==================== design 1
--- src/rtl/delay_mem_arbiter_if.sv ---
// delay_mem_arbiter_if: client and memory-controller signal bundle for the shared delay-line memory arbiter
interface delay_mem_arbiter_if #(
  parameter int N_CLIENTS = 2,
  parameter int data_width = 16,
  parameter int memory_size = 8192
);
  localparam int addr_width = $clog2(memory_size);
  logic [N_CLIENTS-1:0] cli_read_req;
  logic [N_CLIENTS-1:0] cli_write_req;
  logic [N_CLIENTS*addr_width-1:0] cli_read_addr;
  logic [N_CLIENTS*addr_width-1:0] cli_write_addr;
  logic [N_CLIENTS*data_width-1:0] cli_write_data;
  logic [data_width-1:0] cli_read_data;
  logic [N_CLIENTS-1:0] cli_read_valid;
  logic [N_CLIENTS-1:0] cli_write_ack;
  logic mem_read_req;
  logic mem_write_req;
  logic [addr_width-1:0] mem_addr;
  logic [data_width-1:0] mem_data_out;
  logic [data_width-1:0] mem_data_in;
  logic mem_read_valid;
  logic mem_write_ack;
  logic timeout_err;
  modport slave (
    input cli_read_req, cli_write_req, cli_read_addr, cli_write_addr, cli_write_data,
    input mem_data_in, mem_read_valid, mem_write_ack,
    output cli_read_data, cli_read_valid, cli_write_ack,
    output mem_read_req, mem_write_req, mem_addr, mem_data_out, timeout_err
  );
  modport master (
    output cli_read_req, cli_write_req, cli_read_addr, cli_write_addr, cli_write_data,
    output mem_data_in, mem_read_valid, mem_write_ack,
    input cli_read_data, cli_read_valid, cli_write_ack,
    input mem_read_req, mem_write_req, mem_addr, mem_data_out, timeout_err
  );
endinterface

--- src/rtl/delay_mem_arbiter.sv ---
// delay_mem_arbiter: round-robin arbiter sharing one delay-line memory port among clients, with a response watchdog
module delay_mem_arbiter #(
  parameter int N_CLIENTS = 2,
  parameter int data_width = 16,
  parameter int memory_size = 8192,
  parameter int TIMEOUT = 255
) (
  input logic clk,
  input logic reset,
  delay_mem_arbiter_if.slave bus
);
  localparam int addr_width = $clog2(memory_size);
  localparam int iw = $clog2(N_CLIENTS);
  localparam int ww = $clog2(TIMEOUT + 1);
  localparam logic [0:0] IDLE = 1'b0;
  localparam logic [0:0] WAIT = 1'b1;
  logic [0:0] state;
  logic [iw-1:0] rr;
  logic [iw-1:0] g;
  logic [iw-1:0] gnt;
  logic [iw-1:0] cand;
  logic is_wr;
  logic found;
  logic done;
  logic sel_wr;
  logic [addr_width-1:0] sel_addr;
  logic [data_width-1:0] sel_data;
  logic [N_CLIENTS-1:0] holdoff;
  logic [N_CLIENTS-1:0] elig;
  logic [ww-1:0] wd;
  int j;
  assign elig = (bus.cli_read_req | bus.cli_write_req) & ~holdoff;
  assign done = is_wr ? bus.mem_write_ack : bus.mem_read_valid;
  always_comb begin
    found = 1'b0;
    gnt = '0;
    cand = '0;
    j = 0;
    for (int k = N_CLIENTS - 1; k >= 0; k--) begin
      j = int'(rr) + k;
      j = j >= N_CLIENTS ? j - N_CLIENTS : j;
      cand = iw'(j);
      if (elig[cand]) begin
        found = 1'b1;
        gnt = cand;
      end
    end
  end
  always_comb begin
    sel_wr = 1'b0;
    sel_addr = '0;
    sel_data = '0;
    for (int i = 0; i < N_CLIENTS; i++) begin
      if (gnt == iw'(i)) begin
        sel_wr = bus.cli_write_req[i];
        sel_addr = sel_wr ? bus.cli_write_addr[i*addr_width +: addr_width] : bus.cli_read_addr[i*addr_width +: addr_width];
        sel_data = bus.cli_write_data[i*data_width +: data_width];
      end
    end
  end
  always_ff @(posedge clk) begin
    if (reset) begin
      state <= IDLE;
      rr <= '0;
      g <= '0;
      is_wr <= 1'b0;
      holdoff <= '0;
      wd <= '0;
      bus.cli_read_data <= '0;
      bus.cli_read_valid <= '0;
      bus.cli_write_ack <= '0;
      bus.mem_read_req <= 1'b0;
      bus.mem_write_req <= 1'b0;
      bus.mem_addr <= '0;
      bus.mem_data_out <= '0;
      bus.timeout_err <= 1'b0;
    end else begin
      bus.cli_read_valid <= '0;
      bus.cli_write_ack <= '0;
      bus.timeout_err <= 1'b0;
      if (state == IDLE) begin
        holdoff <= '0;
        if (found) begin
          g <= gnt;
          is_wr <= sel_wr;
          rr <= gnt == iw'(N_CLIENTS - 1) ? '0 : gnt + 1'b1;
          bus.mem_addr <= sel_addr;
          if (sel_wr) bus.mem_data_out <= sel_data;
          bus.mem_write_req <= sel_wr;
          bus.mem_read_req <= ~sel_wr;
          wd <= ww'(TIMEOUT);
          state <= WAIT;
        end
      end else if (done || wd == '0) begin
        bus.mem_write_req <= 1'b0;
        bus.mem_read_req <= 1'b0;
        holdoff[g] <= 1'b1;
        bus.timeout_err <= ~done;
        state <= IDLE;
        if (is_wr) bus.cli_write_ack[g] <= 1'b1;
        else begin
          bus.cli_read_valid[g] <= 1'b1;
          bus.cli_read_data <= done ? bus.mem_data_in : '0;
        end
      end else wd <= wd - 1'b1;
    end
  end
endmodule

--- src/flat_wrapper.sv ---
// flat-port wrapper written by rule: the top's interface ports become plain ports
module delay_mem_arbiter_flat 
#(
  parameter int N_CLIENTS = 2,
  parameter int data_width = 16,
  parameter int memory_size = 8192,
  parameter int TIMEOUT = 255
)
  (clk, reset, bus_cli_read_req, bus_cli_write_req, bus_cli_read_addr, bus_cli_write_addr, bus_cli_write_data, bus_mem_data_in, bus_mem_read_valid, bus_mem_write_ack, bus_cli_read_data, bus_cli_read_valid, bus_cli_write_ack, bus_mem_read_req, bus_mem_write_req, bus_mem_addr, bus_mem_data_out, bus_timeout_err);
  delay_mem_arbiter_if #(.N_CLIENTS(N_CLIENTS), .data_width(data_width), .memory_size(memory_size)) bus_i ();
  input logic clk;
  input logic reset;
  input wire logic [$bits(bus_i.cli_read_req)-1:0] bus_cli_read_req;
  input wire logic [$bits(bus_i.cli_write_req)-1:0] bus_cli_write_req;
  input wire logic [$bits(bus_i.cli_read_addr)-1:0] bus_cli_read_addr;
  input wire logic [$bits(bus_i.cli_write_addr)-1:0] bus_cli_write_addr;
  input wire logic [$bits(bus_i.cli_write_data)-1:0] bus_cli_write_data;
  input wire logic [$bits(bus_i.mem_data_in)-1:0] bus_mem_data_in;
  input wire logic [$bits(bus_i.mem_read_valid)-1:0] bus_mem_read_valid;
  input wire logic [$bits(bus_i.mem_write_ack)-1:0] bus_mem_write_ack;
  output wire logic [$bits(bus_i.cli_read_data)-1:0] bus_cli_read_data;
  output wire logic [$bits(bus_i.cli_read_valid)-1:0] bus_cli_read_valid;
  output wire logic [$bits(bus_i.cli_write_ack)-1:0] bus_cli_write_ack;
  output wire logic [$bits(bus_i.mem_read_req)-1:0] bus_mem_read_req;
  output wire logic [$bits(bus_i.mem_write_req)-1:0] bus_mem_write_req;
  output wire logic [$bits(bus_i.mem_addr)-1:0] bus_mem_addr;
  output wire logic [$bits(bus_i.mem_data_out)-1:0] bus_mem_data_out;
  output wire logic [$bits(bus_i.timeout_err)-1:0] bus_timeout_err;
  assign bus_i.cli_read_req = bus_cli_read_req;
  assign bus_i.cli_write_req = bus_cli_write_req;
  assign bus_i.cli_read_addr = bus_cli_read_addr;
  assign bus_i.cli_write_addr = bus_cli_write_addr;
  assign bus_i.cli_write_data = bus_cli_write_data;
  assign bus_i.mem_data_in = bus_mem_data_in;
  assign bus_i.mem_read_valid = bus_mem_read_valid;
  assign bus_i.mem_write_ack = bus_mem_write_ack;
  assign bus_cli_read_data = bus_i.cli_read_data;
  assign bus_cli_read_valid = bus_i.cli_read_valid;
  assign bus_cli_write_ack = bus_i.cli_write_ack;
  assign bus_mem_read_req = bus_i.mem_read_req;
  assign bus_mem_write_req = bus_i.mem_write_req;
  assign bus_mem_addr = bus_i.mem_addr;
  assign bus_mem_data_out = bus_i.mem_data_out;
  assign bus_timeout_err = bus_i.timeout_err;
  delay_mem_arbiter #(.N_CLIENTS(N_CLIENTS), .data_width(data_width), .memory_size(memory_size), .TIMEOUT(TIMEOUT)) u_core (.clk(clk), .reset(reset), .bus(bus_i));
endmodule
--- config.mk ---
export PLATFORM = sky130hd
export DESIGN_NAME = delay_mem_arbiter_flat
export DESIGN_NICKNAME = d
export VERILOG_FILES = /design/src/rtl/delay_mem_arbiter_if.sv /design/src/rtl/delay_mem_arbiter.sv /design/src/flat_wrapper.sv
export SDC_FILE = /design/constraint.sdc
export NUM_CORES = 1
export LEC_CHECK = 0
export ABC_AREA = 1
export CORE_ASPECT_RATIO = 2
export CORE_MARGIN = 2
export CORE_UTILIZATION = 42
export CTS_BUF_LIST = sky130_fd_sc_hd__clkbuf_8
export DETAILED_ROUTE_END_ITERATION = 7
export GPL_TIMING_DRIVEN = 0
export PLACE_DENSITY = 0.92
export SLEW_MARGIN = 20
export SYNTH_ARGS = -nofsm -noshare
export SYNTH_HDL_FRONTEND = slang
export SYNTH_SLANG_ARGS = --single-unit
--- constraint.sdc ---
create_clock -name clk -period 1.5 [get_ports clk]
set_input_delay 0.3 -clock clk [delete_from_list [all_inputs] [get_ports clk]]
set_output_delay 0.3 -clock clk [all_outputs]
set_load 0.01 [all_outputs]
Fig. 1: design 1, gate-type map
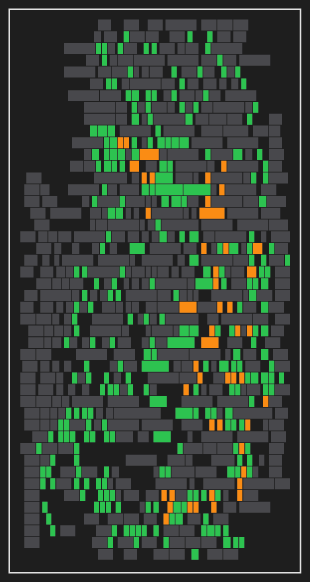
NAND gates: shown in green, cells 256, where widely spread. NOR gates: shown in orange, cells 47.

Fig. 2: design 1, cell classes on the final placement
Scale bar: 20 um.
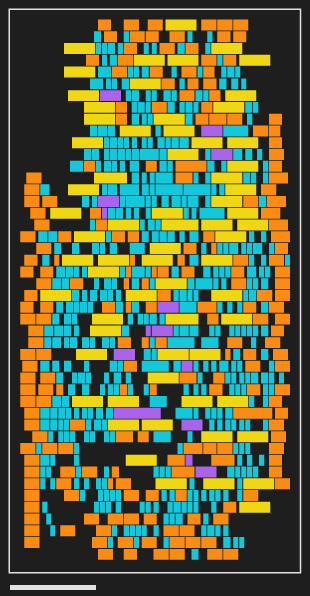
other buffers and delay cells: shown in orange, cells 203, share of their area 35%. clock drivers and dummy loads: shown in purple, cells 14, share of their area 3.2%. combinational and other logic: shown in cyan, cells 433, share of their area 37%. flops: shown in yellow, cells 66, share of their area 25%.

==> CHANGELOG.md <==
### Implementation results

* Status: finished with violations
* Failing checks: setup timing
* TritonCTS clock tree: done
* Fillers at around 650
* Post-route antenna net violation count at 0
* Top layer in use: met4
* Sequential-to-total area share from yosys stat at 0.397
* Setup WS post-layout at -0.0269 ns
* Mux share at 0
* Core box area at 7830 um^2
* Die area at a little under 9000 um^2
* Fa+ha+maj area frac at 0.00751
* Global routing usage on met3 at 0.0603
* Mean routed wirelength per cell at 13.9 um
* Synthesized cell area at 3330 um^2
* Global Route met1 Usage at 0.255
* Top flop regs: u_core.bus.cli_read_data: 16 flops, u_core.bus.mem_data_out: 16 flops, u_core.bus.mem_addr: 13 flops
* Slowest CP cell: dfxtp_1
* Critical Path AT at around 1.8 ns
* Worst Setup Start Kind: register
* GRT Residual Overflow at 0
* Via count at 4026
* Buf/Inv on CP at 2
* Log Warnings at 29
* GRT Total Usage at 0.249
* Die height at between 100 and 150 um
* Simple-Gate Area Share at 0.401
* Synth area leaders: dfxtp_1, nand2_1, a21oi_1, nand3_1, nor2_1
* Number of global-route vias before repair at approximately 3800
* Logic gate share of total power at 0.355
* Most frequent cells in the layout: nand2_1, clkdlybuf4s50_1, dfxtp_1
* Final period utilization at 1.02
* Hold_ws at 0.333 ns
* Layout cells sized above 1 at 0.142
* Crit path largest cell delay at 0.32 ns
* Area fraction in xor and xnor cells at 0
* Minimum clock period at around 1.5 ns
* Clock Path Buffers at 2
* R2r endpoint: u_core.wd[5]
* Root Driver: clkbuf_8
* Critical setup path kind: register to register
* Pwr per Cell Area at just under 1000 nW/um^2
* Setup violators final at 1
* Headroom to the max-slew limit at 0.600
* Clock share of power at 0.259
* Maximum vdd drop at a little under 0.5 mV
* Slew Limit Fails at 0
* Most numerous logic cell after layout: nand2_1
* Layout Cells excl Fill at approximately 800
* EDFF count, synth at 0
Fig. 3: design 1, sequential cells grouped by signal name
Scale bar: 20 um. Other sequential cells in the stronger gray, the rest of the logic in the fainter gray.
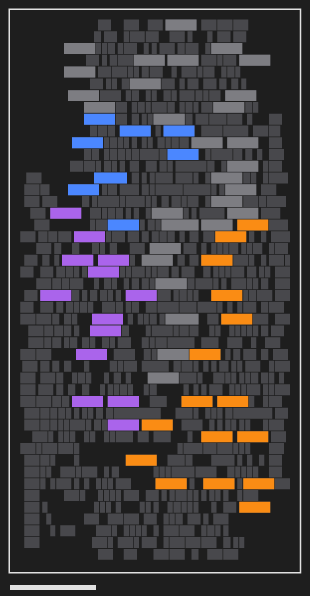
u_core.bus.mem_data_out: shown in orange, sequential cells 16. u_core.bus.mem_addr: shown in purple, sequential cells 13. u_core.wd: shown in blue, sequential cells 8.
Finished Core Util: 0.706
P_seq: 0.00208 W
sequential fraction of total cell area: 0.240
Reg area: 1330 um^2

-- layout make-up --
cell class / instances / area (um^2) / share of cell area
buffer: 24 / 155 / 0.0281
clock inverter: 5 / 50.0 / 0.00905
timing repair buffer: 179 / 1730 / 0.314
sequential: 66 / 1330 / 0.240
clock buffer: 9 / 124 / 0.0224
multi-input combinational: 394 / 1860 / 0.337
inverter: 39 / 155 / 0.0281
tap: 96 / 120 / 0.0217

==================== design 2
Fig. 4: design 2, cell classes on the final placement
Scale bar: 20 um.
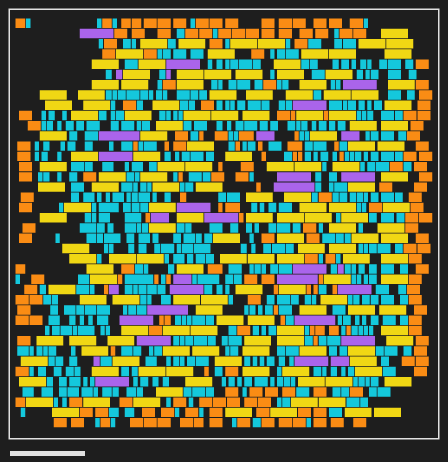
File: src/rtl/fp_axis_packetizer.sv
// Packs sign/exponent/fraction results into 64-bit AXI-stream beats framed into PKT_LEN packets.
// Latency: accept at edge k, earliest move to output at k+1; backpressure via in_ready when hold and output are both full.
module fp_axis_packetizer #(
    parameter int EXPO_W  = 11,
    parameter int FRAC_W  = 52,
    parameter int PKT_LEN = 16,
    parameter int TIMEOUT = 1024
) (
    input  logic              clk25mhz_0,
    input  logic              peripheral_reset_0,
    input  logic              in_sign,
    input  logic [EXPO_W-1:0] in_expo,
    input  logic [FRAC_W-1:0] in_frac,
    input  logic              in_valid,
    output logic              in_ready,
    input  logic              flush,
    output logic [63:0]       m_axis_tdata,
    output logic              m_axis_tvalid,
    input  logic              m_axis_tready,
    output logic              m_axis_tlast,
    output logic [7:0]        m_axis_tkeep,
    output logic [15:0]       pkt_count
);

    localparam int BW = (PKT_LEN > 1) ? $clog2(PKT_LEN) : 1;
    localparam int IW = (TIMEOUT > 0) ? $clog2(TIMEOUT + 1) : 1;
    localparam logic [BW-1:0] LAST_V = BW'(PKT_LEN - 1);
    localparam logic [IW-1:0] TMO_V  = IW'(TIMEOUT);

    logic [63:0]   h_dat_q, h_dat_d;
    logic          h_vld_q, h_vld_d;
    logic [63:0]   o_dat_q, o_dat_d;
    logic          o_last_q, o_last_d;
    logic          o_vld_q, o_vld_d;
    logic [BW-1:0] beat_cnt_q, beat_cnt_d;
    logic [IW-1:0] idle_cnt_q, idle_cnt_d;
    logic          flush_pend_q, flush_pend_d;
    logic [15:0]   pkt_cnt_q, pkt_cnt_d;

    logic [63:0] in_dat;
    logic        slot_free, acc, at_end, tmo, fl, move, mv_last;

    assign in_dat    = {in_sign, in_expo, in_frac};
    assign slot_free = !o_vld_q || m_axis_tready;
    assign in_ready  = !h_vld_q || slot_free;
    assign acc       = in_valid && in_ready;
    assign at_end    = (beat_cnt_q == LAST_V);
    assign tmo       = (TIMEOUT != 0) && (idle_cnt_q == TMO_V);
    assign fl        = flush_pend_q || flush;
    assign move      = h_vld_q && slot_free && (acc || at_end || tmo || fl);
    // Any close reason forces tlast; a plain acc-driven move closes only at the packet boundary.
    assign mv_last   = at_end || tmo || fl;

    always_comb begin
        h_dat_d      = h_dat_q;
        h_vld_d      = h_vld_q;
        o_dat_d      = o_dat_q;
        o_last_d     = o_last_q;
        o_vld_d      = o_vld_q;
        beat_cnt_d   = beat_cnt_q;
        idle_cnt_d   = idle_cnt_q;
        flush_pend_d = flush_pend_q;
        pkt_cnt_d    = pkt_cnt_q;

        if (move) begin
            o_dat_d      = h_dat_q;
            o_last_d     = mv_last;
            o_vld_d      = 1'b1;
            beat_cnt_d   = mv_last ? '0 : beat_cnt_q + BW'(1);
            flush_pend_d = 1'b0;
            h_vld_d      = 1'b0;
        end else begin
            if (o_vld_q && m_axis_tready) begin
                o_vld_d = 1'b0;
            end
            if (flush && h_vld_q) begin
                flush_pend_d = 1'b1;
            end
        end

        if (acc) begin
            h_dat_d = in_dat;
            h_vld_d = 1'b1;
        end

        if (acc || !h_vld_q) begin
            idle_cnt_d = '0;
        end else if (idle_cnt_q != TMO_V) begin
            idle_cnt_d = idle_cnt_q + IW'(1);
        end

        if (o_vld_q && m_axis_tready && o_last_q) begin
            pkt_cnt_d = pkt_cnt_q + 16'd1;
        end
    end

    always_ff @(posedge clk25mhz_0) begin
        if (peripheral_reset_0) begin
            h_dat_q      <= '0;
            h_vld_q      <= 1'b0;
            o_dat_q      <= '0;
            o_last_q     <= 1'b0;
            o_vld_q      <= 1'b0;
            beat_cnt_q   <= '0;
            idle_cnt_q   <= '0;
            flush_pend_q <= 1'b0;
            pkt_cnt_q    <= '0;
        end else begin
            h_dat_q      <= h_dat_d;
            h_vld_q      <= h_vld_d;
            o_dat_q      <= o_dat_d;
            o_last_q     <= o_last_d;
            o_vld_q      <= o_vld_d;
            beat_cnt_q   <= beat_cnt_d;
            idle_cnt_q   <= idle_cnt_d;
            flush_pend_q <= flush_pend_d;
            pkt_cnt_q    <= pkt_cnt_d;
        end
    end

    assign m_axis_tdata  = o_dat_q;
    assign m_axis_tvalid = o_vld_q;
    assign m_axis_tlast  = o_last_q;
    assign m_axis_tkeep  = 8'hFF;
    assign pkt_count     = pkt_cnt_q;

endmodule
File: config.mk
export PLATFORM = sky130hd
export DESIGN_NAME = fp_axis_packetizer
export DESIGN_NICKNAME = d
export VERILOG_FILES = /design/src/rtl/fp_axis_packetizer.sv
export SDC_FILE = /design/constraint.sdc
export NUM_CORES = 1
export LEC_CHECK = 0
export CORE_UTILIZATION = 54
export DETAILED_ROUTE_END_ITERATION = 10
export GPL_TIMING_DRIVEN = 0
export PLACE_DENSITY = 0.88
export SYNTH_ARGS = -nofsm -noshare
export SYNTH_HDL_FRONTEND = slang
export SYNTH_SLANG_ARGS = --single-unit
export TNS_END_PERCENT = 50
File: constraint.sdc
create_clock -name clk25mhz_0 -period 2.96 [get_ports clk25mhz_0]
set_clock_uncertainty 0.05 [all_clocks]
set_input_delay 0.888 -clock clk25mhz_0 [delete_from_list [all_inputs] [get_ports clk25mhz_0]]
set_output_delay 0.888 -clock clk25mhz_0 [all_outputs]
set_load 0.02 [all_outputs]
==> CHANGELOG.md <==
### Implementation results

* Combinational group power at 0.000568 W
* Maximum vdd drop at 0.383 mV
* Worst Setup Start Kind: input pin
* TritonRoute pass-1 iters at 5
* Post-synth top area share at 0.484
* HP Class: register to register
* Non-clock buffers, area share at 0.194
* Sequential share of power at 0.435
* Status: complete, no violations
* Final period utilization at 0.970
* Cts bufs inserted at 17
* Sequential fraction of total cell area at 0.357
* Critical path capture point type: output pin
* Post-synth ARST share at 0
* Clock Latency Late Sink at 0.42 ns
* Critical Path RT at a little over 2 ns
* Mi-comb count at around 540
* Minimum clock period at 2.87 ns
* Unique cell types at around 40
* Routed wl met3 at between 600 and 700 um
* Synthesized cell area at 6740 um^2
* Log Warnings at 27
* P_seq at 0.00233 W
* Largest logic family: simple AND/OR/NAND/NOR gates
* Mux share at 0.0996
* Most frequent cells in the layout: dfxtp_1, clkdlybuf4s50_1, nand2_1
* And-or/or-and share of the synthesized area at 0.0721
* RSZ-0062 raised after global routing: false
* Sw Pwr at 0.00118 W
* Synth area leader: dfxtp_1
* Critical setup path kind: input pin to output pin
* Ant. Diodes at 0
* I/O pin total at ~160
* Root Driver: clkbuf_16
* CTS clk-pin slew, worst paths at approximately 0.060 ns
About Fig. 4:
flops: shown in yellow, cells 163, share of their area 37%. combinational and other logic: shown in cyan, cells 541, share of their area 36%. clock drivers and dummy loads: shown in purple, cells 32, share of their area 7.5%. other buffers and delay cells: shown in orange, cells 203, share of their area 20%.

## stage by stage
step / hold slack (ns) / TNS [ns]
3_5_place_dp: 0.397 / -4.51
2_1_floorplan: 0.387 / 0
5_1_grt: 0.418 / 0
6_report: 0.404 / 0
4_1_cts: 0.405 / 0
3_3_place_gp: 0.392 / -2.64
## flip-flops by register name, summed over array words and instances, names as in the netlist
register       flops
idle_cnt_q        11
beat_cnt_q         4
h_dat_q           64
m_axis_tlast       1
h_vld_q            1
m_axis_tvalid      1
m_axis_tdata      64
pkt_count         16
flush_pend_q       1

==================== design 3
===== src/rtl/ttl_modulo_loader_pkg.sv =====
// Shared types for the modulo-N loader that drives a synchronous binary counter.
package ttl_modulo_loader_pkg;

    typedef enum logic [1:0] {
        IDLE   = 2'b00,
        PRESET = 2'b01,
        RUN    = 2'b10,
        HOLD   = 2'b11
    } state_t;

    localparam logic MODE_PERIODIC = 1'b0;
    localparam logic MODE_ONESHOT  = 1'b1;

endpackage


===== src/rtl/ttl_modulo_loader.sv =====
// Programmable modulo-N period generator controlling a loadable counter through Load_bar/ENT/ENP/D.
// Optional period counter enabled by defining TTL_MODULO_LOADER_PERIODS_EN.
module ttl_modulo_loader
    import ttl_modulo_loader_pkg::*;
#(
    parameter int WIDTH      = 4,
    // Delays belong to the timing model only; the synthesized logic is zero-delay.
    parameter int DELAY_RISE = 0,
    parameter int DELAY_FALL = 0
) (
    input  logic             Clk,
    input  logic             Clear,
    input  logic             Start,
    input  logic             Stop,
    input  logic             Mode,
    input  logic [WIDTH-1:0] Modulus,
    input  logic             RCO_in,
    output logic             Load_bar,
    output logic             ENT,
    output logic             ENP,
    output logic [WIDTH-1:0] D,
    output logic             Busy,
    output logic             Tick,
    output logic [7:0]       Periods
);

    state_t           state_p0;
    logic [WIDTH-1:0] n_latched_p0;
    logic             mode_p0;
    logic             tick_p0;

    // Counter must reach all-ones after N counts, so preset is -N; N=0 yields 0 and a 2^WIDTH period.
    function automatic logic [WIDTH-1:0] preset_of(input logic [WIDTH-1:0] n);
        return '0 - n;
    endfunction

    always_ff @(posedge Clk) begin
        if (Clear) begin
            state_p0     <= IDLE;
            n_latched_p0 <= '0;
            mode_p0      <= MODE_PERIODIC;
            tick_p0      <= 1'b0;
        end else begin
            tick_p0 <= 1'b0;
            case (state_p0)
                IDLE: begin
                    if (Start && !Stop) begin
                        state_p0     <= PRESET;
                        n_latched_p0 <= Modulus;
                        mode_p0      <= Mode;
                    end
                end
                PRESET: state_p0 <= Stop ? IDLE : RUN;
                RUN: begin
                    // A terminal always completes, even when Stop arrives on the same edge.
                    if (RCO_in) begin
                        tick_p0 <= 1'b1;
                        if (mode_p0 == MODE_ONESHOT) state_p0 <= IDLE;
                        else if (Stop)               state_p0 <= HOLD;
                    end else if (Stop) begin
                        state_p0 <= HOLD;
                    end
                end
                HOLD: begin
                    if (Stop)       state_p0 <= IDLE;
                    else if (Start) state_p0 <= RUN;
                end
                default: state_p0 <= IDLE;
            endcase
        end
    end

`ifdef TTL_MODULO_LOADER_PERIODS_EN
    logic [7:0] periods_p0;

    always_ff @(posedge Clk) begin
        if (Clear) begin
            periods_p0 <= 8'd0;
        end else if (state_p0 == IDLE && Start && !Stop) begin
            periods_p0 <= 8'd0;
        end else if (state_p0 == RUN && RCO_in) begin
            periods_p0 <= periods_p0 + 8'd1;
        end
    end

    assign Periods = periods_p0;
`else
    assign Periods = 8'd0;
`endif

    // Load_bar is the only output with a combinational path from an input (RCO reload in RUN).
    always_comb begin
        Load_bar = 1'b1;
        ENT      = 1'b0;
        case (state_p0)
            PRESET:  Load_bar = 1'b0;
            RUN: begin
                Load_bar = !RCO_in;
                ENT      = 1'b1;
            end
            default: begin
                Load_bar = 1'b1;
                ENT      = 1'b0;
            end
        endcase
    end

    assign ENP  = ENT;
    assign D    = preset_of(n_latched_p0);
    assign Busy = (state_p0 != IDLE);
    assign Tick = tick_p0;

endmodule

===== config.mk =====
export PLATFORM = sky130hd
export DESIGN_NAME = ttl_modulo_loader
export DESIGN_NICKNAME = d
export VERILOG_FILES = /design/src/rtl/ttl_modulo_loader_pkg.sv /design/src/rtl/ttl_modulo_loader.sv
export SDC_FILE = /design/constraint.sdc
export NUM_CORES = 1
export LEC_CHECK = 0
export ABC_AREA = 1
export CORE_MARGIN = 1
export CORE_UTILIZATION = 30
export CTS_CLUSTER_DIAMETER = 30
export CTS_CLUSTER_SIZE = 24
export DETAILED_ROUTE_END_ITERATION = 16
export PLACE_DENSITY = 0.67
export SLEW_MARGIN = 20
export SYNTH_ARGS = -nofsm -noshare
export SYNTH_HDL_FRONTEND = slang
export SYNTH_SLANG_ARGS = --single-unit

===== constraint.sdc =====
create_clock -name Clk -period 1.3 [get_ports Clk]
set_clock_uncertainty 0.1 [all_clocks]
set_input_delay 0.26 -clock Clk [delete_from_list [all_inputs] [get_ports Clk]]
set_output_delay 0.26 -clock Clk [all_outputs]
set_load 0.05 [all_outputs]

Fig. 5: design 3, cell classes on the final placement
Scale bar: 10 um.
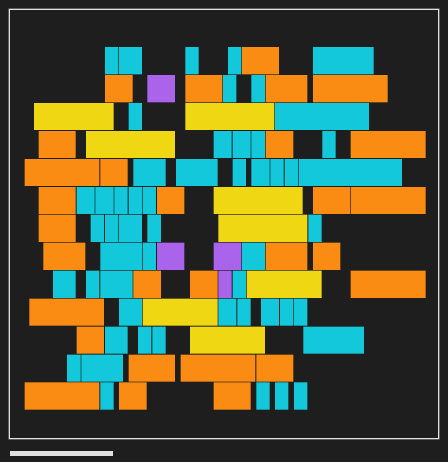
combinational and other logic: shown in cyan, cells 53, share of their area 37%. flops: shown in yellow, cells 8, share of their area 20%. clock drivers and dummy loads: shown in purple, cells 4, share of their area 3.0%. other buffers and delay cells: shown in orange, cells 29, share of their area 40%.
Rows: 13
sequential fraction of total cell area: 0.196
Finished Core Util: 0.652
core box area: 1380 um^2

## flip-flops by register name (all words and copies together), names as in the netlist
name / count
n_latched_p0: 4
state_p0: 2
Tick: 1
mode_p0: 1
## power by group through the flow
stage	sequential [W]	clock [W]	combinational, W
floorplan	0.000284	0	0.000299
global placement	0.000285	0	0.000440
detailed placement	0.000286	0	0.000443
CTS	0.000280	0.000207	0.000482
global route	0.000282	0.000215	0.000508
finish	0.000280	0.000198	0.000487
## metal layers
layer	share of wire	up-vias	global-route usage
met4	0.0094	0	0.0581
met2	0.58	13	0.247
met5	0	-	0
met1	0.35	211	0.109
li1	-	243	-
met3	0.053	2	0.0304
==> CHANGELOG.md <==
### Implementation results

* Status: finished with violations
* Failing checks: setup timing
* Logic gate share of total power at 0.504
* Hold Path Cell Cnt at 3
* Internal at 0.000596 W
* Largest net degree at the start of global routing at 7
* Max FO, Critical Path at 3
* Worst Setup SP: n_latched_p0[0]
* Hold Path End: Tick
* Num Clock Sinks at 8
* Clock buf count at 4
* Maximum vdd drop at ~0.8 mV
* Logic area at ~290 um^2
* Crit-path cells: nor3_4, xnor2_2, buf_12
* Comb/total area at 0.326
* Slew Limit Fails at 0
* Setup WS post-layout at -0.202 ns
* Non-clock buffers, area share at 0.393
* Log Warnings at 29
* Mean Syn Cell Area at 7.26 um^2
* Bufs w/o clock at 29
* Die extent in x at between 40 and 50 um
* Setup violators final at 7
* Initial antenna violation count at 0
* Flop count at 8
* Pwr per Cell Area at between 1000 and 1500 nW/um^2

==================== design 4
Fig. 6: design 4, gate-type map
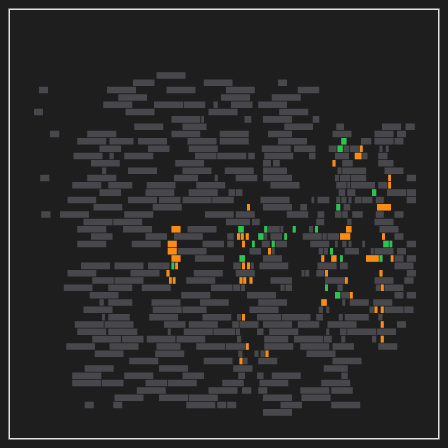
Fig. 7: design 4, routing congestion map
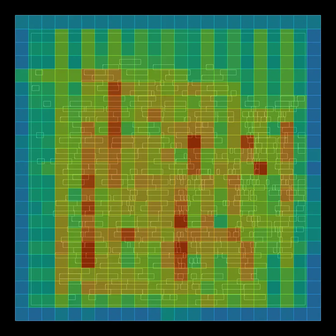
### src/rtl/sync_fifo_flags_pkg.sv
// Shared definitions for the FIFO family: default geometry, flag-threshold
// defaults and the depth legality helper.
package sync_fifo_flags_pkg;

    localparam int DEF_WIDTH     = 8;
    localparam int DEF_DEPTH     = 16;
    localparam int DEF_AE_LEVEL  = 2;
    localparam int DEF_AF_MARGIN = 2;

    function automatic bit is_pow2(input int n);
        return (n > 0) && ((n & (n - 1)) == 0);
    endfunction

endpackage

### src/rtl/sync_fifo_flags_mem.sv
// WIDTH x DEPTH register array with one synchronous write port and one
// registered read port; the read register clears on reset, the array does not.
module fifo_mem_dp #(
    parameter int WIDTH = 8,
    parameter int DEPTH = 16,
    parameter int PTR_W = 4
) (
    input  logic             clk,
    input  logic             rst,
    input  logic             we,
    input  logic [PTR_W-1:0] waddr,
    input  logic [WIDTH-1:0] wdata,
    input  logic             re,
    input  logic [PTR_W-1:0] raddr,
    output logic [WIDTH-1:0] rdata
);

    logic [WIDTH-1:0] mem [DEPTH];

    always_ff @(posedge clk) begin
        if (we) begin
            mem[waddr] <= wdata;
        end
    end

    always_ff @(posedge clk) begin
        if (rst) begin
            rdata <= '0;
        end else if (re) begin
            rdata <= mem[raddr];
        end
    end

endmodule

### src/rtl/sync_fifo_flags.sv
// Single-clock FIFO with occupancy count, programmable almost-full/almost-empty
// flags, read-valid strobe and overflow/underflow error pulses.
module sync_fifo_flags
    import sync_fifo_flags_pkg::*;
#(
    parameter int WIDTH    = DEF_WIDTH,
    parameter int DEPTH    = DEF_DEPTH,
    parameter int AF_LEVEL = DEPTH - DEF_AF_MARGIN,
    parameter int AE_LEVEL = DEF_AE_LEVEL,
    localparam int PTR_W   = $clog2(DEPTH),
    localparam int CNT_W   = PTR_W + 1
) (
    input  logic             clk_i,
    input  logic             rst_i,
    input  logic             wr_en_i,
    input  logic [WIDTH-1:0] wdata_i,
    input  logic             rd_en_i,
    output logic [WIDTH-1:0] rdata_o,
    output logic             rvalid_o,
    output logic             full_o,
    output logic             empty_o,
    output logic             almost_full_o,
    output logic             almost_empty_o,
    output logic [CNT_W-1:0] count_o,
    output logic             wr_error_o,
    output logic             rd_error_o
);

    if (!is_pow2(DEPTH) || DEPTH < 4) begin : g_bad_depth
        $error("sync_fifo_flags: DEPTH=%0d must be a power of 2 and >= 4", DEPTH);
    end
    if (AF_LEVEL < 1 || AF_LEVEL > DEPTH) begin : g_bad_af
        $error("sync_fifo_flags: AF_LEVEL=%0d out of range 1..DEPTH", AF_LEVEL);
    end
    if (AE_LEVEL < 0 || AE_LEVEL > DEPTH - 1) begin : g_bad_ae
        $error("sync_fifo_flags: AE_LEVEL=%0d out of range 0..DEPTH-1", AE_LEVEL);
    end

    logic [PTR_W-1:0] wr_ptr;
    logic [PTR_W-1:0] rd_ptr;
    logic [CNT_W-1:0] count_next;
    logic             wr_acc;
    logic             rd_acc;

    // Acceptance uses the registered flags, so a full FIFO never writes through
    // and an empty FIFO never reads through, regardless of the opposite request.
    assign wr_acc = wr_en_i && !full_o;
    assign rd_acc = rd_en_i && !empty_o;

    always_comb begin
        count_next = count_o;
        unique case ({wr_acc, rd_acc})
            2'b10:   count_next = count_o + CNT_W'(1);
            2'b01:   count_next = count_o - CNT_W'(1);
            default: count_next = count_o;
        endcase
    end

    fifo_mem_dp #(
        .WIDTH (WIDTH),
        .DEPTH (DEPTH),
        .PTR_W (PTR_W)
    ) u_mem (
        .clk   (clk_i),
        .rst   (rst_i),
        .we    (wr_acc),
        .waddr (wr_ptr),
        .wdata (wdata_i),
        .re    (rd_acc),
        .raddr (rd_ptr),
        .rdata (rdata_o)
    );

    // Flags are computed from next-count so they line up with count_o.
    always_ff @(posedge clk_i) begin
        if (rst_i) begin
            wr_ptr         <= '0;
            rd_ptr         <= '0;
            count_o        <= '0;
            full_o         <= 1'b0;
            empty_o        <= 1'b1;
            almost_full_o  <= 1'b0;
            almost_empty_o <= 1'b1;
            rvalid_o       <= 1'b0;
            wr_error_o     <= 1'b0;
            rd_error_o     <= 1'b0;
        end else begin
            if (wr_acc) begin
                wr_ptr <= wr_ptr + PTR_W'(1);
            end
            if (rd_acc) begin
                rd_ptr <= rd_ptr + PTR_W'(1);
            end
            count_o        <= count_next;
            full_o         <= (count_next == CNT_W'(DEPTH));
            empty_o        <= (count_next == '0);
            almost_full_o  <= (count_next >= CNT_W'(AF_LEVEL));
            almost_empty_o <= (count_next <= CNT_W'(AE_LEVEL));
            rvalid_o       <= rd_acc;
            wr_error_o     <= wr_en_i && full_o;
            rd_error_o     <= rd_en_i && empty_o;
        end
    end

endmodule

### config.mk
export PLATFORM = sky130hd
export DESIGN_NAME = sync_fifo_flags
export DESIGN_NICKNAME = d
export VERILOG_FILES = /design/src/rtl/sync_fifo_flags_pkg.sv /design/src/rtl/sync_fifo_flags_mem.sv /design/src/rtl/sync_fifo_flags.sv
export SDC_FILE = /design/constraint.sdc
export NUM_CORES = 1
export LEC_CHECK = 0
export CAP_MARGIN = 20
export CORE_MARGIN = 8
export CORE_UTILIZATION = 30
export CTS_CLUSTER_SIZE = 24
export DETAILED_ROUTE_END_ITERATION = 8
export GPL_TIMING_DRIVEN = 0
export PLACE_DENSITY = 0.46
export SLEW_MARGIN = 20
export SYNTH_ARGS = -nofsm -noshare
export SYNTH_HDL_FRONTEND = slang
export SYNTH_SLANG_ARGS = --single-unit
### constraint.sdc
create_clock -name clk_i -period 2.9 [get_ports clk_i]
set_clock_uncertainty 0.2 [all_clocks]
set_input_delay 0.58 -clock clk_i [delete_from_list [all_inputs] [get_ports clk_i]]
set_output_delay 0.58 -clock clk_i [all_outputs]
set_load 0.01 [all_outputs]
==> CHANGELOG.md <==
### Implementation results

* Slowest CP cell: clkdlybuf4s50_1
* Sw Pwr at roughly 0.0013 W
* CTS clk-pin slew, worst paths at 0.06 ns
* Max FO, Critical Path at 4
* Hold Path End: rd_error_o
* Status: complete, no violations
* Crit path largest cell delay at approximately 0.48 ns
* RSZ-0062 raised after global routing: false
* Final Hold Violating Endpoints at 0
* Critical setup path kind: input pin to register
* Die height at between 150 and 200 um
* Cell Count Post-Placement at 655
* Flop count at approximately 160
* Synthesis-to-finish area growth at 21.4%
* Final Instance Area at 7440 um^2
* Maximum vdd drop at about 0.38 mV
* Vias per cell at between 4 and 5
* Post-CTS Setup Inserts at 0
* Synth Net Count at approximately 370
* Synth top cells by count: edfxtp_1, nor2_1, mux4_2
* Clock Path Buffers at 2
* Most frequent cells in the layout: edfxtp_1, nor2_1, mux4_2
* Layout cells sized above 1 at 0.212
* Fa+ha+maj area frac at 0.0143
* Headroom to the max-slew limit at 0.394
* Clock share of power at 0.423
* Biggest register: u_mem.mem
* Port bufs at 30
* Synthesized cell area at just over 6000 um^2
* Setup crit end: almost_full_o
* Fp util at 0.304
* Clock Latency Late Sink at between 0.4 and 0.5 ns
About Fig. 6:
NAND gates: shown in green, cells 21. NOR gates: shown in orange, cells 46.

About Fig. 7:
global routing usage on met3: 0.0385
met2 usage: 0.186
GRT Total Usage: 0.116
mean routed wirelength per cell: 20.4 um

## metrics by stage
stage | TNS, ns | power (W)
2_1_floorplan | 0 | 0.00299
3_3_place_gp | -13.45 | 0.00324
3_5_place_dp | -2.27 | 0.00325
4_1_cts | 0 | 0.00561
5_1_grt | 0 | 0.00577
6_report | 0 | 0.00555
## critical path: cells and delay by family
| family | cells | cell delay (ns) |
|---|---|---|
| AND/OR/NAND/NOR | 5 | 0.98 |
| buffers and inverters | 2 | 0.61 |
| AND-OR/OR-AND | 2 | 0.43 |
| adder cells (fa/ha/maj) | 1 | 0.19 |
| XOR/XNOR | 1 | 0.15 |

==================== design 5
Fig. 8: design 5, sequential cells grouped by signal name
Scale bar: 50 um. Other sequential cells in the stronger gray, the rest of the logic in the fainter gray.
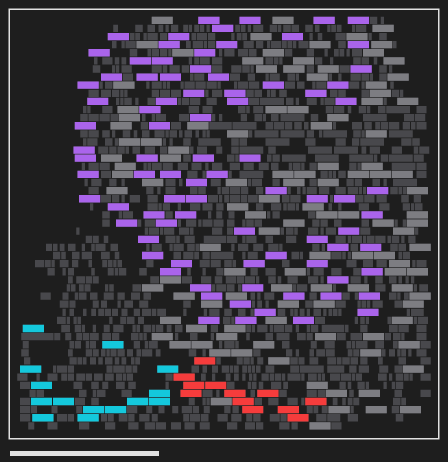
## config.mk

```make
export PLATFORM = sky130hd
export DESIGN_NAME = seg14_scan_decoder_flat
export DESIGN_NICKNAME = d
export VERILOG_FILES = /design/src/rtl/seg14_pkg.sv /design/src/rtl/seg14_scan_decoder_if.sv /design/src/rtl/seg14_glyph_lut.sv /design/src/rtl/seg14_scan_decoder.sv /design/src/flat_wrapper.sv
export SDC_FILE = /design/constraint.sdc
export NUM_CORES = 1
export LEC_CHECK = 0
export CAP_MARGIN = 20
export CORE_MARGIN = 2
export CORE_UTILIZATION = 55
export CTS_BUF_LIST = sky130_fd_sc_hd__clkbuf_4
export DETAILED_ROUTE_END_ITERATION = 6
export HOLD_SLACK_MARGIN = 0.12
export PLACE_DENSITY = 0.74
export SYNTH_ARGS = -nofsm -noshare
export SYNTH_HDL_FRONTEND = slang
export SYNTH_SLANG_ARGS = --single-unit
```

## constraint.sdc

```tcl
create_clock -name clk -period 7.2 [get_ports clk]
set_input_delay 1.44 -clock clk [delete_from_list [all_inputs] [get_ports clk]]
set_output_delay 1.44 -clock clk [all_outputs]
set_load 0.05 [all_outputs]
```

## src/rtl/seg14_pkg.sv

```systemverilog
// seg14_pkg: shared constants for the 12-digit 14-segment display link.
//   - DIGITS_DEFAULT : number of multiplexed digit positions.
//   - GLYPH_*        : 14-bit segment patterns, bit 13 = segment a.
//                      Bit order (MSB..LSB): a b c d e f g1 g2 h i j k l m.
//                      h/i/j are the upper-left diagonal, upper vertical and
//                      upper-right diagonal. k/l/m are the lower-right
//                      diagonal, lower vertical and lower-left diagonal.
//   - CH_*           : 7-bit ASCII codes produced by the decoder.
//   - fsm_state_e    : frame FSM states of the scan decoder.
// The driver side uses the same glyph constants, so both ends agree.
package seg14_pkg;

    localparam int DIGITS_DEFAULT = 12;

    typedef enum logic [0:0] {
        SYNC    = 1'b0,
        CAPTURE = 1'b1
    } fsm_state_e;

    localparam logic [13:0] GLYPH_SPACE = 14'b00000000000000;
    localparam logic [13:0] GLYPH_A = 14'b11101111000000, GLYPH_B = 14'b11110001010010;
    localparam logic [13:0] GLYPH_C = 14'b10011100000000, GLYPH_D = 14'b11110000010010;
    localparam logic [13:0] GLYPH_E = 14'b10011110000000, GLYPH_F = 14'b10001110000000;
    localparam logic [13:0] GLYPH_G = 14'b10111101000000, GLYPH_H = 14'b01101111000000;
    localparam logic [13:0] GLYPH_I = 14'b10010000010010, GLYPH_J = 14'b01111000000000;
    localparam logic [13:0] GLYPH_K = 14'b00001110001100, GLYPH_L = 14'b00011100000000;
    localparam logic [13:0] GLYPH_M = 14'b01101100101000, GLYPH_N = 14'b01101100100100;
    localparam logic [13:0] GLYPH_O = 14'b11111100000000, GLYPH_P = 14'b11001111000000;
    localparam logic [13:0] GLYPH_Q = 14'b11111100000100, GLYPH_R = 14'b11001111000100;
    localparam logic [13:0] GLYPH_S = 14'b10110111000000, GLYPH_T = 14'b10000000010010;
    localparam logic [13:0] GLYPH_U = 14'b01111100000000, GLYPH_V = 14'b00001100001001;
    localparam logic [13:0] GLYPH_W = 14'b01101100000101, GLYPH_X = 14'b00000000101101;
    localparam logic [13:0] GLYPH_Y = 14'b00000000101010, GLYPH_Z = 14'b10010000001001;
    localparam logic [13:0] GLYPH_0 = 14'b11111100001001, GLYPH_1 = 14'b01100000001000;
    localparam logic [13:0] GLYPH_2 = 14'b11011011000000, GLYPH_3 = 14'b11110001000000;
    localparam logic [13:0] GLYPH_4 = 14'b01100111000000, GLYPH_5 = GLYPH_S;
    localparam logic [13:0] GLYPH_6 = 14'b10111111000000, GLYPH_7 = 14'b10000000001010;
    localparam logic [13:0] GLYPH_8 = 14'b11111111000000, GLYPH_9 = 14'b11110111000000;

    localparam logic [6:0] CH_NUL = 7'h00, CH_SPACE = 7'h20, CH_UNKNOWN = 7'h3F;
    localparam logic [6:0] CH_A = 7'h41, CH_B = 7'h42, CH_C = 7'h43, CH_D = 7'h44, CH_E = 7'h45;
    localparam logic [6:0] CH_F = 7'h46, CH_G = 7'h47, CH_H = 7'h48, CH_I = 7'h49, CH_J = 7'h4A;
    localparam logic [6:0] CH_K = 7'h4B, CH_L = 7'h4C, CH_M = 7'h4D, CH_N = 7'h4E, CH_O = 7'h4F;
    localparam logic [6:0] CH_P = 7'h50, CH_Q = 7'h51, CH_R = 7'h52, CH_S = 7'h53, CH_T = 7'h54;
    localparam logic [6:0] CH_U = 7'h55, CH_V = 7'h56, CH_W = 7'h57, CH_X = 7'h58, CH_Y = 7'h59;
    localparam logic [6:0] CH_Z = 7'h5A;
    localparam logic [6:0] CH_0 = 7'h30, CH_1 = 7'h31, CH_2 = 7'h32, CH_3 = 7'h33, CH_4 = 7'h34;
    localparam logic [6:0] CH_5 = 7'h35, CH_6 = 7'h36, CH_7 = 7'h37, CH_8 = 7'h38, CH_9 = 7'h39;

endpackage

```

## src/rtl/seg14_scan_decoder_if.sv

```systemverilog
// seg14_scan_decoder_if: bundle between the display-scan source / debug host
// (master) and the scan decoder (slave).
//   sel_in, segm_in : one-hot digit select and segment pattern, sampled every clock
//   err_clr         : single-cycle pulse clearing the sticky error flags
//   rd_addr/rd_data : combinational readout of the last committed frame
//   frame_*, err_*  : frame status and sticky error flags
//   dbg_state       : current frame FSM state, for observation only
// Transfer semantics: there is no valid/ready pair. Every clock edge is one
// transfer of (sel_in, segm_in); sel_in == 0 marks an idle beat, and the
// decoder never applies backpressure, so the source may change them each cycle.
interface seg14_scan_decoder_if
    import seg14_pkg::*;
#(
    parameter int DIGITS = DIGITS_DEFAULT,
    parameter int SEGW   = 14,
    parameter int FCW    = 8
);
    logic [DIGITS-1:0] sel_in;
    logic [SEGW-1:0]   segm_in;
    logic              err_clr;
    logic [3:0]        rd_addr;
    logic [6:0]        rd_data;
    logic              frame_done;
    logic              frame_valid;
    logic [FCW-1:0]    frame_count;
    logic              err_sel;
    logic              err_seq;
    fsm_state_e        dbg_state;

    modport master (
        output sel_in, segm_in, err_clr, rd_addr,
        input  rd_data, frame_done, frame_valid, frame_count, err_sel, err_seq, dbg_state
    );

    modport slave (
        input  sel_in, segm_in, err_clr, rd_addr,
        output rd_data, frame_done, frame_valid, frame_count, err_sel, err_seq, dbg_state
    );
endinterface

```

## src/rtl/seg14_glyph_lut.sv

```systemverilog
// seg14_glyph_lut: combinational 14-segment pattern to 7-bit ASCII decoder.
//   segm  : segment pattern, bit 13 = segment a
//   ascii : decoded character; unlisted patterns give '?'
// '5' shares its pattern with 'S'; the letter is reported, so no separate
// entry exists for the digit.
module seg14_glyph_lut
    import seg14_pkg::*;
#(
    parameter int SEGW = 14
) (
    input  logic [SEGW-1:0] segm,
    output logic [6:0]      ascii
);
    always_comb begin
        ascii = CH_UNKNOWN;
        case (segm)
            GLYPH_SPACE: ascii = CH_SPACE;
            GLYPH_A: ascii = CH_A;  GLYPH_B: ascii = CH_B;  GLYPH_C: ascii = CH_C;
            GLYPH_D: ascii = CH_D;  GLYPH_E: ascii = CH_E;  GLYPH_F: ascii = CH_F;
            GLYPH_G: ascii = CH_G;  GLYPH_H: ascii = CH_H;  GLYPH_I: ascii = CH_I;
            GLYPH_J: ascii = CH_J;  GLYPH_K: ascii = CH_K;  GLYPH_L: ascii = CH_L;
            GLYPH_M: ascii = CH_M;  GLYPH_N: ascii = CH_N;  GLYPH_O: ascii = CH_O;
            GLYPH_P: ascii = CH_P;  GLYPH_Q: ascii = CH_Q;  GLYPH_R: ascii = CH_R;
            GLYPH_S: ascii = CH_S;  GLYPH_T: ascii = CH_T;  GLYPH_U: ascii = CH_U;
            GLYPH_V: ascii = CH_V;  GLYPH_W: ascii = CH_W;  GLYPH_X: ascii = CH_X;
            GLYPH_Y: ascii = CH_Y;  GLYPH_Z: ascii = CH_Z;
            GLYPH_0: ascii = CH_0;  GLYPH_1: ascii = CH_1;  GLYPH_2: ascii = CH_2;
            GLYPH_3: ascii = CH_3;  GLYPH_4: ascii = CH_4;  GLYPH_6: ascii = CH_6;
            GLYPH_7: ascii = CH_7;  GLYPH_8: ascii = CH_8;  GLYPH_9: ascii = CH_9;
            default: ascii = CH_UNKNOWN;
        endcase
    end
endmodule

```

## src/rtl/seg14_scan_decoder.sv

```systemverilog
// seg14_scan_decoder: rebuilds the text shown on a 12-digit multiplexed
// 14-segment display by sniffing its digit-select and segment buses.
//   clk, rst_n : clock, synchronous active-low reset
//   bus        : seg14_scan_decoder_if.slave (sample inputs, readout, status)
// Pipeline: stage 1 registers sel/segm; stage 2 classifies the select and
// decodes the glyph into registers; the frame FSM acts on stage 2 on the
// following edge. A digit-11 sample captured at edge N commits at edge N+2.
module seg14_scan_decoder
    import seg14_pkg::*;
#(
    parameter int DIGITS = DIGITS_DEFAULT,
    parameter int SEGW   = 14,
    parameter int FCW    = 8
) (
    input  logic                 clk,
    input  logic                 rst_n,
    seg14_scan_decoder_if.slave  bus
);
    localparam logic [3:0] LAST_IDX = 4'(DIGITS - 1);

    // stage 1
    logic [DIGITS-1:0] s1_sel_q, s1_sel_d;
    logic [SEGW-1:0]   s1_segm_q, s1_segm_d;
    logic              s1_valid_q, s1_valid_d;
    // stage 2: only non-idle beats are marked valid
    logic              s2_valid_q, s2_valid_d;
    logic              s2_multi_q, s2_multi_d;
    logic [3:0]        s2_idx_q, s2_idx_d;
    logic [6:0]        s2_char_q, s2_char_d;
    // frame state
    fsm_state_e        state_q, state_d;
    logic [3:0]        exp_q, exp_d;
    logic [6:0]        work_q [DIGITS];
    logic [6:0]        work_d [DIGITS];
    logic [6:0]        shadow_q [DIGITS];
    logic [6:0]        shadow_d [DIGITS];
    logic              frame_done_q, frame_done_d;
    logic              frame_valid_q, frame_valid_d;
    logic [FCW-1:0]    frame_count_q, frame_count_d;
    logic              err_sel_q, err_sel_d;
    logic              err_seq_q, err_seq_d;

    logic [3:0]        sel_idx;
    logic [6:0]        s1_char;
    logic [6:0]        rd_data;

    seg14_glyph_lut #(.SEGW(SEGW)) u_glyph_lut (
        .segm  (s1_segm_q),
        .ascii (s1_char)
    );

    always_comb begin
        sel_idx = '0;
        for (int k = 0; k < DIGITS; k++) begin
            if (s1_sel_q[k]) sel_idx = 4'(k);
        end
    end

    always_comb begin
        s1_sel_d   = bus.sel_in;
        s1_segm_d  = bus.segm_in;
        s1_valid_d = 1'b1;
        s2_valid_d = s1_valid_q && (s1_sel_q != '0);
        // x & (x-1) clears the lowest set bit; non-zero means multi-hot
        s2_multi_d = (s1_sel_q & (s1_sel_q - 1'b1)) != '0;
        s2_idx_d   = sel_idx;
        s2_char_d  = s1_char;
    end

    always_comb begin
        state_d       = state_q;
        exp_d         = exp_q;
        work_d        = work_q;
        shadow_d      = shadow_q;
        frame_done_d  = 1'b0;
        frame_valid_d = frame_valid_q;
        frame_count_d = frame_count_q;
        // clear first so a same-cycle error event below re-sets the flag
        err_sel_d     = err_sel_q & ~bus.err_clr;
        err_seq_d     = err_seq_q & ~bus.err_clr;
        if (s2_valid_q) begin
            if (s2_multi_q) begin
                err_sel_d = 1'b1;
            end else if (state_q == SYNC) begin
                if (s2_idx_q == 4'd0) begin
                    work_d[0] = s2_char_q;
                    exp_d     = 4'd1;
                    state_d   = CAPTURE;
                end
            end else if (s2_idx_q == exp_q - 4'd1) begin
                // dwell on the digit already written: last value wins
                work_d[s2_idx_q] = s2_char_q;
            end else if (s2_idx_q == exp_q) begin
                work_d[s2_idx_q] = s2_char_q;
                if (exp_q == LAST_IDX) begin
                    shadow_d      = work_d;
                    frame_done_d  = 1'b1;
                    frame_valid_d = 1'b1;
                    frame_count_d = frame_count_q + FCW'(1);
                    exp_d         = 4'd0;
                    state_d       = SYNC;
                end else begin
                    exp_d = exp_q + 4'd1;
                end
            end else begin
                err_seq_d = 1'b1;
                if (s2_idx_q == 4'd0) begin
                    work_d[0] = s2_char_q;
                    exp_d     = 4'd1;
                    state_d   = CAPTURE;
                end else begin
                    exp_d   = 4'd0;
                    state_d = SYNC;
                end
            end
        end
    end

    always_ff @(posedge clk) begin
        if (!rst_n) begin
            s1_sel_q      <= '0;
            s1_segm_q     <= '0;
            s1_valid_q    <= 1'b0;
            s2_valid_q    <= 1'b0;
            s2_multi_q    <= 1'b0;
            s2_idx_q      <= '0;
            s2_char_q     <= CH_SPACE;
            state_q       <= SYNC;
            exp_q         <= '0;
            frame_done_q  <= 1'b0;
            frame_valid_q <= 1'b0;
            frame_count_q <= '0;
            err_sel_q     <= 1'b0;
            err_seq_q     <= 1'b0;
            for (int i = 0; i < DIGITS; i++) begin
                work_q[i]   <= CH_SPACE;
                shadow_q[i] <= CH_SPACE;
            end
        end else begin
            s1_sel_q      <= s1_sel_d;
            s1_segm_q     <= s1_segm_d;
            s1_valid_q    <= s1_valid_d;
            s2_valid_q    <= s2_valid_d;
            s2_multi_q    <= s2_multi_d;
            s2_idx_q      <= s2_idx_d;
            s2_char_q     <= s2_char_d;
            state_q       <= state_d;
            exp_q         <= exp_d;
            frame_done_q  <= frame_done_d;
            frame_valid_q <= frame_valid_d;
            frame_count_q <= frame_count_d;
            err_sel_q     <= err_sel_d;
            err_seq_q     <= err_seq_d;
            for (int i = 0; i < DIGITS; i++) begin
                work_q[i]   <= work_d[i];
                shadow_q[i] <= shadow_d[i];
            end
        end
    end

    always_comb begin
        rd_data = CH_NUL;
        if (int'(bus.rd_addr) < DIGITS) rd_data = shadow_q[bus.rd_addr];
    end

    assign bus.rd_data     = rd_data;
    assign bus.frame_done  = frame_done_q;
    assign bus.frame_valid = frame_valid_q;
    assign bus.frame_count = frame_count_q;
    assign bus.err_sel     = err_sel_q;
    assign bus.err_seq     = err_seq_q;
    assign bus.dbg_state   = state_q;
endmodule
```

## src/flat_wrapper.sv

```systemverilog
// flat-port wrapper written by rule: the top's interface ports become plain ports
module seg14_scan_decoder_flat import seg14_pkg::*;
#(
    parameter int DIGITS = DIGITS_DEFAULT,
    parameter int SEGW   = 14,
    parameter int FCW    = 8
)
  (clk, rst_n, bus_sel_in, bus_segm_in, bus_err_clr, bus_rd_addr, bus_rd_data, bus_frame_done, bus_frame_valid, bus_frame_count, bus_err_sel, bus_err_seq, bus_dbg_state);
  seg14_scan_decoder_if #(.DIGITS(DIGITS), .SEGW(SEGW), .FCW(FCW)) bus_i ();
  input  logic clk;
  input  logic rst_n;
  input wire logic [$bits(bus_i.sel_in)-1:0] bus_sel_in;
  input wire logic [$bits(bus_i.segm_in)-1:0] bus_segm_in;
  input wire logic [$bits(bus_i.err_clr)-1:0] bus_err_clr;
  input wire logic [$bits(bus_i.rd_addr)-1:0] bus_rd_addr;
  output wire logic [$bits(bus_i.rd_data)-1:0] bus_rd_data;
  output wire logic [$bits(bus_i.frame_done)-1:0] bus_frame_done;
  output wire logic [$bits(bus_i.frame_valid)-1:0] bus_frame_valid;
  output wire logic [$bits(bus_i.frame_count)-1:0] bus_frame_count;
  output wire logic [$bits(bus_i.err_sel)-1:0] bus_err_sel;
  output wire logic [$bits(bus_i.err_seq)-1:0] bus_err_seq;
  output wire logic [$bits(bus_i.dbg_state)-1:0] bus_dbg_state;
  assign bus_i.sel_in = bus_sel_in;
  assign bus_i.segm_in = bus_segm_in;
  assign bus_i.err_clr = bus_err_clr;
  assign bus_i.rd_addr = bus_rd_addr;
  assign bus_rd_data = bus_i.rd_data;
  assign bus_frame_done = bus_i.frame_done;
  assign bus_frame_valid = bus_i.frame_valid;
  assign bus_frame_count = bus_i.frame_count;
  assign bus_err_sel = bus_i.err_sel;
  assign bus_err_seq = bus_i.err_seq;
  assign bus_dbg_state = bus_i.dbg_state;
  seg14_scan_decoder #(.DIGITS(DIGITS), .SEGW(SEGW), .FCW(FCW)) u_core (.clk(clk), .rst_n(rst_n), .bus(bus_i));
endmodule
```

==> CHANGELOG.md <==
### Implementation results

* Layout Cells excl Fill at ~1500
* Buf/Inv on CP at 3
* And-or/or-and share of the synthesized area at 0.118
* CTS clk-pin slew, worst paths at about 0.06 ns
* Internal at around 0.0019 W
* Critical Path RT at 5.76 ns
* Mean routed wirelength per cell at about 19 um
* Fp util at 0.556
* Status: complete, no violations
* Mi-comb count at 815
* TritonRoute pass-1 iters at 5
* Headroom to the max-slew limit at 0.358
* Max-cap viol count at 0
* Combinational group power at 0.000179 W
* Layout cells sized above 1 at 0.124
* Ant. Diodes at 0
* Slowest CP cell: clkdlybuf4s50_1
* Post-Syn Instances at ~1200
* Final wirelength at between 20 and 30 mm
* Fa+ha+maj area frac at 0.00537
* Slew Limit Fails at 0
* GRT Total Usage at 0.266
* Initial antenna violation count at 0
* Worst-margin pin slew at just under 1 ns
* Largest net degree at the start of global routing at 85
* Max H-tree Level at 2
* Port bufs at roughly 52
* Clock buf count at ~80
About Fig. 8:
u_core.s1_sel_q: shown in red, sequential cells 12, where south. u_core.s1_segm_q: shown in cyan, sequential cells 14, where south-west. u_core.work_q: shown in purple, sequential cells 84.
Reg area: 4500 um^2
P_seq: 0.00130 W

worst paths after layout:
path | startpoint | to | slack [ns] | cells past startpoint
worst max register to register | u_core.exp_q[0] | u_core.shadow_q[38] | 3.96 | 9
worst max-delay path | bus_rd_addr[0] | bus_rd_data[5] | 1.46 | 6
worst min register to register | u_core.s1_valid_q | u_core.s2_valid_q | 0.37 | 2
worst min-delay path | u_core.s1_valid_q | u_core.s2_valid_q | 0.37 | 2

==================== design 6
Fig. 9: design 6, cell classes on the final placement
Scale bar: 20 um.
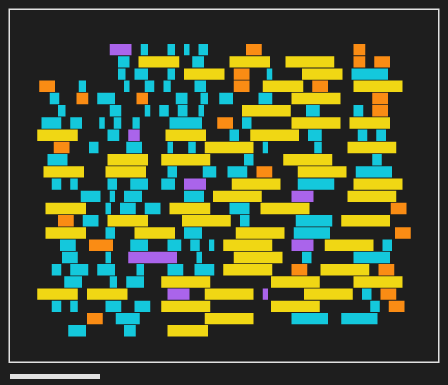
Fig. 10: design 6, sequential cells grouped by signal name
Scale bar: 20 um. Other sequential cells in the stronger gray, the rest of the logic in the fainter gray.
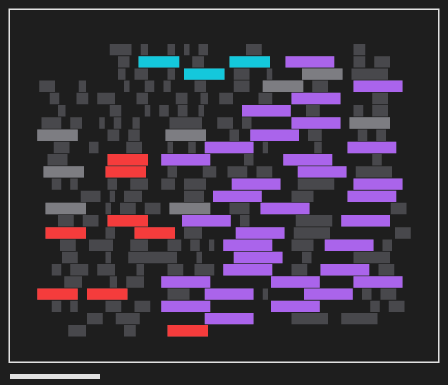
$ cat src/rtl/result_collector_pkg.sv
// Shared definitions for the result collector slice: default geometry of the
// assembled word and output FIFO, plus the width helpers that size the
// fill-level and bit-counter signals.
package result_collector_pkg;

    localparam int DEFAULT_WORD_WIDTH = 8;
    localparam int DEFAULT_FIFO_DEPTH = 4;

    // fill_level must represent 0..depth inclusive, hence one extra bit
    function automatic int fill_level_width(input int depth);
        return $clog2(depth) + 1;
    endfunction

    // Bit counter spans 0..word_width-1
    function automatic int bit_count_width(input int word_width);
        return (word_width <= 2) ? 1 : $clog2(word_width);
    endfunction

endpackage

$ cat src/rtl/result_fifo.sv
// result_fifo: first-word-fall-through FIFO holding completed result words.
// A push into a full FIFO is accepted only when a pop happens on the same
// edge; otherwise the push is silently ignored (the caller flags overflow).
// Storage is not reset; head_data reads as zero whenever the FIFO is empty.
module result_fifo
    import result_collector_pkg::*;
#(
    parameter int DATA_WIDTH = DEFAULT_WORD_WIDTH,
    parameter int DEPTH      = DEFAULT_FIFO_DEPTH
) (
    input  logic                               clk,
    input  logic                               rst_n,
    input  logic                               push,
    input  logic [DATA_WIDTH-1:0]              push_data,
    input  logic                               pop,
    output logic [DATA_WIDTH-1:0]              head_data,
    output logic                               full,
    output logic                               empty,
    output logic [fill_level_width(DEPTH)-1:0] level
);

    localparam int ADDR_W = $clog2(DEPTH);
    localparam int LVL_W  = fill_level_width(DEPTH);

    logic [DATA_WIDTH-1:0] mem [DEPTH];
    logic [ADDR_W-1:0]     wr_ptr;
    logic [ADDR_W-1:0]     rd_ptr;
    logic [LVL_W-1:0]      count;
    logic                  do_pop;
    logic                  do_push;

    assign empty   = (count == '0);
    assign full    = (count == LVL_W'(DEPTH));
    assign do_pop  = pop && !empty;
    assign do_push = push && (!full || do_pop);

    // Pointer and occupancy bookkeeping; pointers wrap by natural overflow
    always_ff @(posedge clk or negedge rst_n) begin
        if (!rst_n) begin
            wr_ptr <= '0;
            rd_ptr <= '0;
            count  <= '0;
        end else begin
            if (do_push) begin
                wr_ptr <= wr_ptr + ADDR_W'(1);
            end
            if (do_pop) begin
                rd_ptr <= rd_ptr + ADDR_W'(1);
            end
            case ({do_push, do_pop})
                2'b10:   count <= count + LVL_W'(1);
                2'b01:   count <= count - LVL_W'(1);
                default: count <= count;
            endcase
        end
    end

    // Entry storage; on full push+pop the freed head slot is the one rewritten
    always_ff @(posedge clk) begin
        if (do_push) begin
            mem[wr_ptr] <= push_data;
        end
    end

    assign head_data = empty ? '0 : mem[rd_ptr];
    assign level     = count;

endmodule

$ cat src/rtl/result_collector.sv
// result_collector: assembles serial result bits (LSB first) into words of
// WORD_WIDTH bits and queues them in a first-word-fall-through FIFO.
// A flush emits a partially filled word zero-padded at the top. A completed
// word that cannot be queued is dropped and latches the sticky overflow flag.
// Optional feature macro: COLLECTOR_PARITY_EN adds a per-entry word_parity
// output (XOR of word_data) stored alongside each word.
module result_collector
    import result_collector_pkg::*;
#(
    parameter int WORD_WIDTH = DEFAULT_WORD_WIDTH,
    parameter int FIFO_DEPTH = DEFAULT_FIFO_DEPTH
) (
    input  logic                                    clk,
    input  logic                                    rst_n,
    input  logic                                    valid_bit,
    input  logic                                    output_bit,
    input  logic                                    flush,
    input  logic                                    clear_overflow,
    input  logic                                    word_ready,
    output logic                                    word_valid,
    output logic [WORD_WIDTH-1:0]                   word_data,
    output logic [fill_level_width(FIFO_DEPTH)-1:0] fill_level,
`ifdef COLLECTOR_PARITY_EN
    output logic                                    word_parity,
`endif
    output logic                                    overflow
);

    localparam int CNT_W = bit_count_width(WORD_WIDTH);
`ifdef COLLECTOR_PARITY_EN
    localparam int ENTRY_W = WORD_WIDTH + 1;
`else
    localparam int ENTRY_W = WORD_WIDTH;
`endif

    logic [WORD_WIDTH-1:0] shift_reg;
    logic [CNT_W-1:0]      bit_cnt;
    logic [WORD_WIDTH-1:0] word_ins;
    logic                  complete;
    logic                  flush_push;
    logic                  push_req;
    logic                  pop;
    logic                  drop;
    logic [ENTRY_W-1:0]    fifo_in;
    logic [ENTRY_W-1:0]    fifo_head;
    logic                  fifo_full;
    logic                  fifo_empty;

    // Current word with this cycle's bit merged in, so flush sees it too
    always_comb begin
        word_ins = shift_reg;
        if (valid_bit) begin
            word_ins[bit_cnt] = output_bit;
        end
    end

    // Push decision: a completing bit pushes once; flush pushes a non-empty partial
    assign complete   = valid_bit && (bit_cnt == CNT_W'(WORD_WIDTH - 1));
    assign flush_push = flush && !complete && (valid_bit || (bit_cnt != '0));
    assign push_req   = complete || flush_push;

    assign pop  = !fifo_empty && word_ready;
    assign drop = push_req && fifo_full && !pop;

    // Bit assembly: accumulate until a push, then restart from an empty word
    always_ff @(posedge clk or negedge rst_n) begin
        if (!rst_n) begin
            shift_reg <= '0;
            bit_cnt   <= '0;
        end else if (push_req) begin
            shift_reg <= '0;
            bit_cnt   <= '0;
        end else if (valid_bit) begin
            shift_reg <= word_ins;
            bit_cnt   <= bit_cnt + CNT_W'(1);
        end
    end

    // Sticky overflow; a drop in the same cycle outranks a clear request
    always_ff @(posedge clk or negedge rst_n) begin
        if (!rst_n) begin
            overflow <= 1'b0;
        end else if (drop) begin
            overflow <= 1'b1;
        end else if (clear_overflow) begin
            overflow <= 1'b0;
        end
    end

`ifdef COLLECTOR_PARITY_EN
    assign fifo_in     = {^word_ins, word_ins};
    assign word_data   = fifo_head[WORD_WIDTH-1:0];
    assign word_parity = fifo_head[WORD_WIDTH];
`else
    assign fifo_in   = word_ins;
    assign word_data = fifo_head;
`endif

    assign word_valid = !fifo_empty;

    result_fifo #(
        .DATA_WIDTH (ENTRY_W),
        .DEPTH      (FIFO_DEPTH)
    ) u_fifo (
        .clk        (clk),
        .rst_n      (rst_n),
        .push       (push_req),
        .push_data  (fifo_in),
        .pop        (pop),
        .head_data  (fifo_head),
        .full       (fifo_full),
        .empty      (fifo_empty),
        .level      (fill_level)
    );

endmodule

$ cat config.mk
export PLATFORM = sky130hd
export DESIGN_NAME = result_collector
export DESIGN_NICKNAME = d
export VERILOG_FILES = /design/src/rtl/result_collector_pkg.sv /design/src/rtl/result_fifo.sv /design/src/rtl/result_collector.sv
export SDC_FILE = /design/constraint.sdc
export NUM_CORES = 1
export LEC_CHECK = 0
export CAP_MARGIN = 20
export CELL_PAD_IN_SITES_DETAIL_PLACEMENT = 2
export CELL_PAD_IN_SITES_GLOBAL_PLACEMENT = 2
export CORE_ASPECT_RATIO = 0.8
export CORE_MARGIN = 5
export CORE_UTILIZATION = 41
export DETAILED_ROUTE_END_ITERATION = 12
export GPL_ROUTABILITY_DRIVEN = 0
export HOLD_SLACK_MARGIN = 0.1
export PLACE_DENSITY = 0.88
export SKIP_LAST_GASP = 1
export SLEW_MARGIN = 10
export SYNTH_ARGS = -nofsm -noshare
export SYNTH_HDL_FRONTEND = slang
export SYNTH_SLANG_ARGS = --single-unit
$ cat constraint.sdc
create_clock -name clk -period 3.22 [get_ports clk]
set_clock_uncertainty 0.15 [all_clocks]
set_input_delay 0.644 -clock clk [delete_from_list [all_inputs] [get_ports clk]]
set_output_delay 0.644 -clock clk [all_outputs]
set_load 0.05 [all_outputs]
==> CHANGELOG.md <==
### Implementation results

* Worst-margin pin slew at approximately 0.87 ns
* Layout Cells excl Fill at about 270
* Hold Path End: shift_reg[5]
* Worst Setup SP: u_fifo.level[2]
* Status: complete, no violations
* Synth area leaders: edfxtp_1, dfrtp_1, mux4_2, a32o_1, ha_1
* Critical Path RT at 2.43 ns
* DRC Markers at 0
* Logic area at about 900 um^2
* Max Freq at ~0.32 GHz
* Busiest grt layer: met2
* Crit-path cells: or3_1, and2_1, clkdlybuf4s50_1
* TritonCTS clock tree: done
* Cts bufs inserted at 5
* Switching Share at 0.411
* CTS clk-pin slew, worst paths at 0.10 ns
* Ant. Diodes at 0
* Total Power at between 0.002 and 0.003 W
* TritonRoute pass-1 iters at 4
* Setup violators final at 0
* Unique cell types at 40
* Post-Syn Instances at ~160
* Sequential share of power at 0.367
* Logic gate share of total power at 0.458
* Largest net degree at the start of global routing at 20
* Log Warnings at 30
* Hold Crit Start: shift_reg[5]
* Rows at 24
* Global-route wire length before repair at 10.4 mm
* Post-CTS Setup Inserts at 0
* DR iter-0 viols at between 90 and 100
* Clk pwr at about 0.00045 W
* Core box area at 5560 um^2
* Synthesis-to-finish area growth at 17.5%
* P_seq at 0.000949 W
* GRT Residual Overflow at 0
* Vias per cell at about 5.6
* Final period utilization at 0.960
* Crit path largest cell delay at about 0.7 ns
* Fp util at 0.429
* Clock-cell share of area at 0.0393
* Root Driver: clkbuf_8
* Final Instance Area at around 2800 um^2
* Synth area leader: edfxtp_1
* Leakage at about 1.0 nW
* N_taps at about 78
* Die extent in x at about 95 um
* Yosys Instances at between 150 and 200
* Port bufs at 19
* Die area at between 7000 and 8000 um^2
* R2r setup slk at 0.51 ns
* Mi-comb count at approximately 100
* Pwr per Cell Area at 924 nW/um^2
* Clock buf count at 6
* Via count at 1503
* Hold_ws at 0.359 ns
* Top layer in use: met4
* Maximum vdd drop at 0.266 mV
* Yosys stat chip area at around 2400 um^2
* Fillers at between 500 and 600
* Wl on met1 at 2.80 mm
* Synthesized cell area at approximately 2400 um^2
* Sequential fraction of total cell area at 0.513
Notes on Fig. 9 above:
other buffers and delay cells: shown in orange, cells 24, share of their area 8.7%. flops: shown in yellow, cells 51, share of their area 53%. combinational and other logic: shown in cyan, cells 106, share of their area 34%. clock drivers and dummy loads: shown in purple, cells 8, share of their area 4.1%.

Notes on Fig. 10 above:
u_fifo.mem: shown in purple, sequential cells 32. u_fifo.level: shown in cyan, sequential cells 3. shift_reg: shown in red, sequential cells 8.
Finished Core Util: 0.504
Reg area: 1440 um^2

## cells by family after synthesis
| group | Yosys count | share of synthesized area |
|---|---|---|
| flip-flops | 51 | 0.603 |
| AND/OR/NAND/NOR | 45 | 0.113 |
| AND-OR/OR-AND | 28 | 0.0893 |
| multiplexers | 17 | 0.120 |
| buffers and inverters | 11 | 0.0184 |
| adder cells (fa/ha/maj) | 8 | 0.0452 |
| XOR/XNOR | 3 | 0.0110 |
## critical path: cells and delay by family, from the launching register on
family	cells	cell delay, ns
flip-flops	1	0.49
AND/OR/NAND/NOR	2	0.79
buffers and inverters	1	0.71

==================== design 7
Fig. 11: design 7, wiring by layer
Scale bar: 50 um. Only two layers are drawn.
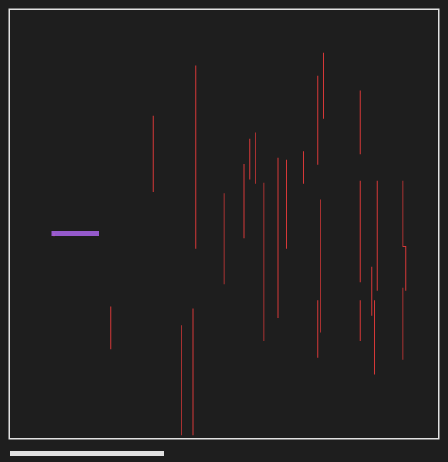
Fig. 12: design 7, cell classes on the final placement
Scale bar: 50 um.
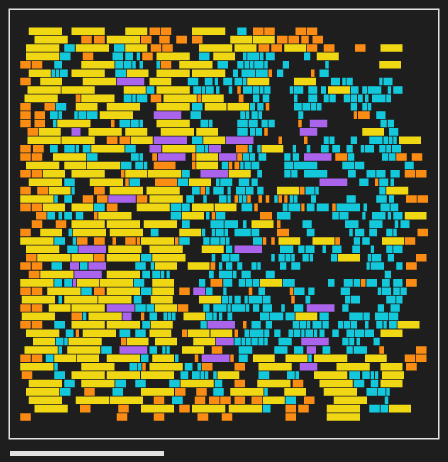
$ cat src/rtl/mvu_pkg.sv
`default_nettype none
// ============================================================================
//  Module      : mvu_pkg
//  Description : Shared widths, the job descriptor type and the job
//                controller state encoding for the MVU lane control path.
//  Revision    : 1.0 - initial release
// ============================================================================
package mvu_pkg;

    localparam int BACC     = 32;
    localparam int BCNTDWN  = 29;
    localparam int BPREC    = 6;
    localparam int BQMSBIDX = $clog2(BACC);

    // One queued job as pushed by the host
    typedef struct packed {
        logic [BCNTDWN-1:0]  countdown;
        logic [BPREC-1:0]    wprec;
        logic [BPREC-1:0]    iprec;
        logic [BPREC-1:0]    oprec;
        logic [BQMSBIDX-1:0] msbidx;
        logic [1:0]          mul_mode;
    } mvu_job_t;

    // State codes kept as plain constants so older code can compare against them
    localparam logic [2:0] c_st_idle  = 3'd0;
    localparam logic [2:0] c_st_setup = 3'd1;
    localparam logic [2:0] c_st_run   = 3'd2;
    localparam logic [2:0] c_st_quant = 3'd3;
    localparam logic [2:0] c_st_done  = 3'd4;

    typedef enum logic [2:0] {
        ST_IDLE  = c_st_idle,
        ST_SETUP = c_st_setup,
        ST_RUN   = c_st_run,
        ST_QUANT = c_st_quant,
        ST_DONE  = c_st_done
    } mvu_ctrl_state_e;

endpackage
`default_nettype wire

$ cat src/rtl/mvu_job_fifo.sv
`default_nettype none
// ============================================================================
//  Module      : mvu_job_fifo
//  Description : Synchronous FIFO of mvu_job_t descriptors with flush.
//                Ports: clk, rst_n (sync, active low), flush, push, pop,
//                din, dout (head entry, combinational), full, empty.
//  Revision    : 1.0 - initial release
// ============================================================================
module mvu_job_fifo
    import mvu_pkg::*;
#(
    parameter int DEPTH = 2
) (
    input  logic     clk,
    input  logic     rst_n,
    input  logic     flush,
    input  logic     push,
    input  logic     pop,
    input  mvu_job_t din,
    output mvu_job_t dout,
    output logic     full,
    output logic     empty
);

    localparam int c_aw = $clog2(DEPTH);

    mvu_job_t          r_mem [DEPTH];
    logic [c_aw-1:0]   r_wr_ptr;
    logic [c_aw-1:0]   r_rd_ptr;
    logic [c_aw:0]     r_count;
    logic              w_push;
    logic              w_pop;

    // Flush beats both push and pop so a same-cycle push is discarded
    assign w_push = rst_n && !flush && push && !full;
    assign w_pop  = rst_n && !flush && pop && !empty;

    assign full  = (r_count == (c_aw+1)'(DEPTH));
    assign empty = (r_count == '0);
    assign dout  = r_mem[r_rd_ptr];

    always_ff @(posedge clk) begin
        if (!rst_n || flush) begin
            r_wr_ptr <= '0;
            r_rd_ptr <= '0;
            r_count  <= '0;
        end else begin
            if (w_push) r_wr_ptr <= r_wr_ptr + c_aw'(1);
            if (w_pop)  r_rd_ptr <= r_rd_ptr + c_aw'(1);
            case ({w_push, w_pop})
                2'b10:   r_count <= r_count + (c_aw+1)'(1);
                2'b01:   r_count <= r_count - (c_aw+1)'(1);
                default: r_count <= r_count;
            endcase
        end
    end

    // Storage needs no reset; occupancy alone decides what is valid
    always_ff @(posedge clk) begin
        if (w_push) r_mem[r_wr_ptr] <= din;
    end

endmodule
`default_nettype wire

$ cat src/rtl/mvu_job_ctrl.sv
`default_nettype none
// ============================================================================
//  Module      : mvu_job_ctrl
//  Description : Job sequencer for one MVU lane. Queues host descriptors,
//                drives the lane config lines and sequences
//                clear -> run -> quantize -> done for each job.
//                Ports: host side job_* valid/ready + descriptor, abort;
//                lane side config (countdown, *precision, quant_msbidx,
//                mul_mode) and strobes (start, acc/max/quant_clr,
//                quant_start, done), plus busy.
//  Revision    : 1.0 - initial release
// ============================================================================
module mvu_job_ctrl
    import mvu_pkg::*;
#(
    parameter int QDEPTH = 2,
    parameter int QLAT   = 4
) (
    input  logic                clk,
    input  logic                rst_n,
    input  logic                job_valid,
    output logic                job_ready,
    input  logic [BCNTDWN-1:0]  job_countdown,
    input  logic [BPREC-1:0]    job_wprec,
    input  logic [BPREC-1:0]    job_iprec,
    input  logic [BPREC-1:0]    job_oprec,
    input  logic [BQMSBIDX-1:0] job_msbidx,
    input  logic [1:0]          job_mul_mode,
    input  logic                abort,
    output logic [BCNTDWN-1:0]  countdown,
    output logic [BPREC-1:0]    wprecision,
    output logic [BPREC-1:0]    iprecision,
    output logic [BPREC-1:0]    oprecision,
    output logic [BQMSBIDX-1:0] quant_msbidx,
    output logic [1:0]          mul_mode,
    output logic                start,
    output logic                acc_clr,
    output logic                max_clr,
    output logic                quant_clr,
    output logic                quant_start,
    output logic                busy,
    output logic                done
);

    mvu_job_t           w_job_in;
    mvu_job_t           w_head;
    logic               w_full;
    logic               w_empty;
    logic               w_push;
    logic               w_pop;
    mvu_ctrl_state_e    r_state;
    logic [BCNTDWN-1:0] r_cnt;
    logic               r_abort_d;

    assign w_job_in = '{countdown: job_countdown, wprec: job_wprec, iprec: job_iprec,
                        oprec: job_oprec, msbidx: job_msbidx, mul_mode: job_mul_mode};

    // Ready comes from registered occupancy only, so a pop in the same
    // cycle never opens a slot early
    assign job_ready = !w_full;
    assign w_push    = job_valid && job_ready && !abort;
    assign w_pop     = (r_state == ST_IDLE) && !w_empty && !abort;

    mvu_job_fifo #(
        .DEPTH (QDEPTH)
    ) u_fifo (
        .clk   (clk),
        .rst_n (rst_n),
        .flush (abort),
        .push  (w_push),
        .pop   (w_pop),
        .din   (w_job_in),
        .dout  (w_head),
        .full  (w_full),
        .empty (w_empty)
    );

    // r_cnt counts the RUN length down from countdown, then is reloaded
    // with QLAT and reused to time the quantizer drain.
    always_ff @(posedge clk) begin
        if (!rst_n) begin
            r_state      <= ST_IDLE;
            r_cnt        <= '0;
            r_abort_d    <= 1'b0;
            countdown    <= '0;
            wprecision   <= '0;
            iprecision   <= '0;
            oprecision   <= '0;
            quant_msbidx <= '0;
            mul_mode     <= '0;
        end else begin
            r_abort_d <= abort;
            if (abort) begin
                r_state <= ST_IDLE;
            end else begin
                case (r_state)
                    ST_IDLE: begin
                        if (w_pop) begin
                            countdown    <= w_head.countdown;
                            wprecision   <= w_head.wprec;
                            iprecision   <= w_head.iprec;
                            oprecision   <= w_head.oprec;
                            quant_msbidx <= w_head.msbidx;
                            mul_mode     <= w_head.mul_mode;
                            r_state      <= ST_SETUP;
                        end
                    end
                    ST_SETUP: begin
                        r_cnt   <= countdown;
                        r_state <= (countdown == '0) ? ST_DONE : ST_RUN;
                    end
                    ST_RUN: begin
                        if (r_cnt == BCNTDWN'(1)) begin
                            r_cnt   <= BCNTDWN'(QLAT);
                            r_state <= ST_QUANT;
                        end else begin
                            r_cnt <= r_cnt - BCNTDWN'(1);
                        end
                    end
                    ST_QUANT: begin
                        if (r_cnt == BCNTDWN'(1)) r_state <= ST_DONE;
                        else                      r_cnt   <= r_cnt - BCNTDWN'(1);
                    end
                    ST_DONE:  r_state <= ST_IDLE;
                    default:  r_state <= ST_IDLE;
                endcase
            end
        end
    end

    // First RUN/QUANT cycle is recognised by the counter still holding its load value
    assign start       = (r_state == ST_RUN)   && (r_cnt == countdown);
    assign quant_start = (r_state == ST_QUANT) && (r_cnt == BCNTDWN'(QLAT));
    // The cycle after an abort also clears the accumulator
    assign acc_clr     = (r_state == ST_SETUP) || r_abort_d;
    assign max_clr     = (r_state == ST_SETUP);
    assign quant_clr   = (r_state == ST_SETUP);
    assign busy        = (r_state != ST_IDLE);
    assign done        = (r_state == ST_DONE);

endmodule
`default_nettype wire

$ cat config.mk
export PLATFORM = sky130hd
export DESIGN_NAME = mvu_job_ctrl
export DESIGN_NICKNAME = d
export VERILOG_FILES = /design/src/rtl/mvu_pkg.sv /design/src/rtl/mvu_job_fifo.sv /design/src/rtl/mvu_job_ctrl.sv
export SDC_FILE = /design/constraint.sdc
export NUM_CORES = 1
export LEC_CHECK = 0
export ABC_AREA = 0
export CAP_MARGIN = 30
export CORE_MARGIN = 3
export CORE_UTILIZATION = 50
export DETAILED_ROUTE_END_ITERATION = 10
export GPL_TIMING_DRIVEN = 0
export PLACE_DENSITY = 0.74
export RECOVER_POWER = 25
export SYNTH_ARGS = -nofsm -noshare
export SYNTH_HDL_FRONTEND = slang
export SYNTH_SLANG_ARGS = --single-unit
$ cat constraint.sdc
create_clock -name clk -period 8.9 [get_ports clk]
set_input_delay 1.78 -clock clk [delete_from_list [all_inputs] [get_ports clk]]
set_output_delay 1.78 -clock clk [all_outputs]
set_load 0.05 [all_outputs]
==> CHANGELOG.md <==
### Implementation results

* Status: complete, no violations
* Sequential-to-total area share from yosys stat at 0.574
* Top layer in use: met5
* Global routing usage on met3 at 0.0648
* Crit-path cells: nor2b_1, clkbuf_1, clkbuf_1, nand4_1, nor4_1, clkdlybuf4s50_1
* I/O pin total at ~120
* Most frequent cells in the layout: edfxtp_1, dfxtp_1, nor2_1
* Cell Area, Placed at 10300 um^2
* Post-CTS Resized at 0
* Root Driver: clkbuf_16
* Logic area at ~3400 um^2
* Hold Crit Start: quant_msbidx[3]
* Bufs w/o clock at 185
* Fp util at 0.521
* Sw Pwr at 0.000482 W
* Critical setup path kind: register to output pin
* GRT Residual Overflow at 0
* Worst-margin pin slew at around 0.9 ns
* Leakage at roughly 3.7 nW
* Hold_ws at between 0.5 and 0.6 ns
* Max Freq at about 0.19 GHz
* R2r endpoint: r_cnt[28]
* Synth area leaders: edfxtp_1, dfxtp_1, mux2i_1, a211oi_1, nor2_1
* EDFF count, synth at roughly 110
* Comb/total area at 0.312
* Critical path capture point type: output pin
* Synth area leader: edfxtp_1
* Final period utilization at 0.586
* Count leader, synth: edfxtp_1
* Final Hold Violating Endpoints at 0
* Setup crit end: start
* Synth Net Count at between 800 and 900
* Flop count at about 200
* Yosys stat chip area at between 8000 and 9000 um^2
* Ant. Diodes at 0
* N_taps at approximately 220
* Max-cap viol count at 0
* Clock-cell share of area at 0.0570
* Routed wl met2 at 11.8 mm
* Fa+ha+maj area frac at 0.00426
* P_seq at 0.000992 W
* Synthesized cell area at a little under 9000 um^2
* Die height at 139 um
* Yosys Instances at 758
* Max FO, Critical Path at 10
* Post-synth ARST share at 0
* Most used flip-flop cell: edfxtp_1
* Die extent in x at between 100 and 150 um
* Post-route antenna net violation count at 0
* Clk_skew at ~0.015 ns
* Combinational group power at about 0.00012 W
* Maximum vdd drop at 0.132 mV
* Post-CTS Setup Inserts at 0
* RSZ-0062 raised after global routing: false
* Fin Setup TNS at 0 ns
* Crit-path leading delay family: buffers and inverters
* HP Class: register to register
* Placer Congestion at around 0.94
* Biggest Area Class: registers
* Post-Syn Instances at ~760
* Largest net degree at the start of global routing at 34
* Slowest CP cell: clkdlybuf4s50_1
* Worst reg2reg startpoint: r_cnt[0]
* Global-route wire length before repair at 38.7 mm
* Clock share of power at 0.420
* Most numerous logic cell after layout: edfxtp_1
* Hold Path Cell Cnt at 2
* Area fraction in xor and xnor cells at 0.0328
About Fig. 11:
metal 5: shown in purple, wire length 13.8 um. metal 4: shown in red, wire length 709 um.
final wirelength: 24.9 mm
via count: 6890
GRT Total Usage: 0.254
mean routed wirelength per cell: 22.0 um

About Fig. 12:
clock drivers and dummy loads: shown in purple, cells 32, share of their area 5.9%. flops: shown in yellow, cells 199, share of their area 47%. combinational and other logic: shown in cyan, cells 495, share of their area 32%. other buffers and delay cells: shown in orange, cells 185, share of their area 14%.
sequential fraction of total cell area: 0.462
Finished Core Util: 0.648
core box area: 16900 um^2
Final Instance Area: 11000 um^2
Rows: 47

## worst register-to-register path: cells and delay by family (launching register included)
kind                       cells  cell delay (ns)
AOI/OAI and AO/OA              2             0.47
buffers and inverters          1             0.12
DFF                            1             0.37
and+or+nand+nor                3             1.72
adders and majority gates      1             0.27
## state kept, by name (all words and copies together), names as in the netlist, 3 cells and up
name and flops:
wprecision 6, u_fifo.r_mem 108, countdown 29, quant_msbidx 5, iprecision 6, r_cnt 29, oprecision 6, r_state 3

==================== design 8
## src/rtl/rot_pkg.sv

```systemverilog
// Shared constants for the rotary encoder front end: quadrature codes, detent thresholds, sub-count type.
// Build option ROT_HALFSTEP_EN selects two detents per Gray cycle (at 00 and 11) with threshold +/-2.
package rot_pkg;

   localparam logic [1:0] ROT_C00 = 2'b00;
   localparam logic [1:0] ROT_C10 = 2'b10;
   localparam logic [1:0] ROT_C11 = 2'b11;
   localparam logic [1:0] ROT_C01 = 2'b01;

   // One bit wider than a bare 3-bit signed value so that +4 is representable.
   localparam int SUB_W   = 4;
   localparam int SUB_SAT = 4;
`ifdef ROT_HALFSTEP_EN
   localparam int DETENT_TH = 2;
`else
   localparam int DETENT_TH = 4;
`endif

   typedef logic signed [SUB_W-1:0] sub_t;

   typedef enum logic [1:0] {
      ST_00 = ROT_C00,
      ST_10 = ROT_C10,
      ST_11 = ROT_C11,
      ST_01 = ROT_C01
   } rot_state_e;

   typedef enum logic [1:0] {QD_HOLD, QD_FWD, QD_REV, QD_ILL} quad_dir_e;

   // Clockwise successor in the Gray sequence 00->10->11->01->00.
   function automatic logic [1:0] rot_fwd(input logic [1:0] c);
      logic [1:0] n;
      case (c)
         ROT_C00: n = ROT_C10;
         ROT_C10: n = ROT_C11;
         ROT_C11: n = ROT_C01;
         default: n = ROT_C00;
      endcase
      return n;
   endfunction

   function automatic quad_dir_e rot_classify(input logic [1:0] prev, input logic [1:0] cur);
      quad_dir_e d;
      if (cur == prev)               d = QD_HOLD;
      else if (cur == rot_fwd(prev)) d = QD_FWD;
      else if (prev == rot_fwd(cur)) d = QD_REV;
      else                           d = QD_ILL;
      return d;
   endfunction

endpackage

```

## src/rtl/rot_filter.sv

```systemverilog
// Two-flop synchroniser followed by a stability filter: the output level follows the
// synchronised pin only after it has differed for FILT_CYCLES consecutive cycles.
module rot_filter #(
   parameter int FILT_CYCLES = 16
) (
   input  logic clk,
   input  logic rst,
   input  logic pin,
   output logic level
);

   localparam int CNT_W = (FILT_CYCLES > 1) ? $clog2(FILT_CYCLES) : 1;
   localparam logic [CNT_W-1:0] CNT_LAST = CNT_W'(FILT_CYCLES - 1);

   logic [1:0]       sync;
   logic [CNT_W-1:0] cnt;

   always_ff @(posedge clk or negedge rst) begin
      if (!rst) begin
         sync  <= 2'b00;
         cnt   <= '0;
         level <= 1'b0;
      end else begin
         sync <= {sync[0], pin};
         // Any sample agreeing with the current level restarts the stability window.
         if (sync[1] == level) begin
            cnt <= '0;
         end else if (cnt == CNT_LAST) begin
            level <= sync[1];
            cnt   <= '0;
         end else begin
            cnt <= cnt + CNT_W'(1);
         end
      end
   end

endmodule

```

## src/rtl/rot_decoder.sv

```systemverilog
// Rotary encoder front end: filtered quadrature decode into detent pulses, wrapping position and centre press.
// Build option ROT_HALFSTEP_EN: detents at both 00 and 11 (two steps per Gray cycle).
module rot_decoder
   import rot_pkg::*;
#(
   parameter int FILT_CYCLES = 16,
   parameter int POS_W       = 5
) (
   input  logic             clk,
   input  logic             rst,
   input  logic             rot_a,
   input  logic             rot_b,
   input  logic             rot_ctr,
   output logic             step_next,
   output logic             step_prev,
   output logic [POS_W-1:0] pos,
   output logic             ctr_level,
   output logic             ctr_press,
   output logic             err
);

   logic       a_f, b_f;
   logic [1:0] code;
   logic       ctr_level_d;

   rot_filter #(.FILT_CYCLES(FILT_CYCLES)) u_filt_a   (.clk(clk), .rst(rst), .pin(rot_a),   .level(a_f));
   rot_filter #(.FILT_CYCLES(FILT_CYCLES)) u_filt_b   (.clk(clk), .rst(rst), .pin(rot_b),   .level(b_f));
   rot_filter #(.FILT_CYCLES(FILT_CYCLES)) u_filt_ctr (.clk(clk), .rst(rst), .pin(rot_ctr), .level(ctr_level));

   assign code = {a_f, b_f};

   rot_state_e state_q, state_d;
   sub_t       sub_q, sub_d, sub_upd;
   quad_dir_e  dir;
   logic       detent;
   logic       next_d, prev_d, err_d;

   always_ff @(posedge clk or negedge rst) begin
      if (!rst) begin
         state_q <= ST_00;
         sub_q   <= '0;
      end else begin
         state_q <= state_d;
         sub_q   <= sub_d;
      end
   end

   always_comb begin
      state_d = state_q;
      sub_d   = sub_q;
      sub_upd = sub_q;
      next_d  = 1'b0;
      prev_d  = 1'b0;
      err_d   = 1'b0;
      dir     = rot_classify(state_q, code);
`ifdef ROT_HALFSTEP_EN
      detent  = (code == ROT_C00) || (code == ROT_C11);
`else
      detent  = (code == ROT_C00);
`endif
      case (dir)
         QD_ILL: begin
            err_d   = 1'b1;
            sub_d   = '0;
            state_d = rot_state_e'(code);
         end
         QD_FWD, QD_REV: begin
            if (dir == QD_FWD)
               sub_upd = (sub_q >= sub_t'(SUB_SAT)) ? sub_q : sub_q + sub_t'(1);
            else
               sub_upd = (sub_q <= sub_t'(-SUB_SAT)) ? sub_q : sub_q - sub_t'(1);
            state_d = rot_state_e'(code);
            // A detent only counts when the whole half/full cycle was traversed in one direction.
            if (detent) begin
               next_d = (sub_upd == sub_t'(DETENT_TH));
               prev_d = (sub_upd == sub_t'(-DETENT_TH));
               sub_d  = '0;
            end else begin
               sub_d  = sub_upd;
            end
         end
         default: ;
      endcase
   end

   always_ff @(posedge clk or negedge rst) begin
      if (!rst) begin
         step_next   <= 1'b0;
         step_prev   <= 1'b0;
         err         <= 1'b0;
         pos         <= '0;
         ctr_level_d <= 1'b0;
         ctr_press   <= 1'b0;
      end else begin
         step_next   <= next_d;
         step_prev   <= prev_d;
         err         <= err_d;
         if (next_d)
            pos <= pos + POS_W'(1);
         else if (prev_d)
            pos <= pos - POS_W'(1);
         ctr_level_d <= ctr_level;
         ctr_press   <= ctr_level & ~ctr_level_d;
      end
   end

endmodule

```

## config.mk

```make
export PLATFORM = sky130hd
export DESIGN_NAME = rot_decoder
export DESIGN_NICKNAME = d
export VERILOG_FILES = /design/src/rtl/rot_pkg.sv /design/src/rtl/rot_filter.sv /design/src/rtl/rot_decoder.sv
export SDC_FILE = /design/constraint.sdc
export NUM_CORES = 1
export LEC_CHECK = 0
export ABC_AREA = 1
export CORE_ASPECT_RATIO = 0.6
export CORE_UTILIZATION = 60
export CTS_BUF_LIST = sky130_fd_sc_hd__clkbuf_4 sky130_fd_sc_hd__clkbuf_8
export CTS_CLUSTER_DIAMETER = 50
export DETAILED_ROUTE_END_ITERATION = 10
export MAX_ROUTING_LAYER = met4
export PLACE_DENSITY = 0.89
export SYNTH_ARGS = -nofsm -noshare
export SYNTH_HDL_FRONTEND = slang
export SYNTH_HIERARCHICAL = 1
export SYNTH_SLANG_ARGS = --single-unit
```

## constraint.sdc

```tcl
create_clock -name clk -period 3.2 [get_ports clk]
set_input_delay 0.32 -clock clk [delete_from_list [all_inputs] [get_ports clk]]
set_output_delay 0.32 -clock clk [all_outputs]
set_load 0.02 [all_outputs]
```

Fig. 13: design 8, wiring by layer
Scale bar: 20 um. Only two layers are drawn.
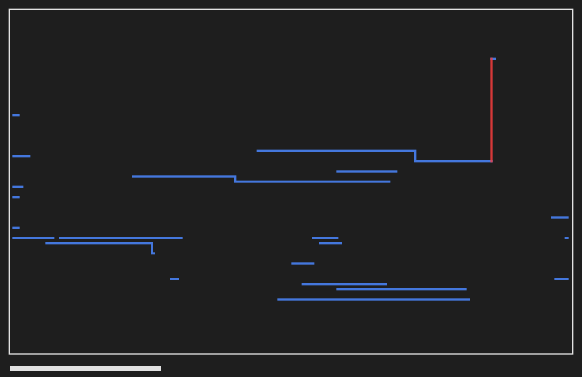
metal 4: shown in red, wire length 13.6 um. metal 3: shown in blue, wire length 184 um.

Fig. 14: design 8, sequential cells grouped by signal name
Scale bar: 20 um. Other sequential cells in the stronger gray, the rest of the logic in the fainter gray.
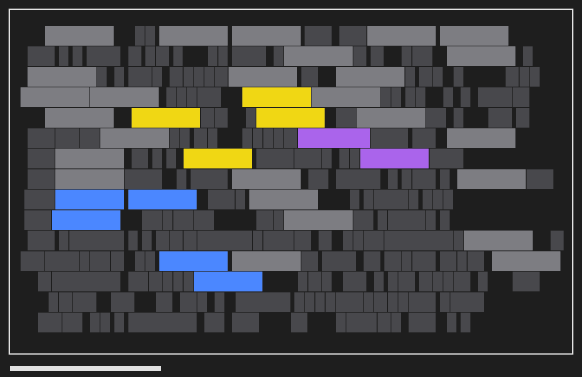
u_filt_a/cnt: shown in yellow, sequential cells 4. state_q: shown in purple, sequential cells 2. pos: shown in blue, sequential cells 5, where west.

==> CHANGELOG.md <==
### Implementation results

* Status: complete, no violations
* Fin Setup TNS at 0 ns
* Vias per cell at approximately 5
* Die extent in x at roughly 75 um
* Crit-path leading delay family: simple AND/OR/NAND/NOR gates
* Bufs w/o clock at 25
* Post-route antenna net violation count at 0
* Max H-tree Level at 2
* Non-clock buffers, area share at 0.0944
* Flop count at 37
* WP depth at 22
* Final period utilization at 0.958
* Worst-margin pin slew at just under 0.9 ns
* Clock-cell share of area at 0.0374
* Synth Net Count at ~230
* Synth top cells by count: nand2_1, dfrtp_1, inv_1
* Fp util at 0.645
* HP Class: input pin to asynchronous set/reset pin
* Layout Cells excl Fill at 286
* Critical Path AT at 3.24 ns
* Via count at 1434
* Sequential fraction of total cell area at 0.402
* Most used flip-flop cell: dfrtp_1
* GRT Residual Overflow at 0
* Global Route met1 Usage at 0.317
* Rows at 15
* Critical path capture point type: register
* Routed wl met3 at around 180 um
* Unique cell types at 25
* Sequential share of power at 0.586
* Max-cap viol count at 0
* Biggest Area Class: registers
* DRC Markers at 0
* DR iter-0 viols at between 90 and 100
* Logic area at 903 um^2
* Setup crit end: pos[4]
* Post-DP HPWL at between 2 and 2.5 mm
* Log Warnings at 29
* Mean Syn Cell Area at approximately 9 um^2
* Count leader, synth: nand2_1
* Synthesis-to-finish area growth at 21.5%
* Combinational group power at about 0.000036 W
* Worst reg2reg startpoint: state_q[0]
* Comb/total area at 0.392
* Layout cells sized above 1 at 0.197
* Clock share of power at 0.371
* Registers, synthesis at 37
* Critical Path RT at around 3.4 ns
* Most numerous logic cell after layout: nand2_1
* Met2 usage at 0.348
* Maximum vdd drop at 0.377 mV
* Finished Core Util at 0.783
* Clk_skew at 0.00421 ns
* Cell Area, Placed at around 2100 um^2
* Post-synth ARST share at 1.00
* Leakage at about 1.2 nW
* Logic gate share of total power at 0.043
* Fillers at about 200
* R2r endpoint: pos[4]
* Slew Limit Fails at 0
* Clock Path Buffers at 2
* Clock buf count at 5
* Most frequent cells in the layout: nand2_1, dfrtp_1, inv_1
* Max Freq at approximately 0.33 GHz
* TritonRoute pass-1 iters at 4
==> cell families (layout without fill, tap and decap cells) <==
group                    count (synthesis)  count (layout)  synth area share
flip-flops                              37              37             0.487
AND-OR/OR-AND                           15              15            0.0481
AND/OR/NAND/NOR                        105             105             0.272
adder cells (fa/ha/maj)                 12              12            0.0830
buffers and inverters                   32              65            0.0632
XOR/XNOR                                10              10            0.0461
==> repair_timing <==
item	4_1_cts	5_1_grt
setup buffers	0	9
setup endpoints to repair	0	2
resized	0	8
hold buffers	0	0
hold endpoints to repair	0	0

==================== design 9
==> src/rtl/gen_if_xform_pipe.sv <==
// Parametrised transform + retiming stage with valid/ready handshake.
// Optional statistics counters enabled by defining GEN_IF_XFORM_PIPE_STATS_EN.
module gen_if_xform_pipe #(
  parameter int unsigned WIDTH  = 8,
  parameter int unsigned STAGES = 2,
  parameter int unsigned MODE   = 0,
  parameter int unsigned CNT_W  = 4
) (
  input  logic             clk,
  input  logic             rst_n,
  input  logic             flush,
  input  logic             in_valid,
  output logic             in_ready,
  input  logic [WIDTH-1:0] in_data,
  output logic             out_valid,
  input  logic             out_ready,
  output logic [WIDTH-1:0] out_data,
  output logic [CNT_W-1:0] occupancy
`ifdef GEN_IF_XFORM_PIPE_STATS_EN
  ,
  output logic [31:0]      xfer_cnt,
  output logic [31:0]      sat_cnt
`endif
);

  logic [WIDTH-1:0] xf_data;

  generate
    if (MODE == 0) begin : g_copy
      assign xf_data = in_data;
    end else if (MODE == 1) begin : g_wrap
      assign xf_data = in_data + WIDTH'(1);
    end else if (MODE == 2) begin : g_sat
      assign xf_data = (&in_data) ? in_data : in_data + WIDTH'(1);
    end else if (MODE == 3) begin : g_inv
      assign xf_data = ~in_data;
    end else begin : g_bad_mode
      $error("gen_if_xform_pipe: MODE must be 0..3");
      assign xf_data = in_data;
    end

    if (STAGES > 8 || CNT_W < $clog2(STAGES + 1)) begin : g_bad_cfg
      $error("gen_if_xform_pipe: STAGES must be 0..8 and fit in CNT_W");
    end
  endgenerate

  generate
    if (STAGES == 0) begin : g_comb
      logic unused_ctrl;
      assign unused_ctrl = ^{clk, rst_n, flush};
      assign out_valid   = in_valid;
      assign in_ready    = out_ready;
      assign out_data    = xf_data;
      assign occupancy   = '0;
    end else begin : g_pipe
      logic              run_q;
      logic [STAGES-1:0] v_q, v_d;
      logic [WIDTH-1:0]  d_q [STAGES];
      logic [STAGES:0]   rdy;
      logic [CNT_W-1:0]  occ_q, occ_d;

      // Ready chain built with a running accumulator so no bit reads its own vector.
      always_comb begin
        logic acc;
        acc         = out_ready;
        rdy         = '0;
        rdy[STAGES] = out_ready;
        for (int unsigned k = 0; k < STAGES; k++) begin
          acc                 = acc || !v_q[STAGES-1-k];
          rdy[STAGES-1-k]     = acc;
        end
      end

      // No input is taken in the first cycle after reset release nor during flush.
      assign in_ready = rdy[0] && run_q && !flush;

      always_comb begin
        v_d = v_q;
        if (flush) begin
          v_d = '0;
        end else begin
          if (rdy[0]) v_d[0] = in_valid && run_q;
          for (int unsigned i = 1; i < STAGES; i++) begin
            if (rdy[i]) v_d[i] = v_q[i-1];
          end
        end
      end

      always_comb begin
        occ_d = '0;
        for (int unsigned k = 0; k < STAGES; k++) begin
          occ_d = occ_d + CNT_W'(v_d[k]);
        end
      end

      always_ff @(posedge clk or negedge rst_n) begin
        if (!rst_n) begin
          run_q <= 1'b0;
          v_q   <= '0;
          occ_q <= '0;
          for (int unsigned i = 0; i < STAGES; i++) d_q[i] <= '0;
        end else begin
          run_q <= 1'b1;
          v_q   <= v_d;
          occ_q <= occ_d;
          if (rdy[0]) d_q[0] <= xf_data;
          for (int unsigned i = 1; i < STAGES; i++) begin
            if (rdy[i]) d_q[i] <= d_q[i-1];
          end
        end
      end

      assign out_valid = v_q[STAGES-1];
      assign out_data  = d_q[STAGES-1];
      assign occupancy = occ_q;
    end
  endgenerate

`ifdef GEN_IF_XFORM_PIPE_STATS_EN
  logic [31:0] xfer_cnt_q, sat_cnt_q;
  logic        sat_hit;

  assign sat_hit = (MODE == 2) && (&in_data);

  always_ff @(posedge clk or negedge rst_n) begin
    if (!rst_n) begin
      xfer_cnt_q <= '0;
      sat_cnt_q  <= '0;
    end else if (flush) begin
      xfer_cnt_q <= '0;
      sat_cnt_q  <= '0;
    end else begin
      if (out_valid && out_ready) xfer_cnt_q <= xfer_cnt_q + 32'd1;
      if (in_valid && in_ready && sat_hit) sat_cnt_q <= sat_cnt_q + 32'd1;
    end
  end

  assign xfer_cnt = xfer_cnt_q;
  assign sat_cnt  = sat_cnt_q;
`endif

endmodule

==> config.mk <==
export PLATFORM = sky130hd
export DESIGN_NAME = gen_if_xform_pipe
export DESIGN_NICKNAME = d
export VERILOG_FILES = /design/src/rtl/gen_if_xform_pipe.sv
export SDC_FILE = /design/constraint.sdc
export NUM_CORES = 1
export LEC_CHECK = 0
export CAP_MARGIN = 20
export CORE_ASPECT_RATIO = 1.4
export CORE_MARGIN = 2
export CORE_UTILIZATION = 45
export DETAILED_ROUTE_END_ITERATION = 8
export DONT_BUFFER_PORTS = 1
export PLACE_DENSITY = 0.72
export SLEW_MARGIN = 20
export SYNTH_ARGS = -nofsm -noshare
export SYNTH_HDL_FRONTEND = slang
export SYNTH_SLANG_ARGS = --single-unit
==> constraint.sdc <==
create_clock -name clk -period 1.8 [get_ports clk]
set_clock_uncertainty 0.05 [all_clocks]
set_input_delay 0.36 -clock clk [delete_from_list [all_inputs] [get_ports clk]]
set_output_delay 0.36 -clock clk [all_outputs]
set_load 0.01 [all_outputs]
Fig. 15: design 9, cell classes on the final placement
Scale bar: 10 um.
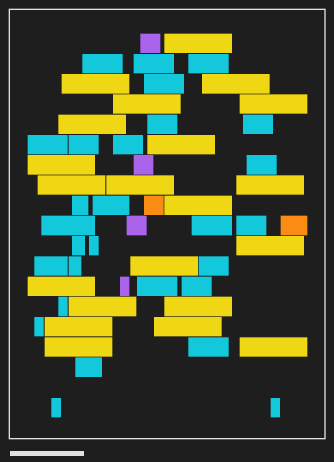
clock drivers and dummy loads: shown in purple, cells 4, share of their area 3.0%. other buffers and delay cells: shown in orange, cells 2, share of their area 2.0%. flops: shown in yellow, cells 21, share of their area 60%. combinational and other logic: shown in cyan, cells 28, share of their area 35%.
Finished Core Util: 0.460
Rows: 19
sequential fraction of total cell area: 0.586
core box area: 1950 um^2

Fig. 16: design 9, gate-type map
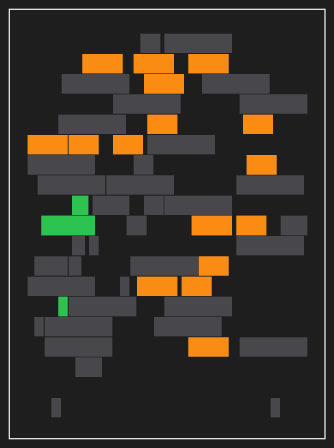
NAND gates: shown in green, cells 3. multiplexers: shown in orange, cells 16.
Layout Cells excl Fill: 76
most numerous logic cell after layout: dfrtp_1
Comb/total area: 0.332

Fig. 17: design 9, routing congestion map
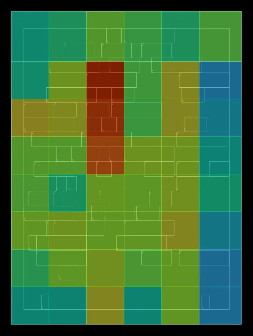
met2 usage: 0.180
mean routed wirelength per cell: 16.6 um
global routing usage on met3: 0.0285
GRT Total Usage: 0.123
Global Route met1 Usage: 0.176

==> CHANGELOG.md <==
### Implementation results

* Post-synth top area share at 0.571
* # hold bufs at CTS at 1
* And-or/or-and share of the synthesized area at 0.0109
* Number of global-route vias before repair at 452
* Hold Crit Start: flush
* Critical Path AT at 1.21 ns
* Status: complete, no violations
* Busiest grt layer: met2
* Hold_ws at 0.0805 ns
* Yosys stat chip area at 921 um^2
* Post-DP HPWL at around 940 um
* Synthesis-to-finish area growth at -2.58%
* Post-CTS Setup Inserts at 0
* Post-CTS Resized at 0
* Max H-tree Level at 1
* Final Hold Violating Endpoints at 0
* Unique cell types at 14
* Minimum clock period at 1.62 ns
* Most frequent cells in the layout: dfrtp_1, mux2_4, mux2_2
* Routed wl met3 at 66 um
* HP Class: input pin to register
* Logic gate share of total power at 0.063
* Wl on met1 at roughly 540 um
* Die height at approximately 58 um
* Routed wl met2 at 648 um
* Worst Setup SP: g_pipe.v_q[1]
* Critical setup path kind: register to output pin
* Leakage at between 0.4 and 0.5 nW
* Mux share at 0.228
* Post-route antenna net violation count at 0
* Maximum vdd drop at ~0.38 mV
* Ant. Diodes at 0
* Switching Share at 0.221
* Vias per cell at 5.12
* Final #Nets at approximately 70
* Worst Setup Start Kind: register
* GRT Residual Overflow at 0
* Internal at between 0.0006 and 0.0007 W
* TritonCTS clock tree: done
* Yosys Instances at ~60
* Cell Count Post-Placement at just over 70
* R2r endpoint: out_data[6]
* Mean Syn Cell Area at ~15 um^2
* Critical Path RT at between 1 and 1.5 ns
* EDFF count, synth at 0
* Synth Warn # at 0
* Log Warnings at 26
* TritonRoute pass-1 iters at 2
* Post-Syn Instances at 60
* Count leader, synth: dfrtp_1
* Die extent in x at 42.2 um
* DR iter-0 viols at 5
* Die area at approximately 2400 um^2
* Synthesized cell area at 921 um^2
* Hold Path End: g_pipe.v_q[1]
* Sw Pwr at 0.000174 W
* Max-cap viol count at 0
[layout make-up]
| type | count | area [um^2] |
|---|---|---|
| repair buffers | 2 | 17.5 |
| clock buffers | 4 | 26.3 |
| flip-flops and latches | 21 | 526 |
| fillers | 181 | 1050 |
| multi-input cells | 27 | 298 |
| well taps | 21 | 26.3 |
| inverters | 1 | 3.75 |
[critical path, stage by stage (launching register included)]
cell and delay (ns):
dfrtp_1 0.49, nand3b_4 0.16, and3b_2 0.26

==================== design 10
Fig. 18: design 10, routing congestion map
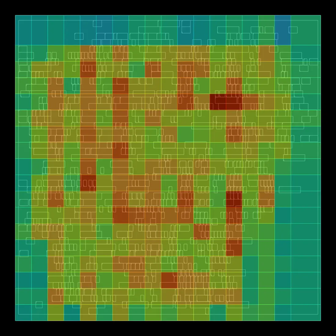
===== config.mk =====
export PLATFORM = sky130hd
export DESIGN_NAME = fixed_divider_flat
export DESIGN_NICKNAME = d
export VERILOG_FILES = /design/src/rtl/fixed_divider_pkg.sv /design/src/rtl/fixed_divider_if.sv /design/src/rtl/fixed_div_step.sv /design/src/rtl/fixed_divider.sv /design/src/flat_wrapper.sv
export SDC_FILE = /design/constraint.sdc
export NUM_CORES = 1
export LEC_CHECK = 0
export ABC_AREA = 1
export CAP_MARGIN = 30
export CORE_UTILIZATION = 35
export CTS_CLUSTER_SIZE = 10
export DETAILED_ROUTE_END_ITERATION = 8
export PLACE_DENSITY = 0.51
export SLEW_MARGIN = 20
export SYNTH_ARGS = -nofsm -noshare
export SYNTH_HDL_FRONTEND = slang
export SYNTH_SLANG_ARGS = --single-unit
export TNS_END_PERCENT = 30

===== constraint.sdc =====
create_clock -name clk -period 3.56 [get_ports clk]
set_input_delay 0.712 -clock clk [delete_from_list [all_inputs] [get_ports clk]]
set_output_delay 0.712 -clock clk [all_outputs]
set_load 0.03 [all_outputs]

===== src/rtl/fixed_divider_pkg.sv =====
// Shared types and saturation helpers for the fixed-point divider and multiplier.
package fixed_divider_pkg;

    typedef enum logic [1:0] {IDLE, CALC, FINAL} state_t;

    localparam int MAX_W = 64;

    // Largest positive value of an n-bit two's complement word: {0,1..1}.
    function automatic logic [MAX_W-1:0] sat_pos(input int n);
        return (MAX_W'(1) << (n - 1)) - MAX_W'(1);
    endfunction

    // Symmetric negative limit: {1,0..0,1}, so |sat_neg| == sat_pos.
    function automatic logic [MAX_W-1:0] sat_neg(input int n);
        return (MAX_W'(1) << (n - 1)) | MAX_W'(1);
    endfunction

endpackage


===== src/rtl/fixed_divider_if.sv =====
// Request/result bundle between a client and fixed_divider.
interface fixed_divider_if #(parameter int N = 16);

    logic         start;
    logic [N-1:0] A;
    logic [N-1:0] B;
    logic [N-1:0] Result;
    logic         done;
    logic         busy;
    logic         div_zero;

    modport master (output start, A, B, input Result, done, busy, div_zero);
    modport slave  (input start, A, B, output Result, done, busy, div_zero);

endinterface


===== src/rtl/fixed_div_step.sv =====
// One restoring division iteration on unsigned magnitudes.
module fixed_div_step #(
    parameter int N = 16
) (
    input  logic [N-1:0] rem_i,
    input  logic [N-1:0] div_i,
    input  logic         bit_i,
    output logic [N-1:0] rem_o,
    output logic         q_o
);

    logic [N:0] shifted;

    assign shifted = {rem_i, bit_i};
    assign q_o     = (shifted >= {1'b0, div_i});
    // rem_i < div_i keeps the restored remainder inside N bits, so modular subtraction is exact.
    assign rem_o   = q_o ? (shifted[N-1:0] - div_i) : shifted[N-1:0];

endmodule


===== src/rtl/fixed_divider.sv =====
// Sequential signed QN/2 restoring divider with saturation.
// Optional build macro: FIXED_DIVIDER_ROUND_EN (round half away from zero via a guard bit).
module fixed_divider
    import fixed_divider_pkg::*;
#(
    parameter int N = 16
) (
    input  logic            clk,
    input  logic            rst_n,
    fixed_divider_if.slave  div_if
);

    localparam int FRAC = N / 2;
`ifdef FIXED_DIVIDER_ROUND_EN
    localparam int K = N + FRAC + 1;
`else
    localparam int K = N + FRAC;
`endif
    localparam int CW = $clog2(K + 1);
    localparam logic [N-1:0] SAT_P = N'(sat_pos(N));
    localparam logic [N-1:0] SAT_N = N'(sat_neg(N));

    state_t        state_q, state_d;
    logic [CW-1:0] cnt_q, cnt_d;
    logic [N-1:0]  rem_q, rem_d;
    logic [K-1:0]  dq_q, dq_d;
    logic [N-1:0]  div_q, div_d;
    logic          neg_q, neg_d;
    logic          a_zero_q, a_zero_d;
    logic          b_zero_q, b_zero_d;
    logic [N-1:0]  result_q, result_d;
    logic          dz_q, dz_d;
    logic          done_q, done_d;
    logic          busy_q, busy_d;

    logic [N-1:0]  a_mag, b_mag, step_rem, final_res;
    logic [K-1:0]  mag;
    logic          step_q, ovf;

    // 0x8000 becomes the unsigned magnitude 0x8000, which still fits N bits.
    assign a_mag = div_if.A[N-1] ? (~div_if.A) + N'(1) : div_if.A;
    assign b_mag = div_if.B[N-1] ? (~div_if.B) + N'(1) : div_if.B;

    // dq_q shifts dividend bits out of the top while quotient bits enter at the bottom.
    fixed_div_step #(.N(N)) u_step (
        .rem_i (rem_q),
        .div_i (div_q),
        .bit_i (dq_q[K-1]),
        .rem_o (step_rem),
        .q_o   (step_q)
    );

`ifdef FIXED_DIVIDER_ROUND_EN
    assign mag = {1'b0, dq_q[K-1:1]} + K'(dq_q[0]);
`else
    assign mag = dq_q;
`endif
    assign ovf = |mag[K-1:N-1];

    always_comb begin
        // With B==0 the sign of B is 0, so neg_q already carries the sign of A.
        if (a_zero_q)              final_res = '0;
        else if (b_zero_q || ovf)  final_res = neg_q ? SAT_N : SAT_P;
        else if (neg_q)            final_res = (~mag[N-1:0]) + N'(1);
        else                       final_res = mag[N-1:0];
    end

    always_comb begin
        // NOTE: every signal gets a default first so no path can infer a latch.
        state_d  = state_q;
        cnt_d    = cnt_q;
        rem_d    = rem_q;
        dq_d     = dq_q;
        div_d    = div_q;
        neg_d    = neg_q;
        a_zero_d = a_zero_q;
        b_zero_d = b_zero_q;
        result_d = result_q;
        dz_d     = dz_q;
        done_d   = 1'b0;
        busy_d   = busy_q;
        case (state_q)
            IDLE: begin
                if (div_if.start) begin
                    dq_d     = {a_mag, {(K-N){1'b0}}};
                    rem_d    = '0;
                    div_d    = b_mag;
                    neg_d    = div_if.A[N-1] ^ div_if.B[N-1];
                    a_zero_d = (div_if.A == '0);
                    b_zero_d = (div_if.B == '0);
                    cnt_d    = CW'(K);
                    busy_d   = 1'b1;
                    state_d  = CALC;
                end
            end
            CALC: begin
                rem_d = step_rem;
                dq_d  = {dq_q[K-2:0], step_q};
                cnt_d = cnt_q - CW'(1);
                if (cnt_q == CW'(1)) state_d = FINAL;
            end
            FINAL: begin
                result_d = final_res;
                dz_d     = b_zero_q;
                done_d   = 1'b1;
                busy_d   = 1'b0;
                state_d  = IDLE;
            end
            default: state_d = IDLE;
        endcase
    end

    // NOTE: sequential state uses non-blocking assignments only, so all registers update together.
    always_ff @(posedge clk or negedge rst_n) begin
        if (!rst_n) begin
            state_q  <= IDLE;
            cnt_q    <= '0;
            rem_q    <= '0;
            dq_q     <= '0;
            div_q    <= '0;
            neg_q    <= 1'b0;
            a_zero_q <= 1'b0;
            b_zero_q <= 1'b0;
            result_q <= '0;
            dz_q     <= 1'b0;
            done_q   <= 1'b0;
            busy_q   <= 1'b0;
        end else begin
            state_q  <= state_d;
            cnt_q    <= cnt_d;
            rem_q    <= rem_d;
            dq_q     <= dq_d;
            div_q    <= div_d;
            neg_q    <= neg_d;
            a_zero_q <= a_zero_d;
            b_zero_q <= b_zero_d;
            result_q <= result_d;
            dz_q     <= dz_d;
            done_q   <= done_d;
            busy_q   <= busy_d;
        end
    end

    assign div_if.Result   = result_q;
    assign div_if.div_zero = dz_q;
    assign div_if.done     = done_q;
    assign div_if.busy     = busy_q;

endmodule


===== src/flat_wrapper.sv =====
// flat-port wrapper written by rule: the top's interface ports become plain ports
module fixed_divider_flat import fixed_divider_pkg::*;
#(
    parameter int N = 16
)
  (clk, rst_n, div_if_start, div_if_A, div_if_B, div_if_Result, div_if_done, div_if_busy, div_if_div_zero);
  fixed_divider_if #(.N(N)) div_if_i ();
  input  logic clk;
  input  logic rst_n;
  input wire logic [$bits(div_if_i.start)-1:0] div_if_start;
  input wire logic [$bits(div_if_i.A)-1:0] div_if_A;
  input wire logic [$bits(div_if_i.B)-1:0] div_if_B;
  output wire logic [$bits(div_if_i.Result)-1:0] div_if_Result;
  output wire logic [$bits(div_if_i.done)-1:0] div_if_done;
  output wire logic [$bits(div_if_i.busy)-1:0] div_if_busy;
  output wire logic [$bits(div_if_i.div_zero)-1:0] div_if_div_zero;
  assign div_if_i.start = div_if_start;
  assign div_if_i.A = div_if_A;
  assign div_if_i.B = div_if_B;
  assign div_if_Result = div_if_i.Result;
  assign div_if_done = div_if_i.done;
  assign div_if_busy = div_if_i.busy;
  assign div_if_div_zero = div_if_i.div_zero;
  fixed_divider #(.N(N)) u_core (.clk(clk), .rst_n(rst_n), .div_if(div_if_i));
endmodule

==> CHANGELOG.md <==
### Implementation results

* Max H-tree Level at 3
* Yosys Instances at 817
* Setup WS post-layout at ~1.2 ns
* GRT Total Usage at 0.194
* Cell mode on critical path: nand2_1
* Maximum vdd drop at a little over 0.3 mV
* Sequential-to-total area share from yosys stat at 0.371
* Slew Limit Fails at 0
* Layout cells sized above 1 at 0.0634
* Via count at 5378
* Global-route wire length before repair at approximately 25 mm
* Rows at 46
* Logic gate share of total power at 0.592
* R2r endpoint: u_core.rem_q[14]
* Most used flip-flop cell: dfrtp_1
* Die height at between 100 and 150 um
* Count leader, synth: nand2_1
* Critical Path RT at 3.81 ns
* Crit path largest cell delay at around 0.37 ns
* Worst Setup SP: u_core.div_q[12]
* Sequential share of power at 0.260
* Area fraction in xor and xnor cells at 0.0275
* R2R depth at 14
* Crit-path leading delay family: simple AND/OR/NAND/NOR gates
* Core box area at around 16000 um^2
* Post-DP HPWL at 11.2 mm
* Status: complete, no violations
* Sw Pwr at 0.00320 W
* Final #Nets at between 900 and 1000
* Biggest register: u_core.dq_q
* RSZ-0062 raised after global routing: false
* Minimum clock period at ~2.3 ns
* Initial antenna violation count at 0
* Combinational group power at approximately 0.0039 W
* Setup violators final at 0
* Synthesis-to-finish area growth at 18.0%
* Post-synth ARST share at 1.00
* Final Hold Violating Endpoints at 0
* Post-CTS Resized at 0
* Clk_skew at about 0.0083 ns
* Place WS at about 1 ns
* Placer Congestion at 0.872
* Vias per cell at 4.96
* Die area at ~17000 um^2
* Critical setup path kind: register to register
* R2r setup slk at ~1.2 ns
Notes on Fig. 18 above:
mean routed wirelength per cell: 13.8 um
Finished Core Util: 0.424
busiest grt layer: met2

[metal layers]
metal / up-vias / global-route usage / routed length [um]
met5: - / 0 / 0
met4: 0 / 0.0520 / 153
met3: 10 / 0.0385 / 673
met2: 110 / 0.294 / 6380
met1: 2505 / 0.280 / 7790
li1: 2753 / - / -
[layout make-up]
type                    instances  area [um^2]
clock buffers                  10          239
clock inverters                 5         60.1
fillers                      1657         9180
inverters                     110          413
multi-input cells             598         3070
flip-flops and latches         85         2130
well taps                     216          270
repair buffers                 60          581

==================== design 11
Fig. 19: design 11, wiring by layer
Scale bar: 20 um. Only two layers are drawn.
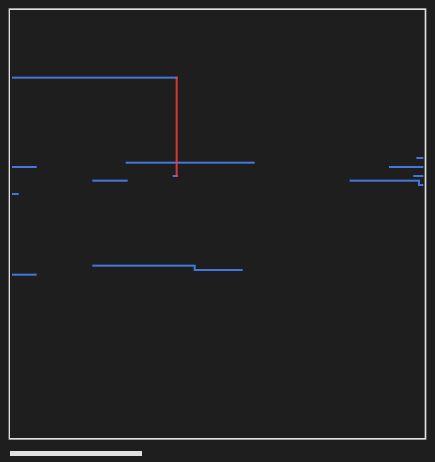
Fig. 20: design 11, routing congestion map
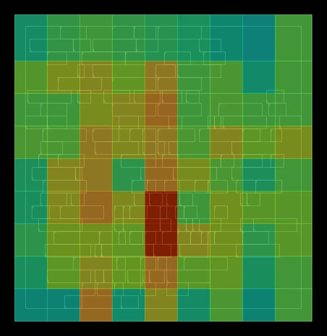
File: config.mk
export PLATFORM = sky130hd
export DESIGN_NAME = uart_rx
export DESIGN_NICKNAME = d
export VERILOG_FILES = /design/src/rtl/uart_pkg.sv /design/src/rtl/sync_2ff.sv /design/src/rtl/uart_rx.sv
export SDC_FILE = /design/constraint.sdc
export NUM_CORES = 1
export LEC_CHECK = 0
export CORE_AREA = 2 2 61 63
export DETAILED_ROUTE_END_ITERATION = 8
export DIE_AREA = 0 0 63 65
export PLACE_DENSITY = 0.64
export SETUP_SLACK_MARGIN = 0.1
export SYNTH_ARGS = -nofsm -noshare
export SYNTH_HDL_FRONTEND = slang
export SYNTH_HIERARCHICAL = 1
export SYNTH_SLANG_ARGS = --single-unit
File: constraint.sdc
create_clock -name clock -period 1.75 [get_ports clock]
set_clock_uncertainty 0.15 [all_clocks]
set_input_delay 0.175 -clock clock [delete_from_list [all_inputs] [get_ports clock]]
set_output_delay 0.175 -clock clock [all_outputs]
set_load 0.02 [all_outputs]
File: src/rtl/uart_pkg.sv
// uart_pkg -- shared UART definitions (used by uart_rx and uart_tx).
// Holds the receiver FSM state encoding and the frame-size constants.
// Optional macro UART_RX_PARITY_EN adds the PARITY state to the encoding.
package uart_pkg;

   localparam int OVERSAMPLE_DEFAULT = 16;
   localparam int DATA_BITS          = 8;

`ifdef UART_RX_PARITY_EN
   typedef enum logic [2:0] {
      IDLE      = 3'd0,
      START     = 3'd1,
      DATA      = 3'd2,
      PARITY    = 3'd3,
      STOP      = 3'd4,
      WAIT_HIGH = 3'd5
   } uart_state_t;
`else
   typedef enum logic [2:0] {
      IDLE      = 3'd0,
      START     = 3'd1,
      DATA      = 3'd2,
      STOP      = 3'd4,
      WAIT_HIGH = 3'd5
   } uart_state_t;
`endif

endpackage

File: src/rtl/sync_2ff.sv
// sync_2ff -- two-flop synchronizer for a single asynchronous bit.
// Ports: clock (system clock), reset_n (async active-low reset),
//        d (asynchronous input), q (synchronized output, resets to 1).
module sync_2ff (
   input  logic clock,
   input  logic reset_n,
   input  logic d,
   output logic q
);

   logic meta;

   always_ff @(posedge clock or negedge reset_n) begin
      if (!reset_n) begin
         meta <= 1'b1;
         q    <= 1'b1;
      end else begin
         meta <= d;
         q    <= meta;
      end
   end

endmodule

File: src/rtl/uart_rx.sv
// uart_rx -- oversampling UART receiver, 8 data bits, LSB first, 1 stop bit.
// Ports: clock, reset_n (async active-low), sample_tick (OVERSAMPLE x baud
//        enable), rx (serial line, idle high), byte_received/valid/ready
//        (output holding register with valid/ready handshake),
//        framing_error and overrun (one-clock pulses),
//        parity_error (one-clock pulse, only with UART_RX_PARITY_EN).
// Macro UART_RX_PARITY_EN: inserts an even-parity bit between data and stop.
module uart_rx
   import uart_pkg::*;
#(
   parameter int OVERSAMPLE = OVERSAMPLE_DEFAULT
) (
   input  logic       clock,
   input  logic       reset_n,
   input  logic       sample_tick,
   input  logic       rx,
   output logic [7:0] byte_received,
   output logic       valid,
   input  logic       ready,
   output logic       framing_error,
   output logic       overrun
`ifdef UART_RX_PARITY_EN
   ,
   output logic       parity_error
`endif
);

   localparam int CW = $clog2(OVERSAMPLE);
   localparam int BW = $clog2(DATA_BITS);
   localparam logic [CW-1:0] HALF_M1 = CW'(OVERSAMPLE / 2 - 1);
   localparam logic [CW-1:0] FULL_M1 = CW'(OVERSAMPLE - 1);
   localparam logic [BW-1:0] LAST_BIT = BW'(DATA_BITS - 1);

   logic                 rx_s;
   uart_state_t          state;
   logic [CW-1:0]        tick_cnt;
   logic [BW-1:0]        bit_idx;
   logic [DATA_BITS-1:0] shift;

   sync_2ff u_sync (
      .clock   (clock),
      .reset_n (reset_n),
      .d       (rx),
      .q       (rx_s)
   );

   always_ff @(posedge clock or negedge reset_n) begin
      if (!reset_n) begin
         state         <= IDLE;
         tick_cnt      <= '0;
         bit_idx       <= '0;
         shift         <= '0;
         byte_received <= '0;
         valid         <= 1'b0;
         framing_error <= 1'b0;
         overrun       <= 1'b0;
`ifdef UART_RX_PARITY_EN
         parity_error  <= 1'b0;
`endif
      end else begin
         framing_error <= 1'b0;
         overrun       <= 1'b0;
`ifdef UART_RX_PARITY_EN
         parity_error  <= 1'b0;
`endif
         // Consume first; a load later in this block overrides valid back to 1.
         if (valid && ready)
            valid <= 1'b0;

         if (sample_tick) begin
            case (state)
               IDLE: begin
                  tick_cnt <= '0;
                  if (!rx_s)
                     state <= START;
               end
               START: begin
                  if (tick_cnt == HALF_M1) begin
                     tick_cnt <= '0;
                     bit_idx  <= '0;
                     state    <= rx_s ? IDLE : DATA;
                  end else begin
                     tick_cnt <= tick_cnt + 1'b1;
                  end
               end
               DATA: begin
                  if (tick_cnt == FULL_M1) begin
                     tick_cnt <= '0;
                     shift    <= {rx_s, shift[DATA_BITS-1:1]};
                     if (bit_idx == LAST_BIT) begin
`ifdef UART_RX_PARITY_EN
                        state <= PARITY;
`else
                        state <= STOP;
`endif
                     end else begin
                        bit_idx <= bit_idx + 1'b1;
                     end
                  end else begin
                     tick_cnt <= tick_cnt + 1'b1;
                  end
               end
`ifdef UART_RX_PARITY_EN
               PARITY: begin
                  if (tick_cnt == FULL_M1) begin
                     tick_cnt     <= '0;
                     parity_error <= (^shift) ^ rx_s;
                     state        <= STOP;
                  end else begin
                     tick_cnt <= tick_cnt + 1'b1;
                  end
               end
`endif
               STOP: begin
                  if (tick_cnt == FULL_M1) begin
                     tick_cnt <= '0;
                     if (rx_s) begin
                        state <= IDLE;
                        // Holding register full and not drained now: keep old byte.
                        if (valid && !ready) begin
                           overrun <= 1'b1;
                        end else begin
                           byte_received <= shift;
                           valid         <= 1'b1;
                        end
                     end else begin
                        framing_error <= 1'b1;
                        state         <= WAIT_HIGH;
                     end
                  end else begin
                     tick_cnt <= tick_cnt + 1'b1;
                  end
               end
               WAIT_HIGH: begin
                  tick_cnt <= '0;
                  if (rx_s)
                     state <= IDLE;
               end
               default: begin
                  state    <= IDLE;
                  tick_cnt <= '0;
               end
            endcase
         end
      end
   end

endmodule

==> CHANGELOG.md <==
### Implementation results

* Status: complete, no violations
* Critical setup path kind: register to register
* Final period utilization at 0.965
* R2R depth at 5
* Critical Path RT at ~1.8 ns
* Buf/Inv on CP at 0
* TritonCTS clock tree: done
* Count leader, synth: dfrtp_1
* Max H-tree Level at 2
* EDFF count, synth at 0
* Logic gate share of total power at 0.315
* Worst Setup Start Kind: register
* Number of global-route vias before repair at approximately 950
* Ant. Diodes at 0
* Crit-path leading delay family: flip-flops
* Wl on met1 at around 1.2 mm
* Biggest Area Class: registers
* # hold bufs at CTS at 0
* Rows at 22
About Fig. 19:
metal 3: shown in blue, wire length 98.6 um. metal 4: shown in red, wire length 15.0 um.
GRT Total Usage: 0.145
via count: 950
final wirelength: 2.58 mm
mean routed wirelength per cell: 13.6 um

About Fig. 20:
Global Route met1 Usage: 0.185
Finished Core Util: 0.539
met2 usage: 0.223

-- worst min-delay path by stage --
stage | startpoint | end | slack [ns] | cells past startpoint
2_1_floorplan | reset_n | bit_idx[0] | -0.27 | 0
5_1_grt | rx | u_sync/meta | 0.09 | 1
6_report | reset_n | byte_received[1] | 0.09 | 2
3_5_place_dp | u_sync/meta | u_sync/q | 0.20 | 0
4_1_cts | reset_n | bit_idx[1] | 0.09 | 2
3_3_place_gp | u_sync/meta | u_sync/q | 0.20 | 0


==> gallery <==
Wiring by layer.
picture 1
Scale bar: 50 um. Only two layers are drawn.
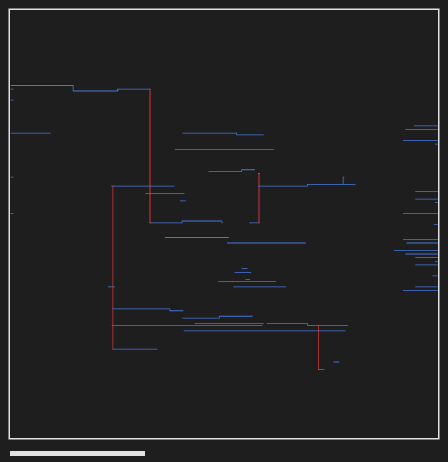
picture 2
Scale bar: 50 um. Only two layers are drawn.
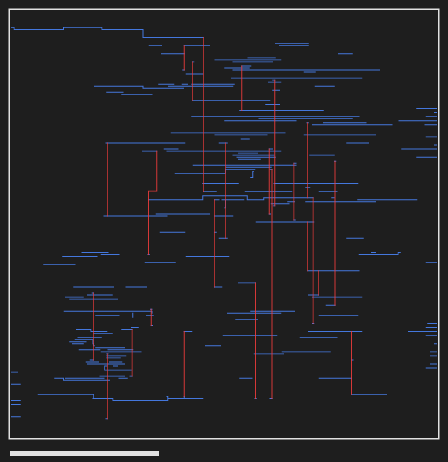
picture 3
Scale bar: 20 um. Only two layers are drawn.
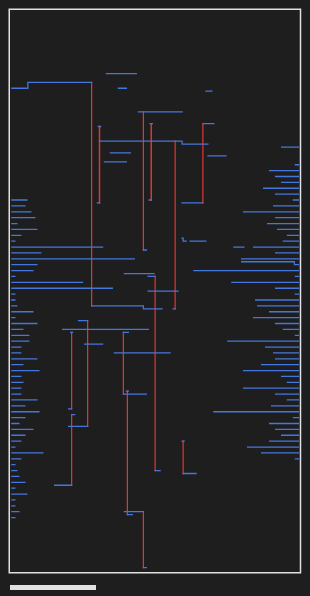
picture 4
Scale bar: 20 um. Only two layers are drawn.
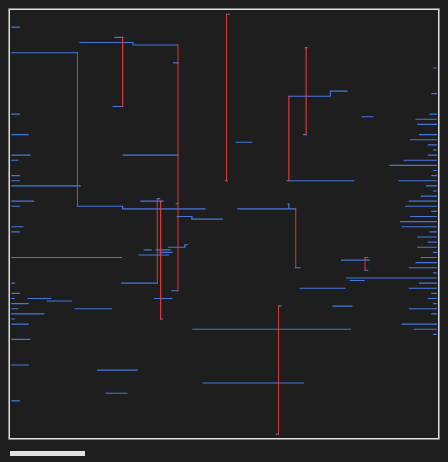
picture 5
Scale bar: 50 um. Only two layers are drawn.
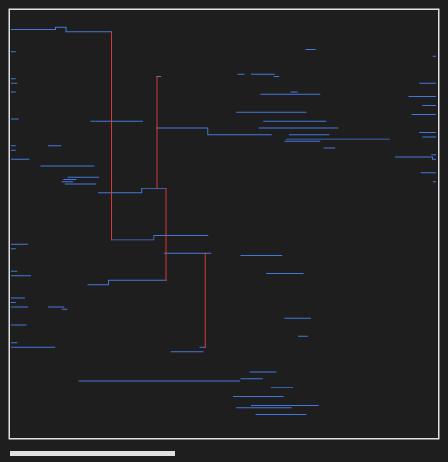
picture 6
Scale bar: 20 um. Only two layers are drawn.
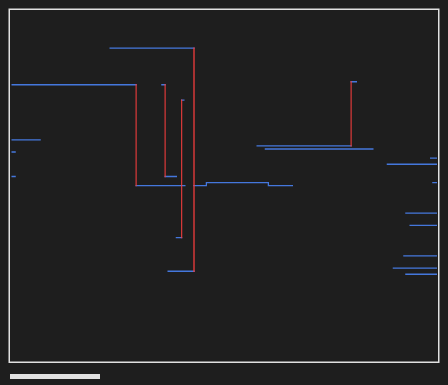
Of these, most wire: picture 2
Of these, smallest die: picture 6
| from | picture |
|---|---|
| design 1 | picture 3 |
| design 2 | picture 4 |
| design 5 | picture 2 |
| design 6 | picture 6 |
| design 4 | picture 1 |
| design 10 | picture 5 |

Key to picture 6:
metal 3: shown in blue, wire length 193 um. metal 4: shown in red, wire length 137 um.


==> screenshots <==
Sequential cells grouped by signal name.
shot_01.png
Scale bar: 20 um. Other sequential cells in the stronger gray, the rest of the logic in the fainter gray.
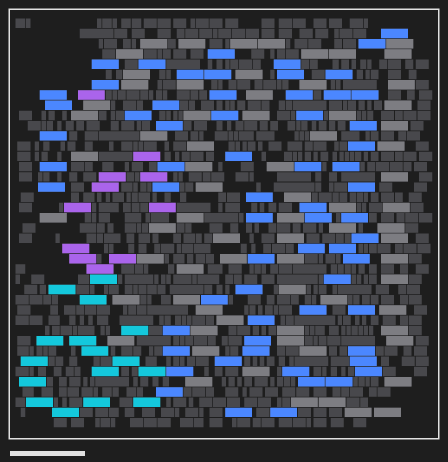
shot_02.png
Scale bar: 50 um. Other sequential cells in the stronger gray, the rest of the logic in the fainter gray.
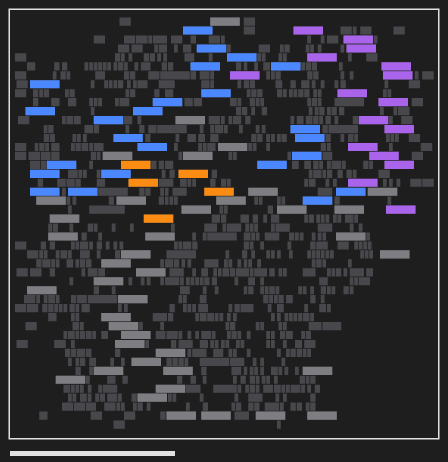
shot_03.png
Scale bar: 20 um. Other sequential cells in the stronger gray, the rest of the logic in the fainter gray.
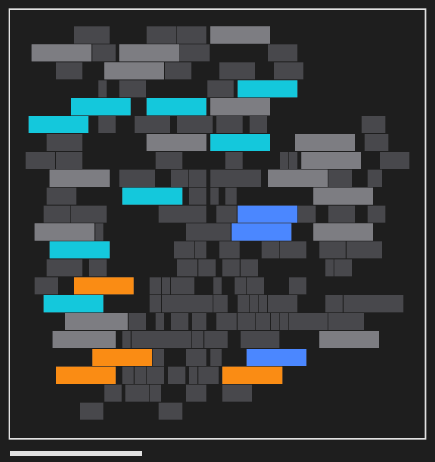
shot_04.png
Scale bar: 10 um. Other sequential cells in the stronger gray, the rest of the logic in the fainter gray.
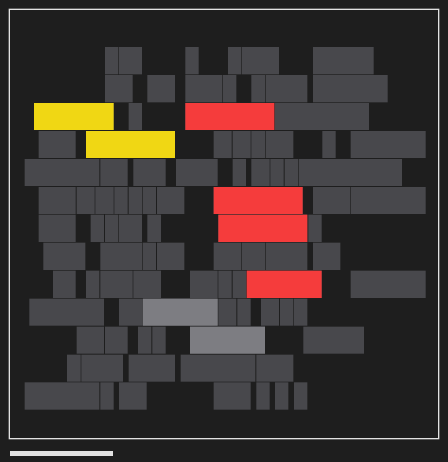
shot_05.png
Scale bar: 50 um. Other sequential cells in the stronger gray, the rest of the logic in the fainter gray.
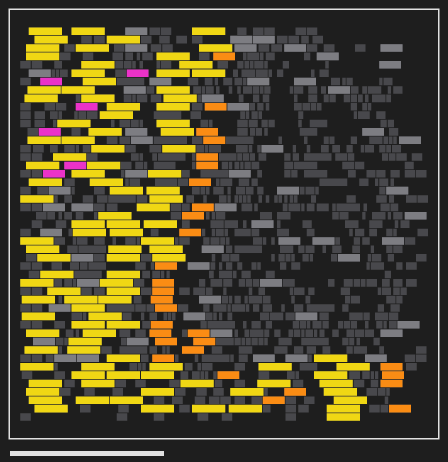
shot_06.png
Scale bar: 10 um. Other sequential cells in the stronger gray, the rest of the logic in the fainter gray.
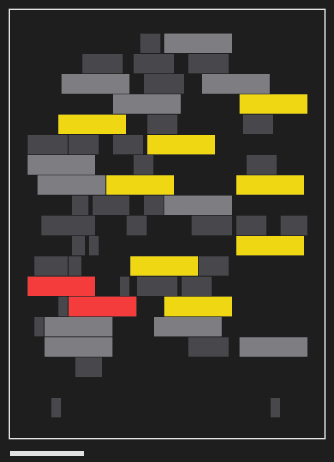
| picture | from |
|---|---|
| shot_03.png | design 11 |
| shot_05.png | design 7 |
| shot_06.png | design 9 |
| shot_02.png | design 10 |
| shot_01.png | design 2 |
| shot_04.png | design 3 |
Of these, fewest sequential cells: shot_04.png
Of these, smallest die: shot_04.png

Key to shot_02.png:
u_core.div_if.Result: shown in purple, sequential cells 16, where north-east. u_core.dq_q: shown in blue, sequential cells 24. u_core.cnt_q: shown in orange, sequential cells 5.

Power figures rest on the tool's default switching activity, not on a simulated workload.
